# ---- rom_rr_arbiter ----
==> rom_rr_arbiter/final_placement.png <==
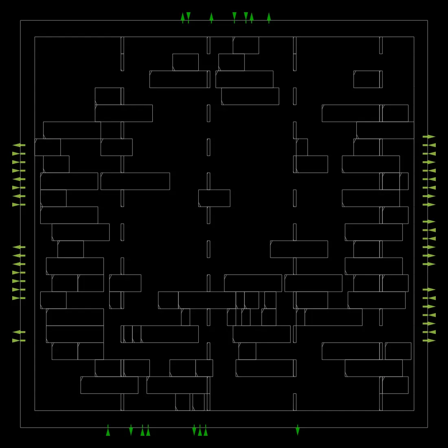

### src/rtl/rom_rr_arbiter.sv
// Round-robin arbiter sharing one synchronous ROM read port between two
// requesters. It returns each word with a one-cycle valid pulse to its owner.
//
// Ports:
//   clk, rst         clock (rising edge), asynchronous active-high reset
//   req0/addr0       requester 0 level request and address, held until ack0
//   req1/addr1       requester 1 level request and address, held until ack1
//   ack0/ack1        one-cycle pulse when that request is accepted
//   rvalid0/rvalid1  one-cycle pulse when rdata holds that requester's word
//   rdata            last captured ROM word, held until the next capture
//   busy             high while a read is in flight
//   rom_r_en         read enable to the ROM
//   rom_addr         read address to the ROM
//   rom_data         registered read data from the ROM

module rom_rr_arbiter #(
    parameter int ADDR_W = 4,
    parameter int DATA_W = 16
) (
    input  logic              clk,
    input  logic              rst,
    input  logic              req0,
    input  logic [ADDR_W-1:0] addr0,
    input  logic              req1,
    input  logic [ADDR_W-1:0] addr1,
    output logic              ack0,
    output logic              ack1,
    output logic              rvalid0,
    output logic              rvalid1,
    output logic [DATA_W-1:0] rdata,
    output logic              busy,
    output logic              rom_r_en,
    output logic [ADDR_W-1:0] rom_addr,
    input  logic [DATA_W-1:0] rom_data
);

    typedef enum logic [1:0] {
        IDLE  = 2'd0,
        ISSUE = 2'd1,
        WAIT  = 2'd2
    } state_t;

    state_t state, state_n;

    logic              owner, owner_n;
    logic              last, last_n;
    logic              win;
    logic              ack0_n, ack1_n;
    logic              rvalid0_n, rvalid1_n;
    logic              rom_r_en_n;
    logic              busy_n;
    logic [ADDR_W-1:0] rom_addr_n;
    logic [DATA_W-1:0] rdata_n;

    // Under contention the requester not served last wins; a lone
    // requester always wins. win = 1 selects requester 1.
    always_comb begin
        if (req0 && req1) begin
            win = ~last;
        end else begin
            win = req1;
        end
    end

    always_comb begin
        state_n    = state;
        owner_n    = owner;
        last_n     = last;
        ack0_n     = 1'b0;
        ack1_n     = 1'b0;
        rvalid0_n  = 1'b0;
        rvalid1_n  = 1'b0;
        rom_r_en_n = 1'b0;
        rom_addr_n = rom_addr;
        rdata_n    = rdata;

        unique case (state)
            IDLE: begin
                if (req0 || req1) begin
                    rom_addr_n = win ? addr1 : addr0;
                    rom_r_en_n = 1'b1;
                    ack0_n     = ~win;
                    ack1_n     = win;
                    owner_n    = win;
                    last_n     = win;
                    state_n    = ISSUE;
                end
            end
            ISSUE: begin
                // ROM samples r_en/addr on the edge leaving this state
                state_n = WAIT;
            end
            WAIT: begin
                rdata_n   = rom_data;
                rvalid0_n = ~owner;
                rvalid1_n = owner;
                state_n   = IDLE;
            end
            default: begin
                state_n = IDLE;
            end
        endcase

        // busy is registered from the next state so it tracks state exactly
        busy_n = (state_n != IDLE);
    end

    always_ff @(posedge clk or posedge rst) begin
        if (rst) begin
            state    <= IDLE;
            owner    <= 1'b0;
            last     <= 1'b1;
            ack0     <= 1'b0;
            ack1     <= 1'b0;
            rvalid0  <= 1'b0;
            rvalid1  <= 1'b0;
            rom_r_en <= 1'b0;
            rom_addr <= '0;
            rdata    <= '0;
            busy     <= 1'b0;
        end else begin
            state    <= state_n;
            owner    <= owner_n;
            last     <= last_n;
            ack0     <= ack0_n;
            ack1     <= ack1_n;
            rvalid0  <= rvalid0_n;
            rvalid1  <= rvalid1_n;
            rom_r_en <= rom_r_en_n;
            rom_addr <= rom_addr_n;
            rdata    <= rdata_n;
            busy     <= busy_n;
        end
    end

endmodule

### config.mk
export PLATFORM = sky130hd
export DESIGN_NAME = rom_rr_arbiter
export DESIGN_NICKNAME = d
export VERILOG_FILES = /design/src/rtl/rom_rr_arbiter.sv
export SDC_FILE = /design/constraint.sdc
export NUM_CORES = 1
export LEC_CHECK = 0
export CELL_PAD_IN_SITES_DETAIL_PLACEMENT = 0
export CELL_PAD_IN_SITES_GLOBAL_PLACEMENT = 1
export CORE_MARGIN = 2
export CORE_UTILIZATION = 30
export DETAILED_ROUTE_END_ITERATION = 16
export DONT_BUFFER_PORTS = 1
export PLACE_DENSITY = 0.62
export SETUP_SLACK_MARGIN = 0.5
export SYNTH_ARGS = -nofsm -noshare
export SYNTH_HDL_FRONTEND = slang
export SYNTH_SLANG_ARGS = --single-unit
### constraint.sdc
create_clock -name clk -period 2.4 [get_ports clk]
set_input_delay 0.48 -clock clk [delete_from_list [all_inputs] [get_ports clk]]
set_output_delay 0.48 -clock clk [all_outputs]
set_load 0.005 [all_outputs]
# ---- l2req_ingress_fifo ----
[src/rtl/l2req_ingress_fifo.sv]
// l2req_ingress_fifo: L2-side in-order ingress FIFO for core L2 requests.
// Define L2REQ_INGRESS_BYPASS_EN for a 0-cycle bypass when the FIFO is empty.

package l2req_pkg;

    typedef struct packed {
        logic        valid;
        logic [1:0]  core_id;
        logic [1:0]  unit;
        logic [3:0]  opcode;
        logic        update_lru;
        logic [33:0] addr;
    } l2req_packet_t;

endpackage

module l2req_ingress_fifo
    import l2req_pkg::*;
#(
    parameter int FIFO_DEPTH = 8
) (
    input  logic                        clk,
    input  logic                        reset,
    input  l2req_packet_t               l2req_packet,
    output logic                        l2req_ready,
    output l2req_packet_t               pipe_packet,
    input  logic                        pipe_ready,
    output logic [$clog2(FIFO_DEPTH):0] occupancy
);

    localparam int AW = $clog2(FIFO_DEPTH);
    localparam int CW = AW + 1;
    localparam logic [CW-1:0] DEPTH_C = CW'(FIFO_DEPTH);

    l2req_packet_t mem [FIFO_DEPTH];

    logic [AW-1:0] rd_ptr;
    logic [AW-1:0] wr_ptr;
    logic [CW-1:0] count;
    logic [CW-1:0] count_next;
    logic          ready_q;

    logic          fifo_empty;
    logic          push;
    logic          pop;
    logic          wr_en;
    logic          rd_en;
    l2req_packet_t head;
    l2req_packet_t wr_data;

    assign fifo_empty = (count == '0);

    // Invalid packets are never accepted, whatever the ready state.
    assign push = l2req_packet.valid && ready_q;

    // Head entry, all-zero while nothing is stored.
    always_comb begin
        head = '0;
        if (!fifo_empty) begin
            head = mem[rd_ptr];
        end
    end

    // Stored entries always carry valid=1; other fields pass through.
    always_comb begin
        wr_data       = l2req_packet;
        wr_data.valid = 1'b1;
    end

`ifdef L2REQ_INGRESS_BYPASS_EN
    logic bypass_hit;

    // Ready is always high at empty, so a bypass hit is also a push.
    assign bypass_hit = fifo_empty && push;

    // Empty FIFO forwards the incoming packet in the same cycle.
    always_comb begin
        pipe_packet = head;
        if (bypass_hit) begin
            pipe_packet = wr_data;
        end
    end

    assign pop   = pipe_packet.valid && pipe_ready;
    assign wr_en = push && !(bypass_hit && pipe_ready);
    assign rd_en = pop && !bypass_hit;
`else
    // Output is driven purely from stored state.
    always_comb begin
        pipe_packet = head;
    end

    assign pop   = pipe_packet.valid && pipe_ready;
    assign wr_en = push;
    assign rd_en = pop;
`endif

    assign count_next = count + CW'(wr_en) - CW'(rd_en);

    // Pointers, count and the registered ready flag.
    always_ff @(posedge clk or posedge reset) begin
        if (reset) begin
            rd_ptr  <= '0;
            wr_ptr  <= '0;
            count   <= '0;
            ready_q <= 1'b1;
        end else begin
            if (wr_en) begin
                wr_ptr <= wr_ptr + 1'b1;
            end
            if (rd_en) begin
                rd_ptr <= rd_ptr + 1'b1;
            end
            count   <= count_next;
            ready_q <= (count_next < DEPTH_C);
        end
    end

    // Entry storage; contents after reset are don't-care.
    always_ff @(posedge clk) begin
        if (wr_en) begin
            mem[wr_ptr] <= wr_data;
        end
    end

    assign l2req_ready = ready_q;
    assign occupancy   = count;

endmodule

[config.mk]
export PLATFORM = sky130hd
export DESIGN_NAME = l2req_ingress_fifo
export DESIGN_NICKNAME = d
export VERILOG_FILES = /design/src/rtl/l2req_ingress_fifo.sv
export SDC_FILE = /design/constraint.sdc
export NUM_CORES = 1
export LEC_CHECK = 0
export CAP_MARGIN = 10
export CORE_MARGIN = 2
export CORE_UTILIZATION = 53
export DETAILED_ROUTE_END_ITERATION = 8
export HOLD_SLACK_MARGIN = 0.15
export MAX_ROUTING_LAYER = met4
export PLACE_DENSITY = 0.87
export SYNTH_ARGS = -nofsm -noshare
export SYNTH_HDL_FRONTEND = slang
export SYNTH_SLANG_ARGS = --single-unit
[constraint.sdc]
create_clock -name clk -period 4 [get_ports clk]
set_input_delay 0.4 -clock clk [delete_from_list [all_inputs] [get_ports clk]]
set_output_delay 0.4 -clock clk [all_outputs]
set_load 0.01 [all_outputs]
# ---- lfsr_step_controller ----
--- config.mk ---
export PLATFORM = sky130hd
export DESIGN_NAME = lfsr_step_controller
export DESIGN_NICKNAME = d
export VERILOG_FILES = /design/src/rtl/lfsr_ctrl_pkg.sv /design/src/rtl/lfsr_tick_gen.sv /design/src/rtl/lfsr_step_controller.sv
export SDC_FILE = /design/constraint.sdc
export NUM_CORES = 1
export LEC_CHECK = 0
export CORE_MARGIN = 5
export CORE_UTILIZATION = 60
export CTS_CLUSTER_DIAMETER = 60
export CTS_CLUSTER_SIZE = 30
export DETAILED_ROUTE_END_ITERATION = 10
export HOLD_SLACK_MARGIN = 0.08
export PLACE_DENSITY = 0.9
export SLEW_MARGIN = 20
export SYNTH_ARGS = -nofsm -noshare
export SYNTH_HDL_FRONTEND = slang
export SYNTH_HIERARCHICAL = 1
export SYNTH_SLANG_ARGS = --single-unit
--- constraint.sdc ---
create_clock -name clk -period 7.9 [get_ports clk]
set_clock_uncertainty 0.05 [all_clocks]
set_input_delay 1.58 -clock clk [delete_from_list [all_inputs] [get_ports clk]]
set_output_delay 1.58 -clock clk [all_outputs]
set_load 0.03 [all_outputs]
--- src/rtl/lfsr_ctrl_pkg.sv ---
// Shared types and helpers for the LFSR step controller: command opcodes, FSM states,
// and the rate clamp used by SET_DIV.
package lfsr_ctrl_pkg;

  localparam int unsigned DIV_POW_W = 5;
  localparam int unsigned OP_W      = 3;

  typedef enum logic [OP_W-1:0] {
    OP_NOP     = 3'd0,
    OP_STOP    = 3'd1,
    OP_RUN     = 3'd2,
    OP_STEP    = 3'd3,
    OP_BURST   = 3'd4,
    OP_SET_DIV = 3'd5,
    OP_LOAD    = 3'd6,
    OP_RSVD    = 3'd7
  } cmd_op_e;

  typedef enum logic [2:0] {
    ST_IDLE  = 3'd0,
    ST_RUN   = 3'd1,
    ST_STEP  = 3'd2,
    ST_BURST = 3'd3,
    ST_LOAD  = 3'd4
  } state_e;

  // Limit a requested rate exponent to what the prescaler can represent.
  function automatic logic [DIV_POW_W-1:0] clamp_pow(input logic [DIV_POW_W-1:0] p,
                                                    input int unsigned cnt_w);
    if (32'(p) > cnt_w - 32'd1) return DIV_POW_W'(cnt_w - 32'd1);
    return p;
  endfunction

endpackage

--- src/rtl/lfsr_tick_gen.sv ---
// Free-running prescaler that flags one cycle out of every 2^div_pow while enabled.
module lfsr_tick_gen
  import lfsr_ctrl_pkg::*;
#(
  parameter int unsigned CNT_W = 32
) (
  input  logic                 clk,
  input  logic                 reset,
  input  logic                 clr,
  input  logic                 en,
  input  logic [DIV_POW_W-1:0] div_pow,
  output logic                 tick
);

  logic [CNT_W-1:0] prescaler;
  logic [CNT_W-1:0] mask;

  always_ff @(posedge clk or negedge reset) begin
    if (!reset) begin
      prescaler <= '0;
    end else if (clr) begin
      prescaler <= '0;
    end else if (en) begin
      prescaler <= prescaler + CNT_W'(1);
    end
  end

  // Low div_pow bits all ones; an empty mask (div_pow = 0) ticks every cycle.
  always_comb begin
    mask = ~({CNT_W{1'b1}} << div_pow);
    tick = en && ((prescaler & mask) == mask);
  end

endmodule

--- src/rtl/lfsr_step_controller.sv ---
// Command-driven sequencer for the LFSR core: turns run/step/burst/load requests into
// single-cycle step_en and seed_load pulses at a programmable 2^P rate.
module lfsr_step_controller
  import lfsr_ctrl_pkg::*;
#(
  parameter int unsigned CNT_W           = 32,
  parameter int unsigned DIV_POW_DEFAULT = 26,
  parameter int unsigned BURST_W         = 16
) (
  input  logic                 clk,
  input  logic                 reset,
  input  logic                 cmd_valid,
  output logic                 cmd_ready,
  input  logic [OP_W-1:0]      cmd_op,
  input  logic [BURST_W-1:0]   cmd_arg,
  input  logic                 abort,
  output logic                 step_en,
  output logic                 seed_load,
  output logic                 busy,
  output logic                 done,
  output logic [BURST_W-1:0]   remaining,
  output logic [DIV_POW_W-1:0] div_pow
);

  state_e               state;
  state_e               state_next;
  logic                 step_en_next;
  logic                 seed_load_next;
  logic                 done_next;
  logic [BURST_W-1:0]   remaining_next;
  logic [DIV_POW_W-1:0] div_pow_next;
  logic                 clr_c;
  logic                 accept_c;
  logic                 tick;
  cmd_op_e              op_c;

  lfsr_tick_gen #(
    .CNT_W(CNT_W)
  ) u_tick_gen (
    .clk    (clk),
    .reset  (reset),
    .clr    (clr_c),
    .en     ((state == ST_RUN) || (state == ST_BURST)),
    .div_pow(div_pow),
    .tick   (tick)
  );

  always_ff @(posedge clk or negedge reset) begin
    if (!reset) begin
      state     <= ST_IDLE;
      step_en   <= 1'b0;
      seed_load <= 1'b0;
      done      <= 1'b0;
      busy      <= 1'b0;
      cmd_ready <= 1'b1;
      remaining <= '0;
      div_pow   <= DIV_POW_W'(DIV_POW_DEFAULT);
    end else begin
      state     <= state_next;
      step_en   <= step_en_next;
      seed_load <= seed_load_next;
      done      <= done_next;
      busy      <= (state_next != ST_IDLE);
      cmd_ready <= (state_next == ST_IDLE) || (state_next == ST_RUN);
      remaining <= remaining_next;
      div_pow   <= div_pow_next;
    end
  end

  // Next state and next registered outputs; pulses are set on the edge that enters a state.
  always_comb begin
    state_next     = state;
    step_en_next   = 1'b0;
    seed_load_next = 1'b0;
    done_next      = 1'b0;
    remaining_next = remaining;
    div_pow_next   = div_pow;
    clr_c          = 1'b0;
    accept_c       = cmd_valid && cmd_ready;
    op_c           = cmd_op_e'(cmd_op);

    unique case (state)
      ST_IDLE: begin
        if (accept_c) begin
          case (op_c)
            OP_RUN: begin
              state_next = ST_RUN;
              clr_c      = 1'b1;
            end
            OP_STEP: begin
              state_next   = ST_STEP;
              step_en_next = 1'b1;
              done_next    = 1'b1;
            end
            OP_BURST: begin
              if (cmd_arg == '0) begin
                done_next = 1'b1;
              end else begin
                state_next     = ST_BURST;
                remaining_next = cmd_arg;
                clr_c          = 1'b1;
              end
            end
            OP_LOAD: begin
              state_next     = ST_LOAD;
              seed_load_next = 1'b1;
              done_next      = 1'b1;
            end
            OP_SET_DIV: begin
              div_pow_next = clamp_pow(cmd_arg[DIV_POW_W-1:0], CNT_W);
              clr_c        = 1'b1;
            end
            default: ;
          endcase
        end
      end
      ST_RUN: begin
        step_en_next = tick;
        if (accept_c) begin
          case (op_c)
            OP_STOP: state_next = ST_IDLE;
            OP_SET_DIV: begin
              div_pow_next = clamp_pow(cmd_arg[DIV_POW_W-1:0], CNT_W);
              clr_c        = 1'b1;
            end
            default: ;
          endcase
        end
      end
      ST_BURST: begin
        if (tick) begin
          step_en_next   = 1'b1;
          remaining_next = remaining - BURST_W'(1);
          if (remaining == BURST_W'(1)) begin
            done_next  = 1'b1;
            state_next = ST_IDLE;
          end
        end
      end
      ST_STEP, ST_LOAD: state_next = ST_IDLE;
      default: state_next = ST_IDLE;
    endcase

    // Abort wins over everything, including a command accepted on the same edge.
    if (abort) begin
      state_next     = ST_IDLE;
      step_en_next   = 1'b0;
      seed_load_next = 1'b0;
      done_next      = 1'b0;
      remaining_next = '0;
      div_pow_next   = div_pow;
      clr_c          = 1'b0;
    end
  end

endmodule
==> rom_rr_arbiter/zoom.png <==
Scale bar: 10 um. Window x 20 to 45, y 7 to 32 um. Cells in gray, sequential cells in the stronger gray; small squares are vias.
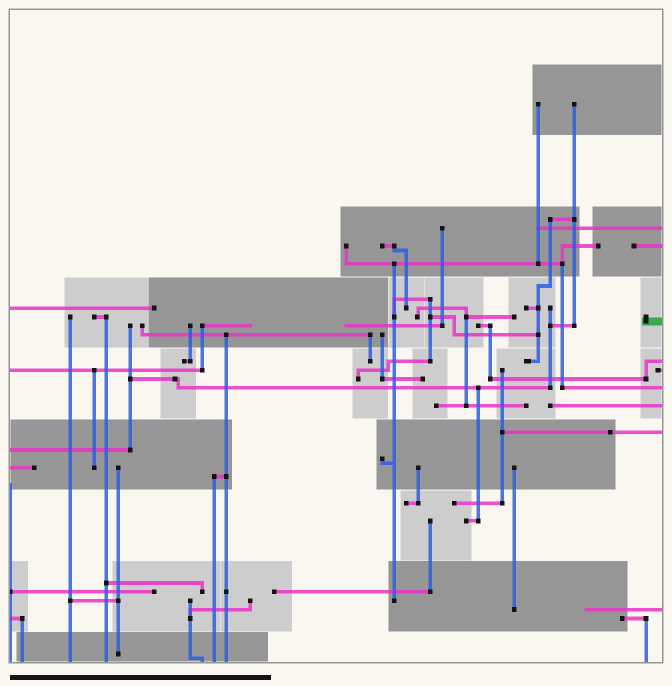
[blue] met2
[magenta] met1
[green] met3
sequential cells in the window: 6
netlist names of flops here include: state (2)
cells with their middle in the window: 18
most frequent: dfrtp_1 (6), nor2_1 (3), inv_1 (2)

Notes on rom_rr_arbiter/final_placement.png above:
Core Footprint: 0.00363 mm^2
fill count: 363
Seq area share: 58.2%

==> impl_metrics.ini, rom_rr_arbiter <==
; physical design summary
[outcome]
status = completed

[placed_design]
hpwl_mm = 1.38

[worst_setup_path]
critical-path-slowest-cell = dfrtp_1
worst_ep_required_time_ns = 2.56
crit_fanout = 5
r2r_cells = 4

[global_routing]
grt_use_total_pct = 9.83
grt-ovfl-total = 0
grt_max_degree = 31

[route]
drt_first_iter_violations = 19
final_antenna_net_count = 0
wl_met2_um = 884

[logic_synthesis]
syn_area_per_cell_um2 = 15.6
ys_sh_simple_pct = 3.12
top_cell_area_share_pct = 64.6
aoi_share_pct = 3.90
ys_warn_count = 0
logic_family = multiplexers

[sta]
fin_setup_tns_ns = 0
rsz0062_at_grt = false

[cts]
cts_hold_buf = 0

[layout]
area_growth_syn_to_layout_pct = 15.0
reg.largest.list = rdata x16, rom_addr x4, state x2

[power]
pwr-share-clk_pct = 26.1

[floorplan]
die_area_mm2 = 0.00425
die_w_um = 65.2
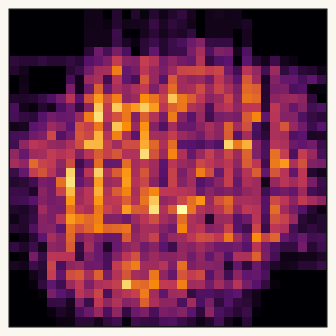
(l2req_ingress_fifo/wire_density.png)
The die is cut into 34 by 34 equal tiles; black is low, pale yellow is high, scaled to the fullest tile. Values are wire area over tile area, all layers added.
emptiest ninth of the die: north-west
nearly empty tiles: 15%
fullest tile: 0.55
drt total wl: 29.3 mm
routed vias: 7,495
Total GRT Usage: 21.7%
post-DR wirelength/cell: 23.1 um

==> impl_metrics.ini, l2req_ingress_fifo <==
; physical design summary
[outcome]
status = completed

[placed_design]
numPortBuffers = 95
hpwl_mm = 16.5

[cts]
clk_path_buf_depth = 3

[layout]
fin_util_pct = 62.9
nMultiInputCombCells = 386
area_growth_syn_to_layout_pct = 17.3
logic_area_mm2 = 0.00353

[floorplan]
die_area_mm2 = 0.0285

[worst_setup_path]
critPathArrivalTime_ns = 3.11
worst_ep_required_time_ns = 3.60
start_kind = flop

[logic_synthesis]
logic_family = multiplexers
topCellsByArea = edfxtp_1 (72%), mux2_2 (6.4%), mux2_4 (4.6%)
postSynthCellCount = 795
xor_area_share_pct = 0.365

[power]
combinationalPower_mw = 4.64
peakVddDrop_uv = 583
clk-power_mw = 3.11

[sta]
slew-limit-headroom_pct = 25.7
rsz0062_at_grt = false

[global_routing]
antenna_found_initial = 1

[flow_run]
max_cap_violations = 0
==> lfsr_step_controller/final_placement.png <==
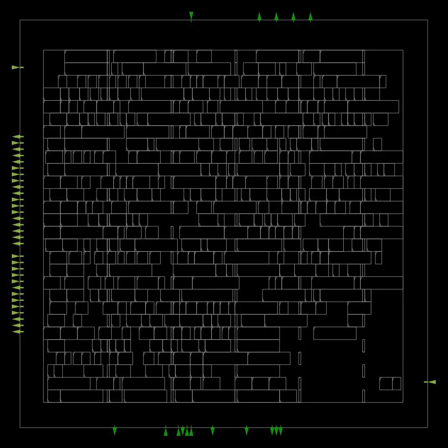
Core Util, Final: 73.9%
Core Footprint: 0.00592 mm^2

==> impl_metrics.ini, lfsr_step_controller <==
; physical design summary
[outcome]
status = completed

[cts]
clkSinkCount = 60

[route]
final_antenna_net_count = 0
wl_met2_mm = 4.95
dr_wl_met3_um = 814
wl_met1_mm = 4.13
first_pass_iters = 7

[layout]
drive_gt1_share_pct = 8.33
nets = 489
fill_cells = 419

[placed_design]
hpwl_mm = 7.08
dp_cells = 527

[logic_synthesis]
synth_top_cell_by_count = dfrtp_1
syn_area_mm2 = 0.00366
flop_cell = dfrtp_1
ys_seq_share_pct = 41.1
xor_area_share_pct = 6.22

[worst_setup_path]
setup.worst_path.class = input pin to flop
start_kind = input pin
critical_path_buf_inv_count = 1
startpoint = cmd_arg[0]
r2r_start = state[0]

[power]
combinationalPower_mw = 0.185
top_power_group = sequential cells
cellLeakagePower_nw = 1.82

[sta]
timing.final.ws_setup_ns = 2.96
min_period_ns = 4.94

# ---- skid_buf ----
==> skid_buf/gate_families.png <==
Scale bar: 10 um.
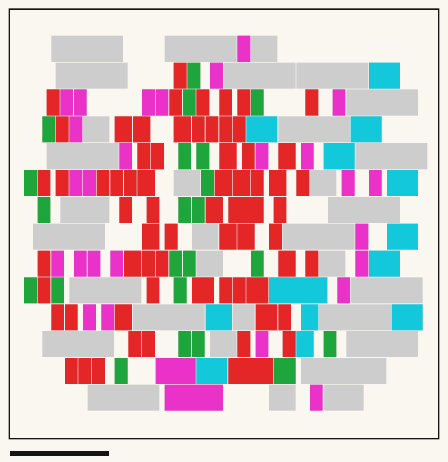

File: src/rtl/skid_buf_pkg.sv
// Shared definitions for FIFO-style valid/ready blocks.
// ST_* give the occupancy-state encoding, so the state value is also the
// fill level reported on the lvl port.
package skid_buf_pkg;

  localparam int unsigned ST_W = 2;

  typedef logic [ST_W-1:0] state_t;

  localparam state_t ST_EMPTY = 2'd0;
  localparam state_t ST_BUSY  = 2'd1;
  localparam state_t ST_FULL  = 2'd2;

endpackage

File: src/rtl/skid_buf.sv
// Two-entry valid/ready skid buffer. It sustains one beat per clock and
// breaks the combinational ready path between upstream and downstream.
// The reset is synchronous and active-high.
//
// Ports:
//   clk, rst  : clock, synchronous active-high reset
//   flush     : discard all stored beats (synchronous)
//   in_vld    : upstream valid
//   in_rdy    : upstream ready
//   in_dat    : upstream data
//   out_vld   : downstream valid
//   out_rdy   : downstream ready
//   out_dat   : downstream data, oldest stored beat
//   lvl       : occupancy, 0..2
module skid_buf
  import skid_buf_pkg::*;
#(
  parameter int unsigned DAT_W = 8
) (
  input  logic             clk,
  input  logic             rst,
  input  logic             flush,
  input  logic             in_vld,
  output logic             in_rdy,
  input  logic [DAT_W-1:0] in_dat,
  output logic             out_vld,
  input  logic             out_rdy,
  output logic [DAT_W-1:0] out_dat,
  output logic [ST_W-1:0]  lvl
);

  state_t           state_q, state_d;
  logic [DAT_W-1:0] main_q, main_d;
  logic [DAT_W-1:0] skid_q, skid_d;
  logic             in_xfer;
  logic             out_xfer;

  // Ready is driven low during rst and flush, so no beat slips in while
  // the buffer is being cleared.
  assign in_rdy   = !rst && !flush && (state_q != ST_FULL);
  assign out_vld  = (state_q != ST_EMPTY);
  assign out_dat  = main_q;
  assign lvl      = state_q;
  assign in_xfer  = in_vld && in_rdy;
  assign out_xfer = out_vld && out_rdy;

  // State and storage registers
  always_ff @(posedge clk) begin
    if (rst) begin
      state_q <= ST_EMPTY;
      main_q  <= '0;
      skid_q  <= '0;
    end else begin
      state_q <= state_d;
      main_q  <= main_d;
      skid_q  <= skid_d;
    end
  end

  // Next-state and storage-enable decode
  always_comb begin
    state_d = state_q;
    main_d  = main_q;
    skid_d  = skid_q;
    if (flush) begin
      // Stored data is dropped by the state change alone. The registers
      // keep their contents because nothing reads them while EMPTY.
      state_d = ST_EMPTY;
    end else begin
      unique case (state_q)
        ST_EMPTY: begin
          if (in_xfer) begin
            main_d  = in_dat;
            state_d = ST_BUSY;
          end
        end
        ST_BUSY: begin
          if (in_xfer && out_xfer) begin
            main_d = in_dat;
          end else if (in_xfer) begin
            // Downstream stalled: park the new beat behind main
            skid_d  = in_dat;
            state_d = ST_FULL;
          end else if (out_xfer) begin
            state_d = ST_EMPTY;
          end
        end
        ST_FULL: begin
          if (out_xfer) begin
            main_d  = skid_q;
            state_d = ST_BUSY;
          end
        end
        default: state_d = ST_EMPTY;
      endcase
    end
  end

endmodule

File: config.mk
export PLATFORM = sky130hd
export DESIGN_NAME = skid_buf
export DESIGN_NICKNAME = d
export VERILOG_FILES = /design/src/rtl/skid_buf_pkg.sv /design/src/rtl/skid_buf.sv
export SDC_FILE = /design/constraint.sdc
export NUM_CORES = 1
export LEC_CHECK = 0
export ABC_AREA = 1
export ABC_CLOCK_PERIOD_IN_PS = 1430
export CAP_MARGIN = 0
export CORE_UTILIZATION = 60
export CTS_CLUSTER_DIAMETER = 120
export DETAILED_ROUTE_END_ITERATION = 7
export DONT_BUFFER_PORTS = 1
export HOLD_SLACK_MARGIN = 0.03
export PLACE_DENSITY = 0.87
export SLEW_MARGIN = 20
export SYNTH_ARGS = -nofsm -noshare
export SYNTH_HDL_FRONTEND = slang
export SYNTH_SLANG_ARGS = --single-unit
export TNS_END_PERCENT = 5
File: constraint.sdc
create_clock -name clk -period 1.43 [get_ports clk]
set_input_delay 0.286 -clock clk [delete_from_list [all_inputs] [get_ports clk]]
set_output_delay 0.286 -clock clk [all_outputs]
set_load 0.01 [all_outputs]
# ---- codec_spi_tx_flat ----
File: src/rtl/codec_spi_tx_if.sv
// codec_spi_tx_if: command handshake from the configurator
// plus the three serial pins toward the codec control port.
interface codec_spi_tx_if #(
  parameter int DATA_WIDTH = 16
);
  logic [DATA_WIDTH-1:0] data;
  logic                  trg;
  logic                  rdy;
  logic                  mosi;
  logic                  sck;
  logic                  cs_n;

  modport master (
    output data,
    output trg,
    input  rdy,
    input  mosi,
    input  sck,
    input  cs_n
  );

  modport slave (
    input  data,
    input  trg,
    output rdy,
    output mosi,
    output sck,
    output cs_n
  );
endinterface

File: src/rtl/codec_spi_tx.sv
// codec_spi_tx: write-only mode-0 SPI serializer for the codec port.
// Optional sticky busy-trigger flag: define CODEC_SPI_TX_ERR_EN.
module codec_spi_tx #(
  parameter int DATA_WIDTH = 16,
  parameter int CLK_DIV    = 4
) (
  input  logic clk,
  input  logic reset,
`ifdef CODEC_SPI_TX_ERR_EN
  output logic trg_err,
`endif
  codec_spi_tx_if.slave bus
);

  localparam int DIV_W = $clog2(CLK_DIV + 1);
  localparam int BIT_W = $clog2(DATA_WIDTH + 1);
  localparam logic [DIV_W-1:0] DIV_LAST = DIV_W'(CLK_DIV - 1);
  localparam logic [BIT_W-1:0] BIT_LAST = BIT_W'(DATA_WIDTH - 1);

  typedef enum logic [2:0] {
    IDLE,
    SHIFT_LO,
    SHIFT_HI,
    TAIL,
    GUARD
  } state_t;

  state_t                state_q, state_d;
  logic [DIV_W-1:0]      div_q, div_d;
  logic [BIT_W-1:0]      bit_q, bit_d;
  logic [DATA_WIDTH-1:0] sh_q, sh_d;
  logic                  rdy_q, rdy_d;
  logic                  cs_n_q, cs_n_d;
  logic                  sck_q, sck_d;
  logic                  mosi_q, mosi_d;
  logic                  div_wrap;
  logic                  accept;

  assign div_wrap = (div_q == DIV_LAST);
  assign accept   = rdy_q && bus.trg;

  assign bus.rdy  = rdy_q;
  assign bus.cs_n = cs_n_q;
  assign bus.sck  = sck_q;
  assign bus.mosi = mosi_q;

  // State, counters, shift register and registered pins.
  always_ff @(posedge clk) begin
    if (reset) begin
      state_q <= IDLE;
      div_q   <= '0;
      bit_q   <= '0;
      sh_q    <= '0;
      rdy_q   <= 1'b1;
      cs_n_q  <= 1'b1;
      sck_q   <= 1'b0;
      mosi_q  <= 1'b0;
    end else begin
      state_q <= state_d;
      div_q   <= div_d;
      bit_q   <= bit_d;
      sh_q    <= sh_d;
      rdy_q   <= rdy_d;
      cs_n_q  <= cs_n_d;
      sck_q   <= sck_d;
      mosi_q  <= mosi_d;
    end
  end

  // Next state: every non-idle phase lasts one divider period.
  always_comb begin
    state_d = state_q;
    bit_d   = bit_q;
    sh_d    = sh_q;
    div_d   = '0;
    if (state_q != IDLE && !div_wrap) begin
      div_d = div_q + 1'b1;
    end
    unique case (state_q)
      IDLE: begin
        bit_d = '0;
        if (accept) begin
          state_d = SHIFT_LO;
          sh_d    = bus.data;
        end
      end
      SHIFT_LO: begin
        if (div_wrap) begin
          state_d = SHIFT_HI;
        end
      end
      SHIFT_HI: begin
        if (div_wrap) begin
          if (bit_q == BIT_LAST) begin
            state_d = TAIL;
          end else begin
            state_d = SHIFT_LO;
            bit_d   = bit_q + 1'b1;
            sh_d    = {sh_q[DATA_WIDTH-2:0], 1'b0};
          end
        end
      end
      TAIL: begin
        if (div_wrap) begin
          state_d = GUARD;
        end
      end
      GUARD: begin
        if (div_wrap) begin
          state_d = IDLE;
          bit_d   = '0;
        end
      end
      default: begin
        state_d = IDLE;
      end
    endcase
  end

  // Pin values decoded from the upcoming state so they register glitch-free.
  always_comb begin
    rdy_d  = (state_d == IDLE);
    cs_n_d = (state_d == IDLE) || (state_d == GUARD);
    sck_d  = (state_d == SHIFT_HI);
    mosi_d = 1'b0;
    if (state_d == SHIFT_LO || state_d == SHIFT_HI ||
        state_d == TAIL) begin
      mosi_d = sh_d[DATA_WIDTH-1];
    end
  end

`ifdef CODEC_SPI_TX_ERR_EN
  logic acc_q;

  // Sticky busy-trigger flag; a trigger held one cycle past acceptance is fine.
  always_ff @(posedge clk) begin
    if (reset) begin
      trg_err <= 1'b0;
      acc_q   <= 1'b0;
    end else begin
      acc_q <= accept;
      if (bus.trg && !rdy_q && !acc_q) begin
        trg_err <= 1'b1;
      end
    end
  end
`endif

endmodule
File: src/flat_wrapper.sv
// flat-port wrapper written by rule: the top's interface ports become plain ports
module codec_spi_tx_flat 
#(
  parameter int DATA_WIDTH = 16,
  parameter int CLK_DIV    = 4
)
  (clk, reset, bus_data, bus_trg, bus_rdy, bus_mosi, bus_sck, bus_cs_n);
  codec_spi_tx_if #(.DATA_WIDTH(DATA_WIDTH)) bus_i ();
  input  logic clk;
  input  logic reset;
  input wire logic [$bits(bus_i.data)-1:0] bus_data;
  input wire logic [$bits(bus_i.trg)-1:0] bus_trg;
  output wire logic [$bits(bus_i.rdy)-1:0] bus_rdy;
  output wire logic [$bits(bus_i.mosi)-1:0] bus_mosi;
  output wire logic [$bits(bus_i.sck)-1:0] bus_sck;
  output wire logic [$bits(bus_i.cs_n)-1:0] bus_cs_n;
  assign bus_i.data = bus_data;
  assign bus_i.trg = bus_trg;
  assign bus_rdy = bus_i.rdy;
  assign bus_mosi = bus_i.mosi;
  assign bus_sck = bus_i.sck;
  assign bus_cs_n = bus_i.cs_n;
  codec_spi_tx #(.DATA_WIDTH(DATA_WIDTH), .CLK_DIV(CLK_DIV)) u_core (.clk(clk), .reset(reset), .bus(bus_i));
endmodule
File: config.mk
export PLATFORM = sky130hd
export DESIGN_NAME = codec_spi_tx_flat
export DESIGN_NICKNAME = d
export VERILOG_FILES = /design/src/rtl/codec_spi_tx_if.sv /design/src/rtl/codec_spi_tx.sv /design/src/flat_wrapper.sv
export SDC_FILE = /design/constraint.sdc
export NUM_CORES = 1
export LEC_CHECK = 0
export ABC_CLOCK_PERIOD_IN_PS = 2500
export CAP_MARGIN = 15
export CORE_UTILIZATION = 52
export DETAILED_ROUTE_END_ITERATION = 12
export GPL_TIMING_DRIVEN = 0
export PLACE_DENSITY_LB_ADDON = 0.25
export SYNTH_ARGS = -nofsm -noshare
export SYNTH_HDL_FRONTEND = slang
export SYNTH_SLANG_ARGS = --single-unit
export TNS_END_PERCENT = 30
File: constraint.sdc
create_clock -name clk -period 2.5 [get_ports clk]
set_input_delay 0.25 -clock clk [delete_from_list [all_inputs] [get_ports clk]]
set_output_delay 0.25 -clock clk [all_outputs]
set_load 0.02 [all_outputs]
# ---- atm_session_ctrl ----
`config.mk`:
```
export PLATFORM = sky130hd
export DESIGN_NAME = atm_session_ctrl
export DESIGN_NICKNAME = d
export VERILOG_FILES = /design/src/rtl/atm_session_ctrl.sv
export SDC_FILE = /design/constraint.sdc
export NUM_CORES = 1
export LEC_CHECK = 0
export ABC_AREA = 1
export CAP_MARGIN = 0
export CORE_ASPECT_RATIO = 0.9
export CORE_MARGIN = 4
export CORE_UTILIZATION = 30
export DETAILED_ROUTE_END_ITERATION = 12
export MAX_ROUTING_LAYER = met4
export PLACE_DENSITY = 0.5
export REMOVE_ABC_BUFFERS = 1
export SYNTH_ARGS = -nofsm -noshare
export SYNTH_HDL_FRONTEND = slang
export SYNTH_SLANG_ARGS = --single-unit
```
`constraint.sdc`:
```
create_clock -name clk -period 6.1 [get_ports clk]
set_clock_uncertainty 0.2 [all_clocks]
set_input_delay 1.525 -clock clk [delete_from_list [all_inputs] [get_ports clk]]
set_output_delay 1.525 -clock clk [all_outputs]
set_load 0.02 [all_outputs]
```
`src/rtl/atm_session_ctrl.sv`:
```
// ATM user-side session controller: PIN capture, menu, amount entry, retry lockout,
// inactivity timeout, and a single outstanding transaction toward the account core.
module atm_session_ctrl #(
    parameter int unsigned MAX_TRIES      = 3,
    parameter int unsigned TIMEOUT_CYCLES = 1000
) (
    input  logic        clk,
    input  logic        reset,
    input  logic        card_in,
    input  logic        key_valid,
    input  logic [3:0]  key_code,
    output logic        txn_valid,
    output logic [1:0]  txn_op,
    output logic [15:0] txn_amount,
    output logic [3:0]  txn_pin,
    input  logic        txn_done,
    input  logic        txn_granted,
    input  logic        txn_success,
    input  logic [15:0] txn_balance,
    output logic [15:0] disp_balance,
    output logic [2:0]  msg,
    output logic        card_locked,
    output logic        eject_card
);

    localparam int unsigned IdleW = (TIMEOUT_CYCLES > 1) ? $clog2(TIMEOUT_CYCLES) : 1;
    localparam int unsigned FailW = $clog2(MAX_TRIES + 1);
    localparam logic [IdleW-1:0] IdleLast  = IdleW'(TIMEOUT_CYCLES - 1);
    localparam logic [FailW-1:0] FailLimit = FailW'(MAX_TRIES);

    localparam logic [3:0] KeyEnter    = 4'hA;
    localparam logic [3:0] KeyCancel   = 4'hB;
    localparam logic [3:0] KeyBalance  = 4'hC;
    localparam logic [3:0] KeyDeposit  = 4'hD;
    localparam logic [3:0] KeyWithdraw = 4'hE;
    localparam logic [3:0] KeyClear    = 4'hF;

    localparam logic [2:0] MsgNone     = 3'd0;
    localparam logic [2:0] MsgOk       = 3'd1;
    localparam logic [2:0] MsgDeclined = 3'd2;
    localparam logic [2:0] MsgBadPin   = 3'd3;
    localparam logic [2:0] MsgLocked   = 3'd4;
    localparam logic [2:0] MsgTimeout  = 3'd5;

    typedef enum logic [2:0] {
        StIdle,
        StPin,
        StMenu,
        StAmount,
        StIssue,
        StEject,
        StLocked
    } state_e;

    state_e           state_q, state_d;
    logic [3:0]       pin_buf_q, pin_buf_d;
    logic             pin_seen_q, pin_seen_d;
    logic [15:0]      amount_q, amount_d;
    logic [2:0]       digit_cnt_q, digit_cnt_d;
    logic [1:0]       op_q, op_d;
    logic [FailW-1:0] fail_q, fail_d, fail_inc;
    logic [IdleW-1:0] idle_q, idle_d;
    logic [15:0]      disp_q, disp_d;
    logic [2:0]       msg_q, msg_d;
    logic             eject_q, eject_d;
    logic             txn_valid_q, txn_valid_d;
    logic             locked_q, locked_d;
    logic             is_digit;

    // Next-state and next-output computation for the whole session.
    always_comb begin
        state_d     = state_q;
        pin_buf_d   = pin_buf_q;
        pin_seen_d  = pin_seen_q;
        amount_d    = amount_q;
        digit_cnt_d = digit_cnt_q;
        op_d        = op_q;
        fail_d      = fail_q;
        idle_d      = '0;
        disp_d      = disp_q;
        msg_d       = msg_q;
        is_digit    = (key_code <= 4'd9);
        fail_inc    = fail_q + 1'b1;

        case (state_q)
            StIdle: begin
                if (card_in) begin
                    state_d     = StPin;
                    pin_buf_d   = '0;
                    pin_seen_d  = 1'b0;
                    amount_d    = '0;
                    digit_cnt_d = '0;
                    op_d        = '0;
                    fail_d      = '0;
                    msg_d       = MsgNone;
                end
            end
            StPin, StMenu, StAmount: begin
                // Removal beats keys; a key beats timeout expiry.
                if (!card_in) begin
                    state_d = StIdle;
                end else if (key_valid) begin
                    if (state_q == StPin) begin
                        if (is_digit) begin
                            pin_buf_d  = key_code;
                            pin_seen_d = 1'b1;
                        end else if (key_code == KeyEnter && pin_seen_q) begin
                            state_d = StMenu;
                        end else if (key_code == KeyCancel) begin
                            state_d = StEject;
                        end
                    end else if (state_q == StMenu) begin
                        if (key_code == KeyBalance) begin
                            op_d     = 2'b00;
                            amount_d = '0;
                            state_d  = StIssue;
                        end else if (key_code == KeyDeposit || key_code == KeyWithdraw) begin
                            op_d        = (key_code == KeyDeposit) ? 2'b01 : 2'b10;
                            amount_d    = '0;
                            digit_cnt_d = '0;
                            state_d     = StAmount;
                        end else if (key_code == KeyCancel) begin
                            state_d = StEject;
                        end
                    end else begin
                        if (is_digit) begin
                            if (digit_cnt_q < 3'd4) begin
                                amount_d    = amount_q * 16'd10 + {12'd0, key_code};
                                digit_cnt_d = digit_cnt_q + 3'd1;
                            end
                        end else if (key_code == KeyClear) begin
                            amount_d    = '0;
                            digit_cnt_d = '0;
                        end else if (key_code == KeyEnter && amount_q != 16'd0) begin
                            state_d = StIssue;
                        end else if (key_code == KeyCancel) begin
                            state_d = StMenu;
                        end
                    end
                end else if (idle_q == IdleLast) begin
                    state_d = StEject;
                    msg_d   = MsgTimeout;
                end else begin
                    idle_d = idle_q + 1'b1;
                end
            end
            StIssue: begin
                if (txn_valid_q && txn_done) begin
                    if (txn_granted) begin
                        fail_d  = '0;
                        disp_d  = txn_balance;
                        msg_d   = txn_success ? MsgOk : MsgDeclined;
                        state_d = card_in ? StMenu : StIdle;
                    end else begin
                        fail_d = fail_inc;
                        if (fail_inc == FailLimit) begin
                            msg_d   = MsgLocked;
                            state_d = StLocked;
                        end else begin
                            msg_d      = MsgBadPin;
                            pin_seen_d = 1'b0;
                            state_d    = card_in ? StPin : StIdle;
                        end
                    end
                end
            end
            StEject: begin
                if (!card_in) begin
                    state_d = StIdle;
                end
            end
            StLocked: begin
                state_d = StLocked;
            end
            default: begin
                state_d = StIdle;
            end
        endcase

        // Any state change restarts the inactivity window.
        if (state_d != state_q) begin
            idle_d = '0;
        end

        eject_d     = (state_d == StEject) && (state_q != StEject);
        txn_valid_d = (state_d == StIssue);
        locked_d    = (state_d == StLocked);
    end

    // Session state and registered outputs.
    always_ff @(posedge clk or posedge reset) begin
        if (reset) begin
            state_q     <= StIdle;
            pin_buf_q   <= '0;
            pin_seen_q  <= 1'b0;
            amount_q    <= '0;
            digit_cnt_q <= '0;
            op_q        <= '0;
            fail_q      <= '0;
            idle_q      <= '0;
            disp_q      <= '0;
            msg_q       <= MsgNone;
            eject_q     <= 1'b0;
            txn_valid_q <= 1'b0;
            locked_q    <= 1'b0;
        end else begin
            state_q     <= state_d;
            pin_buf_q   <= pin_buf_d;
            pin_seen_q  <= pin_seen_d;
            amount_q    <= amount_d;
            digit_cnt_q <= digit_cnt_d;
            op_q        <= op_d;
            fail_q      <= fail_d;
            idle_q      <= idle_d;
            disp_q      <= disp_d;
            msg_q       <= msg_d;
            eject_q     <= eject_d;
            txn_valid_q <= txn_valid_d;
            locked_q    <= locked_d;
        end
    end

    assign txn_valid    = txn_valid_q;
    assign txn_op       = op_q;
    assign txn_amount   = amount_q;
    assign txn_pin      = pin_buf_q;
    assign disp_balance = disp_q;
    assign msg          = msg_q;
    assign card_locked  = locked_q;
    assign eject_card   = eject_q;

endmodule

```

==> screenshots <==
Clock network drawn from the DEF.
(a)
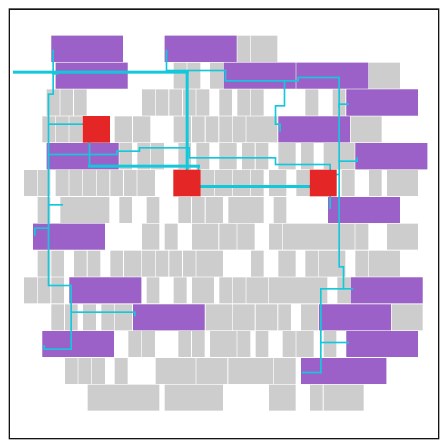
(b)
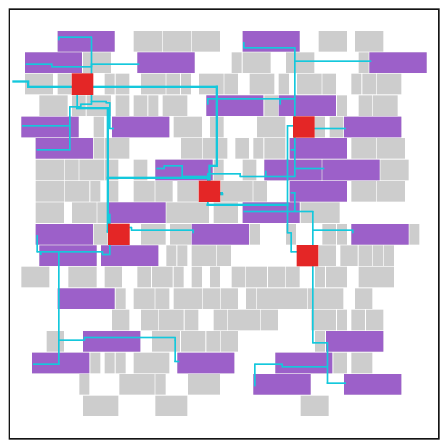
(c)
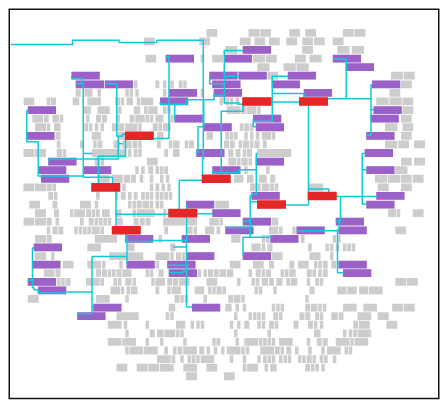
Of these, most sequential cells: (c)
Of these, fewest sequential cells: (a)
(c) is atm_session_ctrl.
(a) is skid_buf.
(b) is codec_spi_tx_flat.

==> atm_session_ctrl/final_placement.png <==
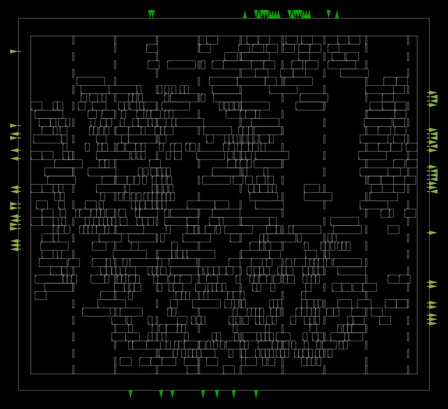
Core Util, Final: 39.7%
flop count: 63
Seq area share: 27.9%

==> impl_metrics.ini, atm_session_ctrl <==
; physical design summary
[logic_synthesis]
ys_sh_simple_pct = 29.8
syn_area_mm2 = 0.00439
ys_warn_count = 0
synth_top_cell_by_count = nand2_1
flop_cell = dfrtp_1
synth_flops = 63
synth.distinct_cells = 51
topCellsByArea = dfrtp_1 (36%), nand2_1 (12%), ha_1 (8.3%)
synth-edff-count = 0

[power]
p_seq_share_pct = 28.5
internal_power_mw = 1.37
peakVddDrop_uv = 192

[global_routing]
grtUsageMet1_pct = 19.6
grt_pass1_vias = 3866
antenna_found_initial = 0
grt_max_degree = 64
grtUsageMet3_pct = 3.40
grt-ovfl-total = 0
grt_pass1_wl_mm = 18.6
met2_usage_pct = 20.9

[layout]
nets = 702
clkbuf_count = 11
finish.instance_area_mm2 = 0.00564

[floorplan]
taps = 193
die_area_mm2 = 0.0167
dieHeight_um = 123

[worst_hold_path]
min_from = digit_cnt_q[0]
worstHoldEndpoint = digit_cnt_q[0]
holdPathStages = 1
min_path_type = flop to flop

[worst_setup_path]
r2r_slack_ns = 2.91
critical_path_buf_inv_count = 3
crit_fanout = 15
r2r_end = txn_amount[15]
worst_ep_required_time_ns = 6.14

[sta]
drv_slew = 0
worst_pin_slew_ns = 0.809
min_period_ns = 4.06

[outcome]
status = completed

[route]
wl_met1_mm = 5.65
drt_first_iter_violations = 181
vias = 3925
drc = 0
wl_met2_mm = 4.79

[cts]
cts_resized = 0
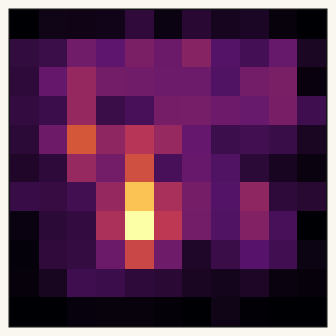
(codec_spi_tx_flat/wire_density.png)
The die is cut into 11 by 11 equal tiles; black is low, pale yellow is high, scaled to the fullest tile. Values are wire area over tile area, all layers added.
tiles over half the peak: 5.0%
nearly empty tiles: 14%
densest ninth of the die: center
post-DR wirelength/cell: 14.2 um
drt total wl: 3.04 mm
Total GRT Usage: 23.0%
routed vias: 1,298

==> impl_metrics.ini, codec_spi_tx_flat <==
; physical design summary
[global_routing]
grt_pass1_wl_mm = 4.70
top_usage_layer = met2

[route]
final_antenna_net_count = 0

[worst_hold_path]
min_from = reset

[sta]
fin_hold_ws_ns = 0.336
setup_violations = 0
min_period_ns = 2.30

[worst_setup_path]
critPathArrivalTime_ns = 2.49
critical_path_depth = 8

[layout]
antenna_cells = 0
fill_cells = 198
final_cell_mix = dfxtp_1 (31), nor2_1 (22), clkdlybuf4s50_1 (21), nor3_1 (15), a221oi_1 (14)

[logic_synthesis]
ys_chip_area_mm2 = 0.00142
mux_area_share_pct = 0
syn_area_mm2 = 0.00142
topCellsByArea = dfxtp_1 (44%), a221oi_1 (8.6%), nor2_1 (5.8%)
synth_area_leader_cell = dfxtp_1

[floorplan]
core_util_floorplan_pct = 56.3

[cts]
numCtsBuffers = 5

[placed_design]
pre_cts_slack_ns = 0.247

[power]
p_per_area_mw_per_mm2 = 628

[outcome]
status = completed
==> skid_buf/wire_density.png <==
The die is cut into 9 by 9 equal tiles; black is low, pale yellow is high, scaled to the fullest tile. Values are wire area over tile area, all layers added.
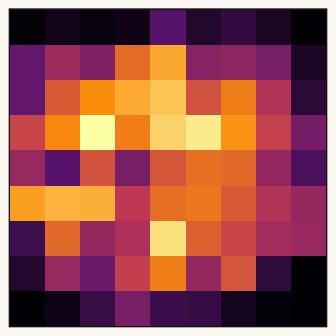
mean over tiles: 0.17
tiles over half the peak: 41%
fullest tile: 0.40
nearly empty tiles: 8.6%

==> skid_buf/final_placement.png <==
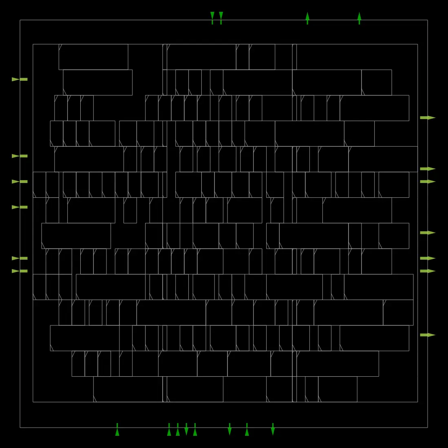
flop count: 18
Core Footprint: 0.00156 mm^2
Seq area share: 32.0%
fill count: 133

Notes on skid_buf/gate_families.png above:
[green] inverters | cells: 22
[cyan] inverting AOI/OAI gates | cells: 13
[magenta] NOR gates | cells: 28
[red] NAND gates | cells: 66

==> impl_metrics.ini, skid_buf <==
; physical design summary
[global_routing]
grtUsageMet1_pct = 27.8
grtUsageMet3_pct = 8.33
grt_use_total_pct = 22.6
grt-ovfl-total = 0

[logic_synthesis]
common_cells = nand2_1 (45), nor2_1 (26), inv_1 (21), dfxtp_1 (18), nand3_1 (16)
synth_top_cell_by_count = nand2_1
logic_family = simple AND/OR/NAND/NOR gates
synth.net_count = 168

[cts]
clk_pin_slew_ns = 0.11
post_cts_buffers = 0
cts_hold_buf = 0
insertion_delay_ns = 0.30
clk_path_buf_depth = 2
numCtsBuffers = 3
clkSinkCount = 18

[placed_design]
placed_cell_area_mm2 = 0.00106
dp_cells = 170

[sta]
min_period_ns = 1.38
drv_slew = 0

[worst_setup_path]
critical-path-slowest-cell = dfxtp_1
startpoint = lvl[1]
critPathArrivalTime_ns = 1.09
cp_top_family = flip-flops

[route]
viasPerCell = 5.18
dr_wl_met3_um = 107

[power]
clk-power_mw = 0.320
combinationalPower_mw = 0.135

[layout]
regArea_um2 = 364
num-nonclk-buffers = 9
nMultiInputCombCells = 108

[floorplan]
row_count = 14

[outcome]
status = completed

# ---- spi_sclk_gen ----
==> spi_sclk_gen/final_placement.png <==
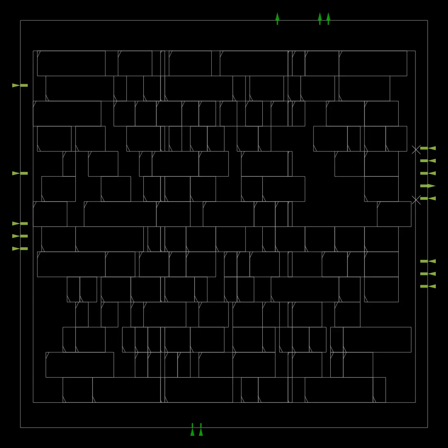

## config.mk

```make
export PLATFORM = sky130hd
export DESIGN_NAME = spi_sclk_gen
export DESIGN_NICKNAME = d
export VERILOG_FILES = /design/src/rtl/spi_sclk_gen.sv
export SDC_FILE = /design/constraint.sdc
export NUM_CORES = 1
export LEC_CHECK = 0
export ABC_CLOCK_PERIOD_IN_PS = 8330
export CAP_MARGIN = 0
export CORE_UTILIZATION = 54
export DETAILED_ROUTE_END_ITERATION = 8
export GPL_ROUTABILITY_DRIVEN = 1
export GPL_TIMING_DRIVEN = 0
export PLACE_DENSITY = 0.82
export SLEW_MARGIN = 0
export SYNTH_ARGS = -nofsm -noshare
export SYNTH_HDL_FRONTEND = slang
export SYNTH_SLANG_ARGS = --single-unit
```

## constraint.sdc

```tcl
create_clock -name pclk -period 8.33 [get_ports pclk]
set_input_delay 1.666 -clock pclk [delete_from_list [all_inputs] [get_ports pclk]]
set_output_delay 1.666 -clock pclk [all_outputs]
set_load 0.01 [all_outputs]
```

## src/rtl/spi_sclk_gen.sv

```systemverilog
// Half-period divider and sclk toggler for one transfer, with strobes
// marking the leading, trailing and final sclk edge.
module spi_sclk_gen #(
  parameter int CHAR_LENGTH = 8,
  parameter int DELAY_WIDTH = 8
) (
  input  logic                 pclk,
  input  logic                 areset,
  input  logic                 load_i,
  input  logic                 cpol_i,
  input  logic                 en_i,
  input  logic [DELAY_WIDTH:0] div_i,
  output logic                 sclk_o,
  output logic                 leading_o,
  output logic                 trailing_o,
  output logic                 last_edge_o
);

  localparam int EW = $clog2(2 * CHAR_LENGTH);
  localparam logic [EW-1:0] LAST = EW'(2 * CHAR_LENGTH - 1);

  logic [DELAY_WIDTH:0] cnt_q;
  logic [EW-1:0]        ecnt_q;
  logic                 sclk_q;
  logic                 tick;

  assign tick        = en_i && (cnt_q == div_i - 1'b1);
  assign leading_o   = tick && !ecnt_q[0];
  assign trailing_o  = tick && ecnt_q[0];
  assign last_edge_o = tick && (ecnt_q == LAST);
  assign sclk_o      = sclk_q;

  always_ff @(posedge pclk) begin
    if (areset) begin
      cnt_q  <= '0;
      ecnt_q <= '0;
      sclk_q <= 1'b0;
    end else if (load_i) begin
      cnt_q  <= '0;
      ecnt_q <= '0;
      sclk_q <= cpol_i;
    end else if (tick) begin
      cnt_q  <= '0;
      ecnt_q <= ecnt_q + 1'b1;
      sclk_q <= ~sclk_q;
    end else if (en_i) begin
      cnt_q  <= cnt_q + 1'b1;
    end else begin
      cnt_q  <= '0;
      ecnt_q <= '0;
    end
  end

endmodule

```

# ---- timer_nbit_v2_flat ----
### src/rtl/timer_nbit_v2_pkg.sv
// Shared types for the n-bit timer v2: FSM states, control and flag bundles.
package timer_nbit_v2_pkg;

    localparam int TMR2_MAX_CH = 8;

    typedef enum logic {
        IDLE = 1'b0,
        RUN  = 1'b1
    } tmr2_state_e;

    typedef struct packed {
        logic start;
        logic stop;
        logic cnt_clr;
        logic ld;
        logic one_shot;
        logic running;
    } tmr2_ctrl_t;

    typedef struct packed {
        logic                   ovf;
        logic [TMR2_MAX_CH-1:0] match;
    } tmr2_flags_t;

endpackage

### src/rtl/timer_nbit_v2_if.sv
// Decoded SFR fields into the timer and status back out for readback.
interface timer_nbit_v2_if #(
    parameter int N      = 32,
    parameter int NUM_CH = 4,
    parameter int PSC_W  = 8
);
    logic                start;
    logic                stop;
    logic                cnt_clr;
    logic                ld;
    logic [N-1:0]        ld_val;
    logic                one_shot;
    logic [PSC_W-1:0]    psc_div;
    logic [N-1:0]        period;
    logic [NUM_CH*N-1:0] match_val;
    logic [NUM_CH:0]     irq_en;
    logic [NUM_CH:0]     flag_clr;
    logic [N-1:0]        cnt_val;
    logic                running;
    logic [NUM_CH-1:0]   match_flag;
    logic                ovf_flag;
    logic [NUM_CH-1:0]   match_pulse;
    logic                ovf_pulse;
    logic [NUM_CH-1:0]   pwm_out;
    logic                irq;

    modport master (
        output start, stop, cnt_clr, ld, ld_val, one_shot,
        output psc_div, period, match_val, irq_en, flag_clr,
        input  cnt_val, running, match_flag, ovf_flag,
        input  match_pulse, ovf_pulse, pwm_out, irq
    );

    modport slave (
        input  start, stop, cnt_clr, ld, ld_val, one_shot,
        input  psc_div, period, match_val, irq_en, flag_clr,
        output cnt_val, running, match_flag, ovf_flag,
        output match_pulse, ovf_pulse, pwm_out, irq
    );
endinterface

### src/rtl/timer_nbit_v2_cmp.sv
// One compare channel: equality pulse after a tick, sticky W1C flag, PWM.
module tmr_compare_ch #(
    parameter int N = 32
) (
    input  logic         sys_clk,
    input  logic         sys_rst,
    input  logic         sys_clk_en,
    input  logic         adv_q,
    input  logic         running,
    input  logic [N-1:0] cnt,
    input  logic [N-1:0] match_val,
    input  logic         flag_clr,
    output logic         match_pulse,
    output logic         match_flag,
    output logic         pwm
);

    // adv_q marks that cnt was produced by a tick, so ld/clr never match
    always_ff @(posedge sys_clk or posedge sys_rst) begin
        if (sys_rst) begin
            match_pulse <= 1'b0;
            match_flag  <= 1'b0;
            pwm         <= 1'b0;
        end else if (sys_clk_en) begin
            match_pulse <= adv_q && (cnt == match_val);
            match_flag  <= match_pulse | (match_flag & ~flag_clr);
            pwm         <= running && (cnt < match_val);
        end
    end

endmodule

### src/rtl/timer_nbit_v2.sv
// Prescaled up-counter with auto-reload, one-shot mode, compare channels and irq.
import timer_nbit_v2_pkg::*;

module timer_nbit_v2 #(
    parameter int N      = 32,
    parameter int NUM_CH = 4,
    parameter int PSC_W  = 8
) (
    input logic           sys_clk,
    input logic           sys_rst,
    input logic           sys_clk_en,
    timer_nbit_v2_if.slave bus
);

    tmr2_state_e       state;
    tmr2_ctrl_t        ctrl;
    logic [PSC_W-1:0]  psc;
    logic [N-1:0]      cnt;
    logic              adv_q;
    logic              ovf_pend;
    logic              ovf_pulse;
    logic              ovf_flag;
    logic [NUM_CH-1:0] match_flag;
    logic              done;
    logic              run_en;
    logic              tick;
    logic              adv;
    logic              wrap;

    assign ctrl.start    = bus.start;
    assign ctrl.stop     = bus.stop;
    assign ctrl.cnt_clr  = bus.cnt_clr;
    assign ctrl.ld       = bus.ld;
    assign ctrl.one_shot = bus.one_shot;
    assign ctrl.running  = (state == RUN);

    // One-shot: hold the counter at 0 until the overflow pulse ends RUN
    always_comb begin
        done   = ctrl.one_shot && ovf_pend;
        run_en = ctrl.running && !done;
        tick   = run_en && (psc == bus.psc_div);
        adv    = tick && !ctrl.cnt_clr && !ctrl.ld;
        wrap   = adv && ((cnt == bus.period) || (cnt == {N{1'b1}}));
    end

    always_ff @(posedge sys_clk or posedge sys_rst) begin
        if (sys_rst) begin
            state     <= IDLE;
            psc       <= '0;
            cnt       <= '0;
            adv_q     <= 1'b0;
            ovf_pend  <= 1'b0;
            ovf_pulse <= 1'b0;
            ovf_flag  <= 1'b0;
        end else if (sys_clk_en) begin
            unique case (state)
                IDLE: if (ctrl.start && !ctrl.stop) state <= RUN;
                RUN:  if (ctrl.stop || done) state <= IDLE;
                default: state <= IDLE;
            endcase

            if (ctrl.cnt_clr || ctrl.ld || !run_en || tick)
                psc <= '0;
            else
                psc <= psc + 1'b1;

            if (ctrl.cnt_clr)
                cnt <= '0;
            else if (ctrl.ld)
                cnt <= bus.ld_val;
            else if (wrap)
                cnt <= '0;
            else if (adv)
                cnt <= cnt + 1'b1;

            adv_q     <= adv;
            ovf_pend  <= wrap;
            ovf_pulse <= ovf_pend;
            ovf_flag  <= ovf_pulse | (ovf_flag & ~bus.flag_clr[NUM_CH]);
        end
    end

    for (genvar i = 0; i < NUM_CH; i++) begin : g_ch
        tmr_compare_ch #(.N(N)) u_ch (
            .sys_clk     (sys_clk),
            .sys_rst     (sys_rst),
            .sys_clk_en  (sys_clk_en),
            .adv_q       (adv_q),
            .running     (ctrl.running),
            .cnt         (cnt),
            .match_val   (bus.match_val[i*N +: N]),
            .flag_clr    (bus.flag_clr[i]),
            .match_pulse (bus.match_pulse[i]),
            .match_flag  (match_flag[i]),
            .pwm         (bus.pwm_out[i])
        );
    end

    assign bus.cnt_val    = cnt;
    assign bus.running    = ctrl.running;
    assign bus.ovf_pulse  = ovf_pulse;
    assign bus.ovf_flag   = ovf_flag;
    assign bus.match_flag = match_flag;
    assign bus.irq        = |({ovf_flag, match_flag} & bus.irq_en);

endmodule

### src/flat_wrapper.sv
// flat-port wrapper written by rule: the top's interface ports become plain ports
module timer_nbit_v2_flat 
#(
    parameter int N      = 32,
    parameter int NUM_CH = 4,
    parameter int PSC_W  = 8
)
  (sys_clk, sys_rst, sys_clk_en, bus_start, bus_stop, bus_cnt_clr, bus_ld, bus_ld_val, bus_one_shot, bus_psc_div, bus_period, bus_match_val, bus_irq_en, bus_flag_clr, bus_cnt_val, bus_running, bus_match_flag, bus_ovf_flag, bus_match_pulse, bus_ovf_pulse, bus_pwm_out, bus_irq);
  timer_nbit_v2_if #(.N(N), .NUM_CH(NUM_CH), .PSC_W(PSC_W)) bus_i ();
  input logic sys_clk;
  input logic sys_rst;
  input logic sys_clk_en;
  input wire logic [$bits(bus_i.start)-1:0] bus_start;
  input wire logic [$bits(bus_i.stop)-1:0] bus_stop;
  input wire logic [$bits(bus_i.cnt_clr)-1:0] bus_cnt_clr;
  input wire logic [$bits(bus_i.ld)-1:0] bus_ld;
  input wire logic [$bits(bus_i.ld_val)-1:0] bus_ld_val;
  input wire logic [$bits(bus_i.one_shot)-1:0] bus_one_shot;
  input wire logic [$bits(bus_i.psc_div)-1:0] bus_psc_div;
  input wire logic [$bits(bus_i.period)-1:0] bus_period;
  input wire logic [$bits(bus_i.match_val)-1:0] bus_match_val;
  input wire logic [$bits(bus_i.irq_en)-1:0] bus_irq_en;
  input wire logic [$bits(bus_i.flag_clr)-1:0] bus_flag_clr;
  output wire logic [$bits(bus_i.cnt_val)-1:0] bus_cnt_val;
  output wire logic [$bits(bus_i.running)-1:0] bus_running;
  output wire logic [$bits(bus_i.match_flag)-1:0] bus_match_flag;
  output wire logic [$bits(bus_i.ovf_flag)-1:0] bus_ovf_flag;
  output wire logic [$bits(bus_i.match_pulse)-1:0] bus_match_pulse;
  output wire logic [$bits(bus_i.ovf_pulse)-1:0] bus_ovf_pulse;
  output wire logic [$bits(bus_i.pwm_out)-1:0] bus_pwm_out;
  output wire logic [$bits(bus_i.irq)-1:0] bus_irq;
  assign bus_i.start = bus_start;
  assign bus_i.stop = bus_stop;
  assign bus_i.cnt_clr = bus_cnt_clr;
  assign bus_i.ld = bus_ld;
  assign bus_i.ld_val = bus_ld_val;
  assign bus_i.one_shot = bus_one_shot;
  assign bus_i.psc_div = bus_psc_div;
  assign bus_i.period = bus_period;
  assign bus_i.match_val = bus_match_val;
  assign bus_i.irq_en = bus_irq_en;
  assign bus_i.flag_clr = bus_flag_clr;
  assign bus_cnt_val = bus_i.cnt_val;
  assign bus_running = bus_i.running;
  assign bus_match_flag = bus_i.match_flag;
  assign bus_ovf_flag = bus_i.ovf_flag;
  assign bus_match_pulse = bus_i.match_pulse;
  assign bus_ovf_pulse = bus_i.ovf_pulse;
  assign bus_pwm_out = bus_i.pwm_out;
  assign bus_irq = bus_i.irq;
  timer_nbit_v2 #(.N(N), .NUM_CH(NUM_CH), .PSC_W(PSC_W)) u_core (.sys_clk(sys_clk), .sys_rst(sys_rst), .sys_clk_en(sys_clk_en), .bus(bus_i));
endmodule
### config.mk
export PLATFORM = sky130hd
export DESIGN_NAME = timer_nbit_v2_flat
export DESIGN_NICKNAME = d
export VERILOG_FILES = /design/src/rtl/timer_nbit_v2_pkg.sv /design/src/rtl/timer_nbit_v2_if.sv /design/src/rtl/timer_nbit_v2_cmp.sv /design/src/rtl/timer_nbit_v2.sv /design/src/flat_wrapper.sv
export SDC_FILE = /design/constraint.sdc
export NUM_CORES = 1
export LEC_CHECK = 0
export CAP_MARGIN = 20
export CORE_UTILIZATION = 30
export DETAILED_ROUTE_END_ITERATION = 8
export PLACE_DENSITY = 0.68
export SYNTH_ARGS = -nofsm -noshare
export SYNTH_HDL_FRONTEND = slang
export SYNTH_SLANG_ARGS = --single-unit
### constraint.sdc
create_clock -name sys_clk -period 2.3 [get_ports sys_clk]
set_input_delay 0.575 -clock sys_clk [delete_from_list [all_inputs] [get_ports sys_clk]]
set_output_delay 0.575 -clock sys_clk [all_outputs]
set_load 0.01 [all_outputs]
# ---- control_unit_flat ----
**src/rtl/control_unit_if.sv**
```systemverilog
// Control bundle between control_unit (master) and data_path (slave).
// Carries instruction/status inputs to the sequencer and every strobe back out.
interface control_unit_if;
   logic       stop;
   logic [31:0] irOut;
   logic       branchCompare;
   logic       run;
   logic       Gra, Grb, Grc, Rin, Rout, BAOut, CONin;
   logic       HIout, LOout, Zhighout, Zlowout, PCout, MDRout, InPortout, Cout;
   logic       HIin, LOin, Zhighin, Zlowin, PCin, MDRin, OutPortin, Yin, MARin, IncPC, irIn;
   logic       Read, Write;
   logic [4:0] op_in;

   modport master (
      input  stop, irOut, branchCompare,
      output run, Gra, Grb, Grc, Rin, Rout, BAOut, CONin,
             HIout, LOout, Zhighout, Zlowout, PCout, MDRout, InPortout, Cout,
             HIin, LOin, Zhighin, Zlowin, PCin, MDRin, OutPortin, Yin, MARin, IncPC, irIn,
             Read, Write, op_in
   );

   modport slave (
      output stop, irOut, branchCompare,
      input  run, Gra, Grb, Grc, Rin, Rout, BAOut, CONin,
             HIout, LOout, Zhighout, Zlowout, PCout, MDRout, InPortout, Cout,
             HIin, LOin, Zhighin, Zlowin, PCin, MDRin, OutPortin, Yin, MARin, IncPC, irIn,
             Read, Write, op_in
   );
endinterface

```
**src/rtl/control_unit.sv**
```systemverilog
// Hardwired Moore sequencer: fetch in T0-T2, opcode-specific execute in T3-T7.
// Outputs depend only on the state register and irOut; stop is honoured at the T0 boundary.
module control_unit #(
   parameter logic [4:0] OP_ADD = 5'b00011
) (
   input  logic             clock,
   input  logic             clear,
   control_unit_if.master   bus
);

   localparam logic [3:0] RST  = 4'd0;
   localparam logic [3:0] T0   = 4'd1;
   localparam logic [3:0] T1   = 4'd2;
   localparam logic [3:0] T2   = 4'd3;
   localparam logic [3:0] T3   = 4'd4;
   localparam logic [3:0] T4   = 4'd5;
   localparam logic [3:0] T5   = 4'd6;
   localparam logic [3:0] T6   = 4'd7;
   localparam logic [3:0] T7   = 4'd8;
   localparam logic [3:0] HALT = 4'd9;

   logic [3:0] state, nxt;
   logic [4:0] opc;
   logic       is_alu, is_imm, is_muldiv, is_negnot, is_ld, is_ldi, is_st, is_brx;
   logic       is_jr, is_jal, is_in, is_out, is_mfhi, is_mflo, is_nop, is_halt, is_mem;
   logic       unused_bits;

   assign opc         = bus.irOut[31:27];
   assign unused_bits = ^{bus.irOut[26:0], bus.branchCompare};

   assign is_alu    = (opc >= 5'd3)  && (opc <= 5'd11);
   assign is_imm    = (opc >= 5'd12) && (opc <= 5'd14);
   assign is_muldiv = (opc == 5'd15) || (opc == 5'd16);
   assign is_negnot = (opc == 5'd17) || (opc == 5'd18);
   assign is_ld     = (opc == 5'd0);
   assign is_ldi    = (opc == 5'd1);
   assign is_st     = (opc == 5'd2);
   assign is_brx    = (opc == 5'd19);
   assign is_jr     = (opc == 5'd20);
   assign is_jal    = (opc == 5'd21);
   assign is_in     = (opc == 5'd22);
   assign is_out    = (opc == 5'd23);
   assign is_mfhi   = (opc == 5'd24);
   assign is_mflo   = (opc == 5'd25);
   assign is_halt   = (opc == 5'd27);
   assign is_nop    = (opc == 5'd26) || (opc >= 5'd28);
   assign is_mem    = is_ld || is_ldi || is_st;

   always_ff @(posedge clock) begin
      if (!clear) state <= RST;
      else        state <= nxt;
   end

   always_comb begin
      nxt = RST;
      case (state)
         RST:  nxt = T0;
         T0:   nxt = bus.stop ? HALT : T1;
         T1:   nxt = T2;
         T2:   nxt = is_halt ? HALT : (is_nop ? T0 : T3);
         T3:   nxt = (is_jr || is_in || is_out || is_mfhi || is_mflo) ? T0 : T4;
         T4:   nxt = (is_negnot || is_jal) ? T0 : T5;
         T5:   nxt = (is_alu || is_imm || is_ldi) ? T0 : T6;
         T6:   nxt = (is_muldiv || is_st || is_brx) ? T0 : T7;
         T7:   nxt = T0;
         HALT: nxt = HALT;
         default: nxt = RST;
      endcase
   end

   always_comb begin
      bus.run = (state != RST) && (state != HALT);
      bus.Gra = 1'b0; bus.Grb = 1'b0; bus.Grc = 1'b0; bus.Rin = 1'b0; bus.Rout = 1'b0;
      bus.BAOut = 1'b0; bus.CONin = 1'b0;
      bus.HIout = 1'b0; bus.LOout = 1'b0; bus.Zhighout = 1'b0; bus.Zlowout = 1'b0;
      bus.PCout = 1'b0; bus.MDRout = 1'b0; bus.InPortout = 1'b0; bus.Cout = 1'b0;
      bus.HIin = 1'b0; bus.LOin = 1'b0; bus.Zhighin = 1'b0; bus.Zlowin = 1'b0;
      bus.PCin = 1'b0; bus.MDRin = 1'b0; bus.OutPortin = 1'b0; bus.Yin = 1'b0;
      bus.MARin = 1'b0; bus.IncPC = 1'b0; bus.irIn = 1'b0;
      bus.Read = 1'b0; bus.Write = 1'b0;
      bus.op_in = OP_ADD;
      case (state)
         T0: begin bus.PCout = 1'b1; bus.MARin = 1'b1; bus.IncPC = 1'b1; bus.Zlowin = 1'b1; end
         T1: begin bus.Zlowout = 1'b1; bus.PCin = 1'b1; bus.Read = 1'b1; bus.MDRin = 1'b1; end
         T2: begin bus.MDRout = 1'b1; bus.irIn = 1'b1; end
         T3: begin
            if (is_alu || is_imm) begin bus.Grb = 1'b1; bus.Rout = 1'b1; bus.Yin = 1'b1; end
            if (is_muldiv) begin bus.Gra = 1'b1; bus.Rout = 1'b1; bus.Yin = 1'b1; end
            if (is_negnot) begin
               bus.Grb = 1'b1; bus.Rout = 1'b1; bus.Zlowin = 1'b1; bus.op_in = opc;
            end
            if (is_mem) begin bus.Grb = 1'b1; bus.BAOut = 1'b1; bus.Yin = 1'b1; end
            if (is_brx) begin bus.Gra = 1'b1; bus.Rout = 1'b1; bus.CONin = 1'b1; end
            if (is_jr)  begin bus.Gra = 1'b1; bus.Rout = 1'b1; bus.PCin = 1'b1; end
            // jal: PC is looped onto the bus so data_path can capture it into R15
            if (is_jal) begin bus.PCout = 1'b1; bus.PCin = 1'b1; end
            if (is_in)  begin bus.InPortout = 1'b1; bus.Gra = 1'b1; bus.Rin = 1'b1; end
            if (is_out) begin bus.Gra = 1'b1; bus.Rout = 1'b1; bus.OutPortin = 1'b1; end
            if (is_mfhi) begin bus.HIout = 1'b1; bus.Gra = 1'b1; bus.Rin = 1'b1; end
            if (is_mflo) begin bus.LOout = 1'b1; bus.Gra = 1'b1; bus.Rin = 1'b1; end
         end
         T4: begin
            if (is_alu) begin
               bus.Grc = 1'b1; bus.Rout = 1'b1; bus.Zlowin = 1'b1; bus.op_in = opc;
            end
            if (is_imm) begin bus.Cout = 1'b1; bus.Zlowin = 1'b1; bus.op_in = opc; end
            if (is_muldiv) begin
               bus.Grb = 1'b1; bus.Rout = 1'b1; bus.Zlowin = 1'b1; bus.Zhighin = 1'b1;
               bus.op_in = opc;
            end
            if (is_negnot) begin bus.Zlowout = 1'b1; bus.Gra = 1'b1; bus.Rin = 1'b1; end
            if (is_mem) begin bus.Cout = 1'b1; bus.Zlowin = 1'b1; end
            if (is_brx) begin bus.PCout = 1'b1; bus.Yin = 1'b1; end
            if (is_jal) begin bus.Gra = 1'b1; bus.Rout = 1'b1; bus.PCin = 1'b1; end
         end
         T5: begin
            if (is_alu || is_imm || is_ldi) begin
               bus.Zlowout = 1'b1; bus.Gra = 1'b1; bus.Rin = 1'b1;
            end
            if (is_muldiv) begin bus.Zlowout = 1'b1; bus.LOin = 1'b1; end
            if (is_ld || is_st) begin bus.Zlowout = 1'b1; bus.MARin = 1'b1; end
            if (is_brx) begin bus.Cout = 1'b1; bus.Zlowin = 1'b1; end
         end
         T6: begin
            if (is_muldiv) begin bus.Zhighout = 1'b1; bus.HIin = 1'b1; end
            if (is_ld) begin bus.Read = 1'b1; bus.MDRin = 1'b1; end
            if (is_st) begin bus.Gra = 1'b1; bus.Rout = 1'b1; bus.Write = 1'b1; end
            // branch target is offered unconditionally; data_path gates PC load with CON
            if (is_brx) bus.Zlowout = 1'b1;
         end
         T7: begin
            if (is_ld) begin bus.MDRout = 1'b1; bus.Gra = 1'b1; bus.Rin = 1'b1; end
         end
         default: ;
      endcase
   end

endmodule

```
**src/flat_wrapper.sv**
```systemverilog
// flat-port wrapper written by rule: the top's interface ports become plain ports
module control_unit_flat 
#(
   parameter logic [4:0] OP_ADD = 5'b00011
)
  (clock, clear, bus_stop, bus_irOut, bus_branchCompare, bus_run, bus_Gra, bus_Grb, bus_Grc, bus_Rin, bus_Rout, bus_BAOut, bus_CONin, bus_HIout, bus_LOout, bus_Zhighout, bus_Zlowout, bus_PCout, bus_MDRout, bus_InPortout, bus_Cout, bus_HIin, bus_LOin, bus_Zhighin, bus_Zlowin, bus_PCin, bus_MDRin, bus_OutPortin, bus_Yin, bus_MARin, bus_IncPC, bus_irIn, bus_Read, bus_Write, bus_op_in);
  control_unit_if bus_i ();
  input  logic clock;
  input  logic clear;
  input wire logic [$bits(bus_i.stop)-1:0] bus_stop;
  input wire logic [$bits(bus_i.irOut)-1:0] bus_irOut;
  input wire logic [$bits(bus_i.branchCompare)-1:0] bus_branchCompare;
  output wire logic [$bits(bus_i.run)-1:0] bus_run;
  output wire logic [$bits(bus_i.Gra)-1:0] bus_Gra;
  output wire logic [$bits(bus_i.Grb)-1:0] bus_Grb;
  output wire logic [$bits(bus_i.Grc)-1:0] bus_Grc;
  output wire logic [$bits(bus_i.Rin)-1:0] bus_Rin;
  output wire logic [$bits(bus_i.Rout)-1:0] bus_Rout;
  output wire logic [$bits(bus_i.BAOut)-1:0] bus_BAOut;
  output wire logic [$bits(bus_i.CONin)-1:0] bus_CONin;
  output wire logic [$bits(bus_i.HIout)-1:0] bus_HIout;
  output wire logic [$bits(bus_i.LOout)-1:0] bus_LOout;
  output wire logic [$bits(bus_i.Zhighout)-1:0] bus_Zhighout;
  output wire logic [$bits(bus_i.Zlowout)-1:0] bus_Zlowout;
  output wire logic [$bits(bus_i.PCout)-1:0] bus_PCout;
  output wire logic [$bits(bus_i.MDRout)-1:0] bus_MDRout;
  output wire logic [$bits(bus_i.InPortout)-1:0] bus_InPortout;
  output wire logic [$bits(bus_i.Cout)-1:0] bus_Cout;
  output wire logic [$bits(bus_i.HIin)-1:0] bus_HIin;
  output wire logic [$bits(bus_i.LOin)-1:0] bus_LOin;
  output wire logic [$bits(bus_i.Zhighin)-1:0] bus_Zhighin;
  output wire logic [$bits(bus_i.Zlowin)-1:0] bus_Zlowin;
  output wire logic [$bits(bus_i.PCin)-1:0] bus_PCin;
  output wire logic [$bits(bus_i.MDRin)-1:0] bus_MDRin;
  output wire logic [$bits(bus_i.OutPortin)-1:0] bus_OutPortin;
  output wire logic [$bits(bus_i.Yin)-1:0] bus_Yin;
  output wire logic [$bits(bus_i.MARin)-1:0] bus_MARin;
  output wire logic [$bits(bus_i.IncPC)-1:0] bus_IncPC;
  output wire logic [$bits(bus_i.irIn)-1:0] bus_irIn;
  output wire logic [$bits(bus_i.Read)-1:0] bus_Read;
  output wire logic [$bits(bus_i.Write)-1:0] bus_Write;
  output wire logic [$bits(bus_i.op_in)-1:0] bus_op_in;
  assign bus_i.stop = bus_stop;
  assign bus_i.irOut = bus_irOut;
  assign bus_i.branchCompare = bus_branchCompare;
  assign bus_run = bus_i.run;
  assign bus_Gra = bus_i.Gra;
  assign bus_Grb = bus_i.Grb;
  assign bus_Grc = bus_i.Grc;
  assign bus_Rin = bus_i.Rin;
  assign bus_Rout = bus_i.Rout;
  assign bus_BAOut = bus_i.BAOut;
  assign bus_CONin = bus_i.CONin;
  assign bus_HIout = bus_i.HIout;
  assign bus_LOout = bus_i.LOout;
  assign bus_Zhighout = bus_i.Zhighout;
  assign bus_Zlowout = bus_i.Zlowout;
  assign bus_PCout = bus_i.PCout;
  assign bus_MDRout = bus_i.MDRout;
  assign bus_InPortout = bus_i.InPortout;
  assign bus_Cout = bus_i.Cout;
  assign bus_HIin = bus_i.HIin;
  assign bus_LOin = bus_i.LOin;
  assign bus_Zhighin = bus_i.Zhighin;
  assign bus_Zlowin = bus_i.Zlowin;
  assign bus_PCin = bus_i.PCin;
  assign bus_MDRin = bus_i.MDRin;
  assign bus_OutPortin = bus_i.OutPortin;
  assign bus_Yin = bus_i.Yin;
  assign bus_MARin = bus_i.MARin;
  assign bus_IncPC = bus_i.IncPC;
  assign bus_irIn = bus_i.irIn;
  assign bus_Read = bus_i.Read;
  assign bus_Write = bus_i.Write;
  assign bus_op_in = bus_i.op_in;
  control_unit #(.OP_ADD(OP_ADD)) u_core (.clock(clock), .clear(clear), .bus(bus_i));
endmodule
```
**config.mk**
```make
export PLATFORM = sky130hd
export DESIGN_NAME = control_unit_flat
export DESIGN_NICKNAME = d
export VERILOG_FILES = /design/src/rtl/control_unit_if.sv /design/src/rtl/control_unit.sv /design/src/flat_wrapper.sv
export SDC_FILE = /design/constraint.sdc
export NUM_CORES = 1
export LEC_CHECK = 0
export ABC_AREA = 1
export CORE_MARGIN = 1
export CORE_UTILIZATION = 34
export CTS_CLUSTER_DIAMETER = 200
export CTS_CLUSTER_SIZE = 16
export DETAILED_ROUTE_END_ITERATION = 16
export PLACE_DENSITY = 0.8
export REMOVE_ABC_BUFFERS = 1
export SLEW_MARGIN = 0
export SYNTH_ARGS = -nofsm -noshare
export SYNTH_HDL_FRONTEND = slang
export SYNTH_SLANG_ARGS = --single-unit
export TNS_END_PERCENT = 20
```
**constraint.sdc**
```tcl
create_clock -name clock -period 1.8 [get_ports clock]
set_clock_uncertainty 0.1 [all_clocks]
set_input_delay 0.45 -clock clock [delete_from_list [all_inputs] [get_ports clock]]
set_output_delay 0.45 -clock clock [all_outputs]
set_load 0.01 [all_outputs]
```
# ---- sync_gray_ptr_multi ----
--- config.mk ---
export PLATFORM = sky130hd
export DESIGN_NAME = sync_gray_ptr_multi
export DESIGN_NICKNAME = d
export VERILOG_FILES = /design/src/rtl/sync_ptr_pkg.sv /design/src/rtl/sync_stage_chain.sv /design/src/rtl/sync_gray_ptr_multi.sv
export SDC_FILE = /design/constraint.sdc
export NUM_CORES = 1
export LEC_CHECK = 0
export CAP_MARGIN = 15
export CORE_MARGIN = 3
export CORE_UTILIZATION = 46
export CTS_CLUSTER_DIAMETER = 50
export DETAILED_ROUTE_END_ITERATION = 6
export PLACE_DENSITY = 0.78
export SETUP_SLACK_MARGIN = 0.1
export SYNTH_ARGS = -nofsm -noshare
export SYNTH_HDL_FRONTEND = slang
export SYNTH_SLANG_ARGS = --single-unit
export TNS_END_PERCENT = 50
--- constraint.sdc ---
create_clock -name wclk -period 2.4 [get_ports wclk]
set_clock_uncertainty 0.05 [all_clocks]
set_input_delay 0.24 -clock wclk [delete_from_list [all_inputs] [get_ports wclk]]
set_output_delay 0.24 -clock wclk [all_outputs]
set_load 0.01 [all_outputs]
--- src/rtl/sync_ptr_pkg.sv ---
// sync_ptr_pkg: gray-pointer helpers and legal parameter bounds for the pointer synchronizer
package sync_ptr_pkg;
  localparam int SYNC_STAGES_MIN = 2;
  localparam int SYNC_STAGES_MAX = 4;
  localparam int CHANNELS_MIN    = 1;
  localparam int CHANNELS_MAX    = 8;
  function automatic logic [31:0] gray2bin(input logic [31:0] g);
    logic [31:0] b;
    b = g;
    for (int i = 1; i < 32; i++) b = b ^ (g >> i);
    return b;
  endfunction
  function automatic logic popcount_gt1(input logic [31:0] x);
    return (x & (x - 32'd1)) != 32'd0;
  endfunction
endpackage

--- src/rtl/sync_stage_chain.sv ---
// sync_stage_chain: plain shift-register synchronizer with synchronous active-high reset
module sync_stage_chain #(
  parameter int WIDTH  = 4,
  parameter int STAGES = 2
) (
  input  logic             clk,
  input  logic             rst,
  input  logic [WIDTH-1:0] d,
  output logic [WIDTH-1:0] q
);
  logic [STAGES-1:0][WIDTH-1:0] stage_q, stage_d;
  always_comb stage_d = {stage_q[STAGES-2:0], d};
  always_ff @(posedge clk) begin
    if (rst) stage_q <= '0;
    else     stage_q <= stage_d;
  end
  assign q = stage_q[STAGES-1];
endmodule

--- src/rtl/sync_gray_ptr_multi.sv ---
// sync_gray_ptr_multi: multi-channel gray pointer synchronizer with binary, advance, delta and coherence outputs
module sync_gray_ptr_multi
  import sync_ptr_pkg::*;
#(
  parameter int ADDR_WIDTH  = 3,
  parameter int SYNC_STAGES = 2,
  parameter int CHANNELS    = 1
) (
  input  logic                             wclk,
  input  logic                             wrst,
  input  logic [CHANNELS*(ADDR_WIDTH+1)-1:0] rptr,
  input  logic [CHANNELS-1:0]              err_clr,
  output logic [CHANNELS*(ADDR_WIDTH+1)-1:0] wq_rptr,
  output logic [CHANNELS*(ADDR_WIDTH+1)-1:0] wq_rptr_bin,
  output logic [CHANNELS-1:0]              ptr_adv,
  output logic [CHANNELS*(ADDR_WIDTH+1)-1:0] ptr_delta,
  output logic [CHANNELS-1:0]              gray_err
);
  localparam int P = ADDR_WIDTH + 1;
  if (SYNC_STAGES < SYNC_STAGES_MIN || SYNC_STAGES > SYNC_STAGES_MAX) begin : g_bad_stages
    $error("sync_gray_ptr_multi: SYNC_STAGES out of range 2..4");
  end
  if (CHANNELS < CHANNELS_MIN || CHANNELS > CHANNELS_MAX) begin : g_bad_channels
    $error("sync_gray_ptr_multi: CHANNELS out of range 1..8");
  end
  for (genvar c = 0; c < CHANNELS; c++) begin : g_ch
    logic [P-1:0] cur, prev_q, prev_d, bin_q, bin_d, delta_q, delta_d;
    logic         adv_q, adv_d, err_q, err_d;
    sync_stage_chain #(.WIDTH(P), .STAGES(SYNC_STAGES)) u_chain (
      .clk(wclk),
      .rst(wrst),
      .d  (rptr[c*P +: P]),
      .q  (cur)
    );
    // a multi-bit jump is still passed through; the error flag only reports it
    always_comb begin
      prev_d  = cur;
      bin_d   = P'(gray2bin(32'(cur)));
      adv_d   = cur != prev_q;
      delta_d = bin_d - P'(gray2bin(32'(prev_q)));
      err_d   = popcount_gt1(32'(cur ^ prev_q)) | (err_q & ~err_clr[c]);
    end
    always_ff @(posedge wclk) begin
      if (wrst) begin
        prev_q  <= '0;
        bin_q   <= '0;
        delta_q <= '0;
        adv_q   <= 1'b0;
        err_q   <= 1'b0;
      end else begin
        prev_q  <= prev_d;
        bin_q   <= bin_d;
        delta_q <= delta_d;
        adv_q   <= adv_d;
        err_q   <= err_d;
      end
    end
    assign wq_rptr[c*P +: P]     = cur;
    assign wq_rptr_bin[c*P +: P] = bin_q;
    assign ptr_delta[c*P +: P]   = delta_q;
    assign ptr_adv[c]            = adv_q;
    assign gray_err[c]           = err_q;
  end
endmodule


==> screenshots <==
Clock network drawn from the DEF.
panel A
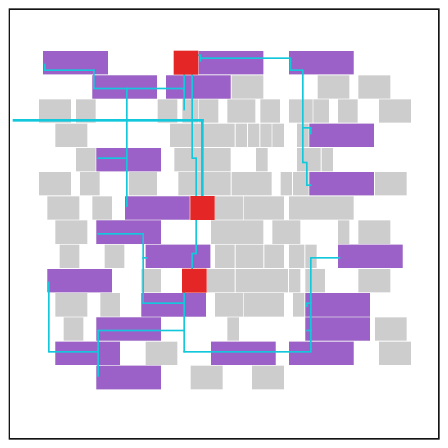
panel B
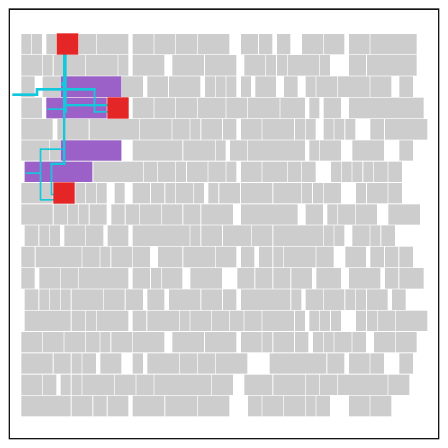
panel C
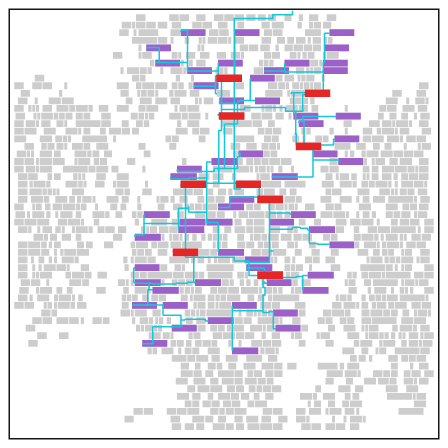
panel D
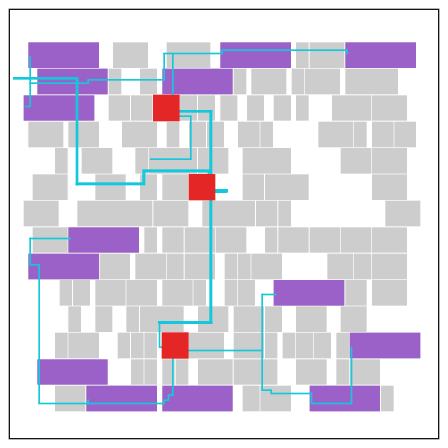
Panel C comes from timer_nbit_v2_flat.
Panel B comes from control_unit_flat.
Panel D comes from spi_sclk_gen.
Panel A comes from sync_gray_ptr_multi.
Of these, most sequential cells: panel C

==> sync_gray_ptr_multi/gate_families.png <==
Scale bar: 10 um.
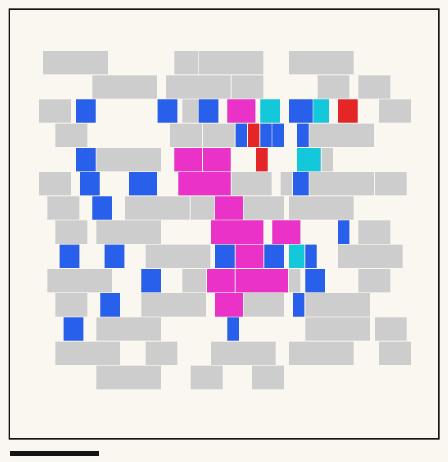
[blue] NOR gates | cells: 25
[red] NAND gates | cells: 3
[cyan] inverting AOI/OAI gates | cells: 4
[magenta] XOR/XNOR gates | cells: 11 | where: center

==> impl_metrics.ini, sync_gray_ptr_multi <==
; physical design summary
[layout]
final_common_cell = dfxtp_1
antenna_cells = 0
drive_gt1_share_pct = 9.47
regArea_um2 = 420
clk_share_pct = 2.64
final_cell_mix = dfxtp_1 (21), clkdlybuf4s50_1 (20), nor2b_1 (13), nor2_1 (8), xnor2_1 (6)
logic_area_um2 = 353

[sta]
timing.final.ws_setup_ns = 0.359
min_period_ns = 2.04
fin_crit_sh_pct = 85.0

[worst_hold_path]
min_from = g_ch[0].u_chain.stage_d[7]

[worst_setup_path]
crit_path_end_kind = flop
r2r_end = ptr_delta[2]
path_cells = xor2_2, xnor2_2, xor2_2, ha_1, fa_1, xor2_1, nor2_1
setup.worst_path.class = flop to flop
r2r_slack_ns = 0.36
r2r_start = g_ch[0].u_chain.q[2]
critical_path_buf_inv_count = 0
crit_fanout = 4

[power]
p_per_area_mw_per_mm2 = 653
switching_share_pct = 24.6
internal_power_mw = 0.514
powerSeq_mw = 0.385
peakVddDrop_uv = 420

[floorplan]
pin_count = 21
row_count = 14
die_area_mm2 = 0.00231

[logic_synthesis]
synth-edff-count = 0
ys_warn_count = 0
synth_top_cell_by_count = dfxtp_1
synth_flops = 21
async_flop_share_pct = 0
ys_sh_simple_pct = 18.7
synthAdderAreaFrac_pct = 7.07
common_cells = dfxtp_1 (21), nor2b_1 (13), nor2_1 (8), xnor2_1 (6)
mux_area_share_pct = 0

[cts]
cts_tree = built
cts_root_buffer = clkbuf_4

[global_routing]
grt_pass1_wl_mm = 1.91

[placed_design]
pre_cts_slack_ns = 0.351
dp_cells = 115

[outcome]
status = completed

[route]
drt_first_iter_violations = 5
totalWireLength_mm = 1.17
==> timer_nbit_v2_flat/zoom.png <==
Scale bar: 10 um. Window x 64 to 89, y 34 to 59 um. Cells in gray, sequential cells in the stronger gray; small squares are vias.
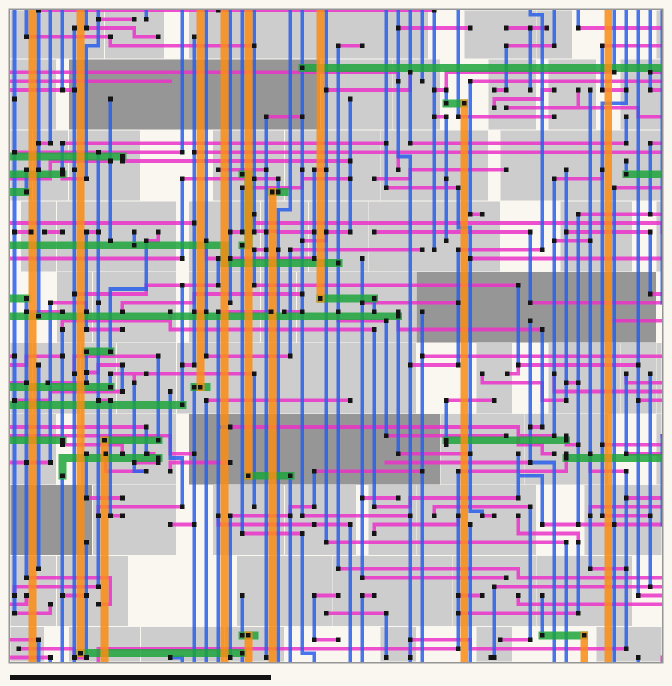
[green] met3
[blue] met2
[orange] met4
[magenta] met1
sequential cells in the window: 3
cells with their middle in the window: 62
netlist names of flops here include: u_core.bus.cnt_val (3)
most frequent: buf_4 (13), nand2_1 (5)

==> impl_metrics.ini, timer_nbit_v2_flat <==
; physical design summary
[outcome]
status = complete, but fails checks
violations = negative setup slack

[sta]
fin_hold_ws_ns = 0.517
min_period_ns = 2.43
timing.final.ws_setup_ns = -0.133
setup_violations = 29
rsz0062_at_grt = true
worst_pin_slew_ns = 0.535

[flow_run]
warnings = 29

[cts]
clk_path_buf_depth = 2
cts_root_buffer = clkbuf_16
h-tree-depth = 3
cts_tree = built
numCtsBuffers = 9
insertion_delay_ns = 0.33

[layout]
regArea_mm2 = 0.00145
fill_cells = 2011
non_clock_buffer_area_share_pct = 34.0
clkbuf_count = 14
nets = 1638
num-nonclk-buffers = 433
comb-cell-share_pct = 44.1
antenna_cells = 1

[route]
first_pass_iters = 7
dr_wl_met3_mm = 2.23
vias = 8118
final_antenna_net_count = 0

[logic_synthesis]
ys_chip_area_mm2 = 0.00690
synthAdderAreaFrac_pct = 23.6
xor_area_share_pct = 5.96
synth_area_leader_cell = ha_1
topCellsByArea = ha_1 (24%), dfrtp_1 (21%), inv_1 (8.1%)

[global_routing]
grt_use_total_pct = 24.2
grt_max_degree = 58

[power]
comb_power_share_pct = 42.7

[worst_setup_path]
critical_path_buf_inv_count = 4
critPathArrivalTime_ns = 2.67
setup.worst_path.class = input pin to flop

[placed_design]
numPortBuffers = 265
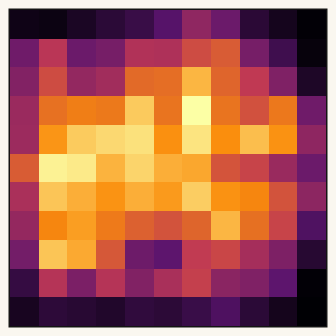
(control_unit_flat/wire_density.png)
The die is cut into 11 by 11 equal tiles; black is low, pale yellow is high, scaled to the fullest tile. Values are wire area over tile area, all layers added.
densest ninth of the die: center
tiles over half the peak: 49%
nearly empty tiles: 3.3%
fullest tile: 0.99
post-DR wirelength/cell: 23.2 um
routed vias: 2,085

==> impl_metrics.ini, control_unit_flat <==
; physical design summary
[logic_synthesis]
ys_chip_area_um2 = 943
postSynthCellCount = 186
synthAdderAreaFrac_pct = 0

[layout]
fin_util_pct = 90.1
reg.largest.list = u_core.state x4
nMultiInputCombCells = 148

[outcome]
violations = negative setup slack
status = complete, but fails checks

[route]
viasPerCell = 6.32

[sta]
setup_violations = 34
timing.final.ws_setup_ns = -0.352
fin_hold_ws_ns = 0.653

[worst_setup_path]
r2r_end = u_core.state[3]
crit_path_end_kind = primary output
critPathMostFrequentCell = nor2_4

[power]
p_seq_share_pct = 15.0
cellLeakagePower_nw = 1.23

[cts]
cts_hold_buf = 0
clk_path_buf_depth = 2
cts_root_buffer = clkbuf_4

[placed_design]
gp_congestion = 0.947
==> spi_sclk_gen/gate_families.png <==
Scale bar: 10 um.
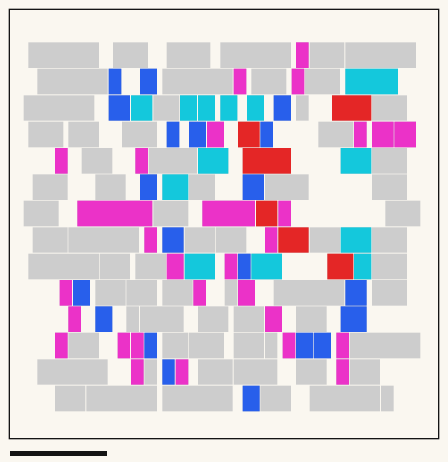
[cyan] inverting AOI/OAI gates | cells: 13
[blue] NAND gates | cells: 20
[magenta] NOR gates | cells: 29
[red] AND and OR gates | cells: 6
Final Non-Filler Cells: 152
combinational share of cell area: 55.3%
Commonest Layout Cell: nor2_1

## Picture notes: spi_sclk_gen/final_placement.png
Seq area share: 23.7%
Core Util, Final: 75.1%
row cnt: 14
tap cells: 16

==> impl_metrics.ini, spi_sclk_gen <==
; physical design summary
[outcome]
status = complete, but fails checks
violations = design-rule violations

[layout]
largest_register = cnt_q
nets = 154
non_clock_buffer_area_share_pct = 15.0

[placed_design]
numPortBuffers = 17
gp_congestion = 0.758

[sta]
worst_pin_slew_ns = 0.513
drv_slew = 0
fin_setup_tns_ns = 0
rsz0062_at_grt = false
timing.final.ws_setup_ns = 2.01

[power]
p_seq_share_pct = 48.0
p_per_area_mw_per_mm2 = 120
comb_power_share_pct = 16.2
combinationalPower_mw = 0.0229
cellLeakagePower_nw = 0.410

[logic_synthesis]
synth-edff-count = 0
flop_cell = dfxtp_1
synth.distinct_cells = 36
mux_area_share_pct = 1.05
syn_area_per_cell_um2 = 8.32

[route]
viasPerCell = 5.77
drt_first_iter_violations = 12
first_pass_iters = 6
drc = 2
vias = 877
wl_per_cell_um = 13.0

[cts]
insertion_delay_ns = 0.29
clk_path_buf_depth = 2
numCtsBuffers = 3
cts_resized = 0

[global_routing]
met2_usage_pct = 34.4
grt-ovfl-total = 0
antenna_found_initial = 0
grtUsageMet3_pct = 2.86
top_usage_layer = met2

[worst_hold_path]
holdPathStages = 2
worstHoldEndpoint = ecnt_q[3]

[worst_setup_path]
cp_top_family = simple AND/OR/NAND/NOR gates
worst_ep_required_time_ns = 6.66
r2r_start = cnt_q[6]


==> layout pictures side by side <==
Wiring heat map.
picture 1
The die is cut into 9 by 9 equal tiles; black is low, pale yellow is high, scaled to the fullest tile. Values are wire area over tile area, all layers added.
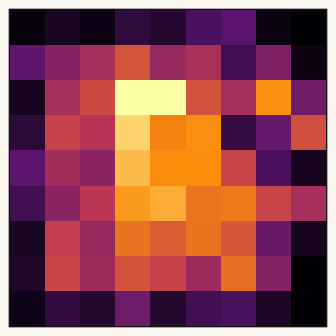
picture 2
The die is cut into 18 by 18 equal tiles; black is low, pale yellow is high, scaled to the fullest tile. Values are wire area over tile area, all layers added.
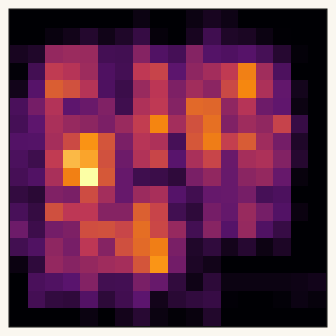
picture 3
The die is cut into 31 by 31 equal tiles; black is low, pale yellow is high, scaled to the fullest tile. Values are wire area over tile area, all layers added.
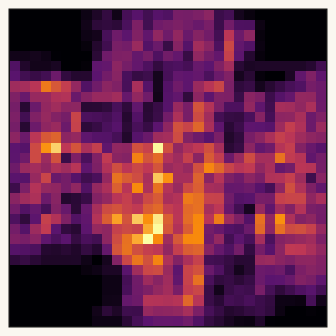
picture 4
The die is cut into 13 by 13 equal tiles; black is low, pale yellow is high, scaled to the fullest tile. Values are wire area over tile area, all layers added.
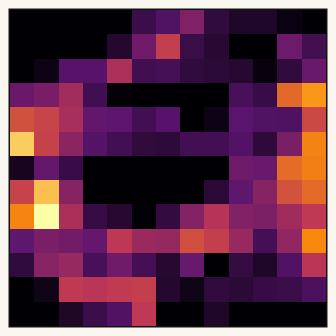
picture 5
The die is cut into 10 by 10 equal tiles; black is low, pale yellow is high, scaled to the fullest tile. Values are wire area over tile area, all layers added.
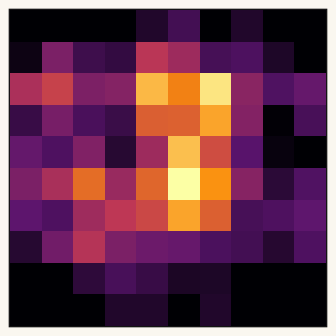
picture 6
The die is cut into 27 by 25 equal tiles; black is low, pale yellow is high, scaled to the fullest tile. Values are wire area over tile area, all layers added.
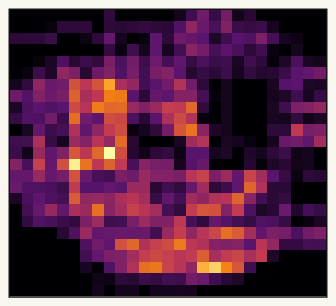
sync_gray_ptr_multi: picture 5
rom_rr_arbiter: picture 4
atm_session_ctrl: picture 6
spi_sclk_gen: picture 1
timer_nbit_v2_flat: picture 3
lfsr_step_controller: picture 2


==> gallery <==
Clock network drawn from the DEF.
image #1
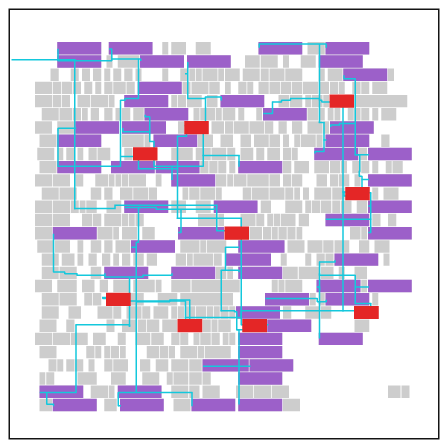
image #2
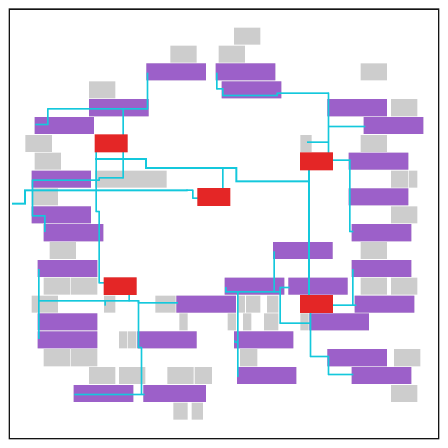
image #3
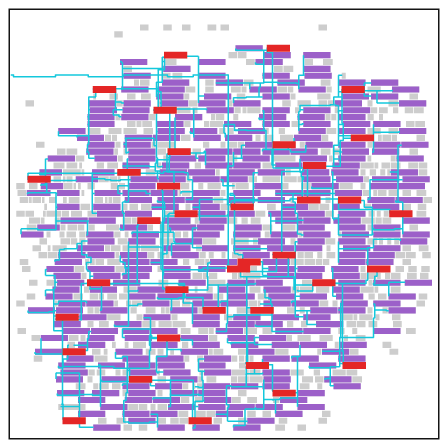
image #3 -> l2req_ingress_fifo
image #1 -> lfsr_step_controller
image #2 -> rom_rr_arbiter
- most sequential cells: image #3

Power is estimated from default activity; no workload was simulated.
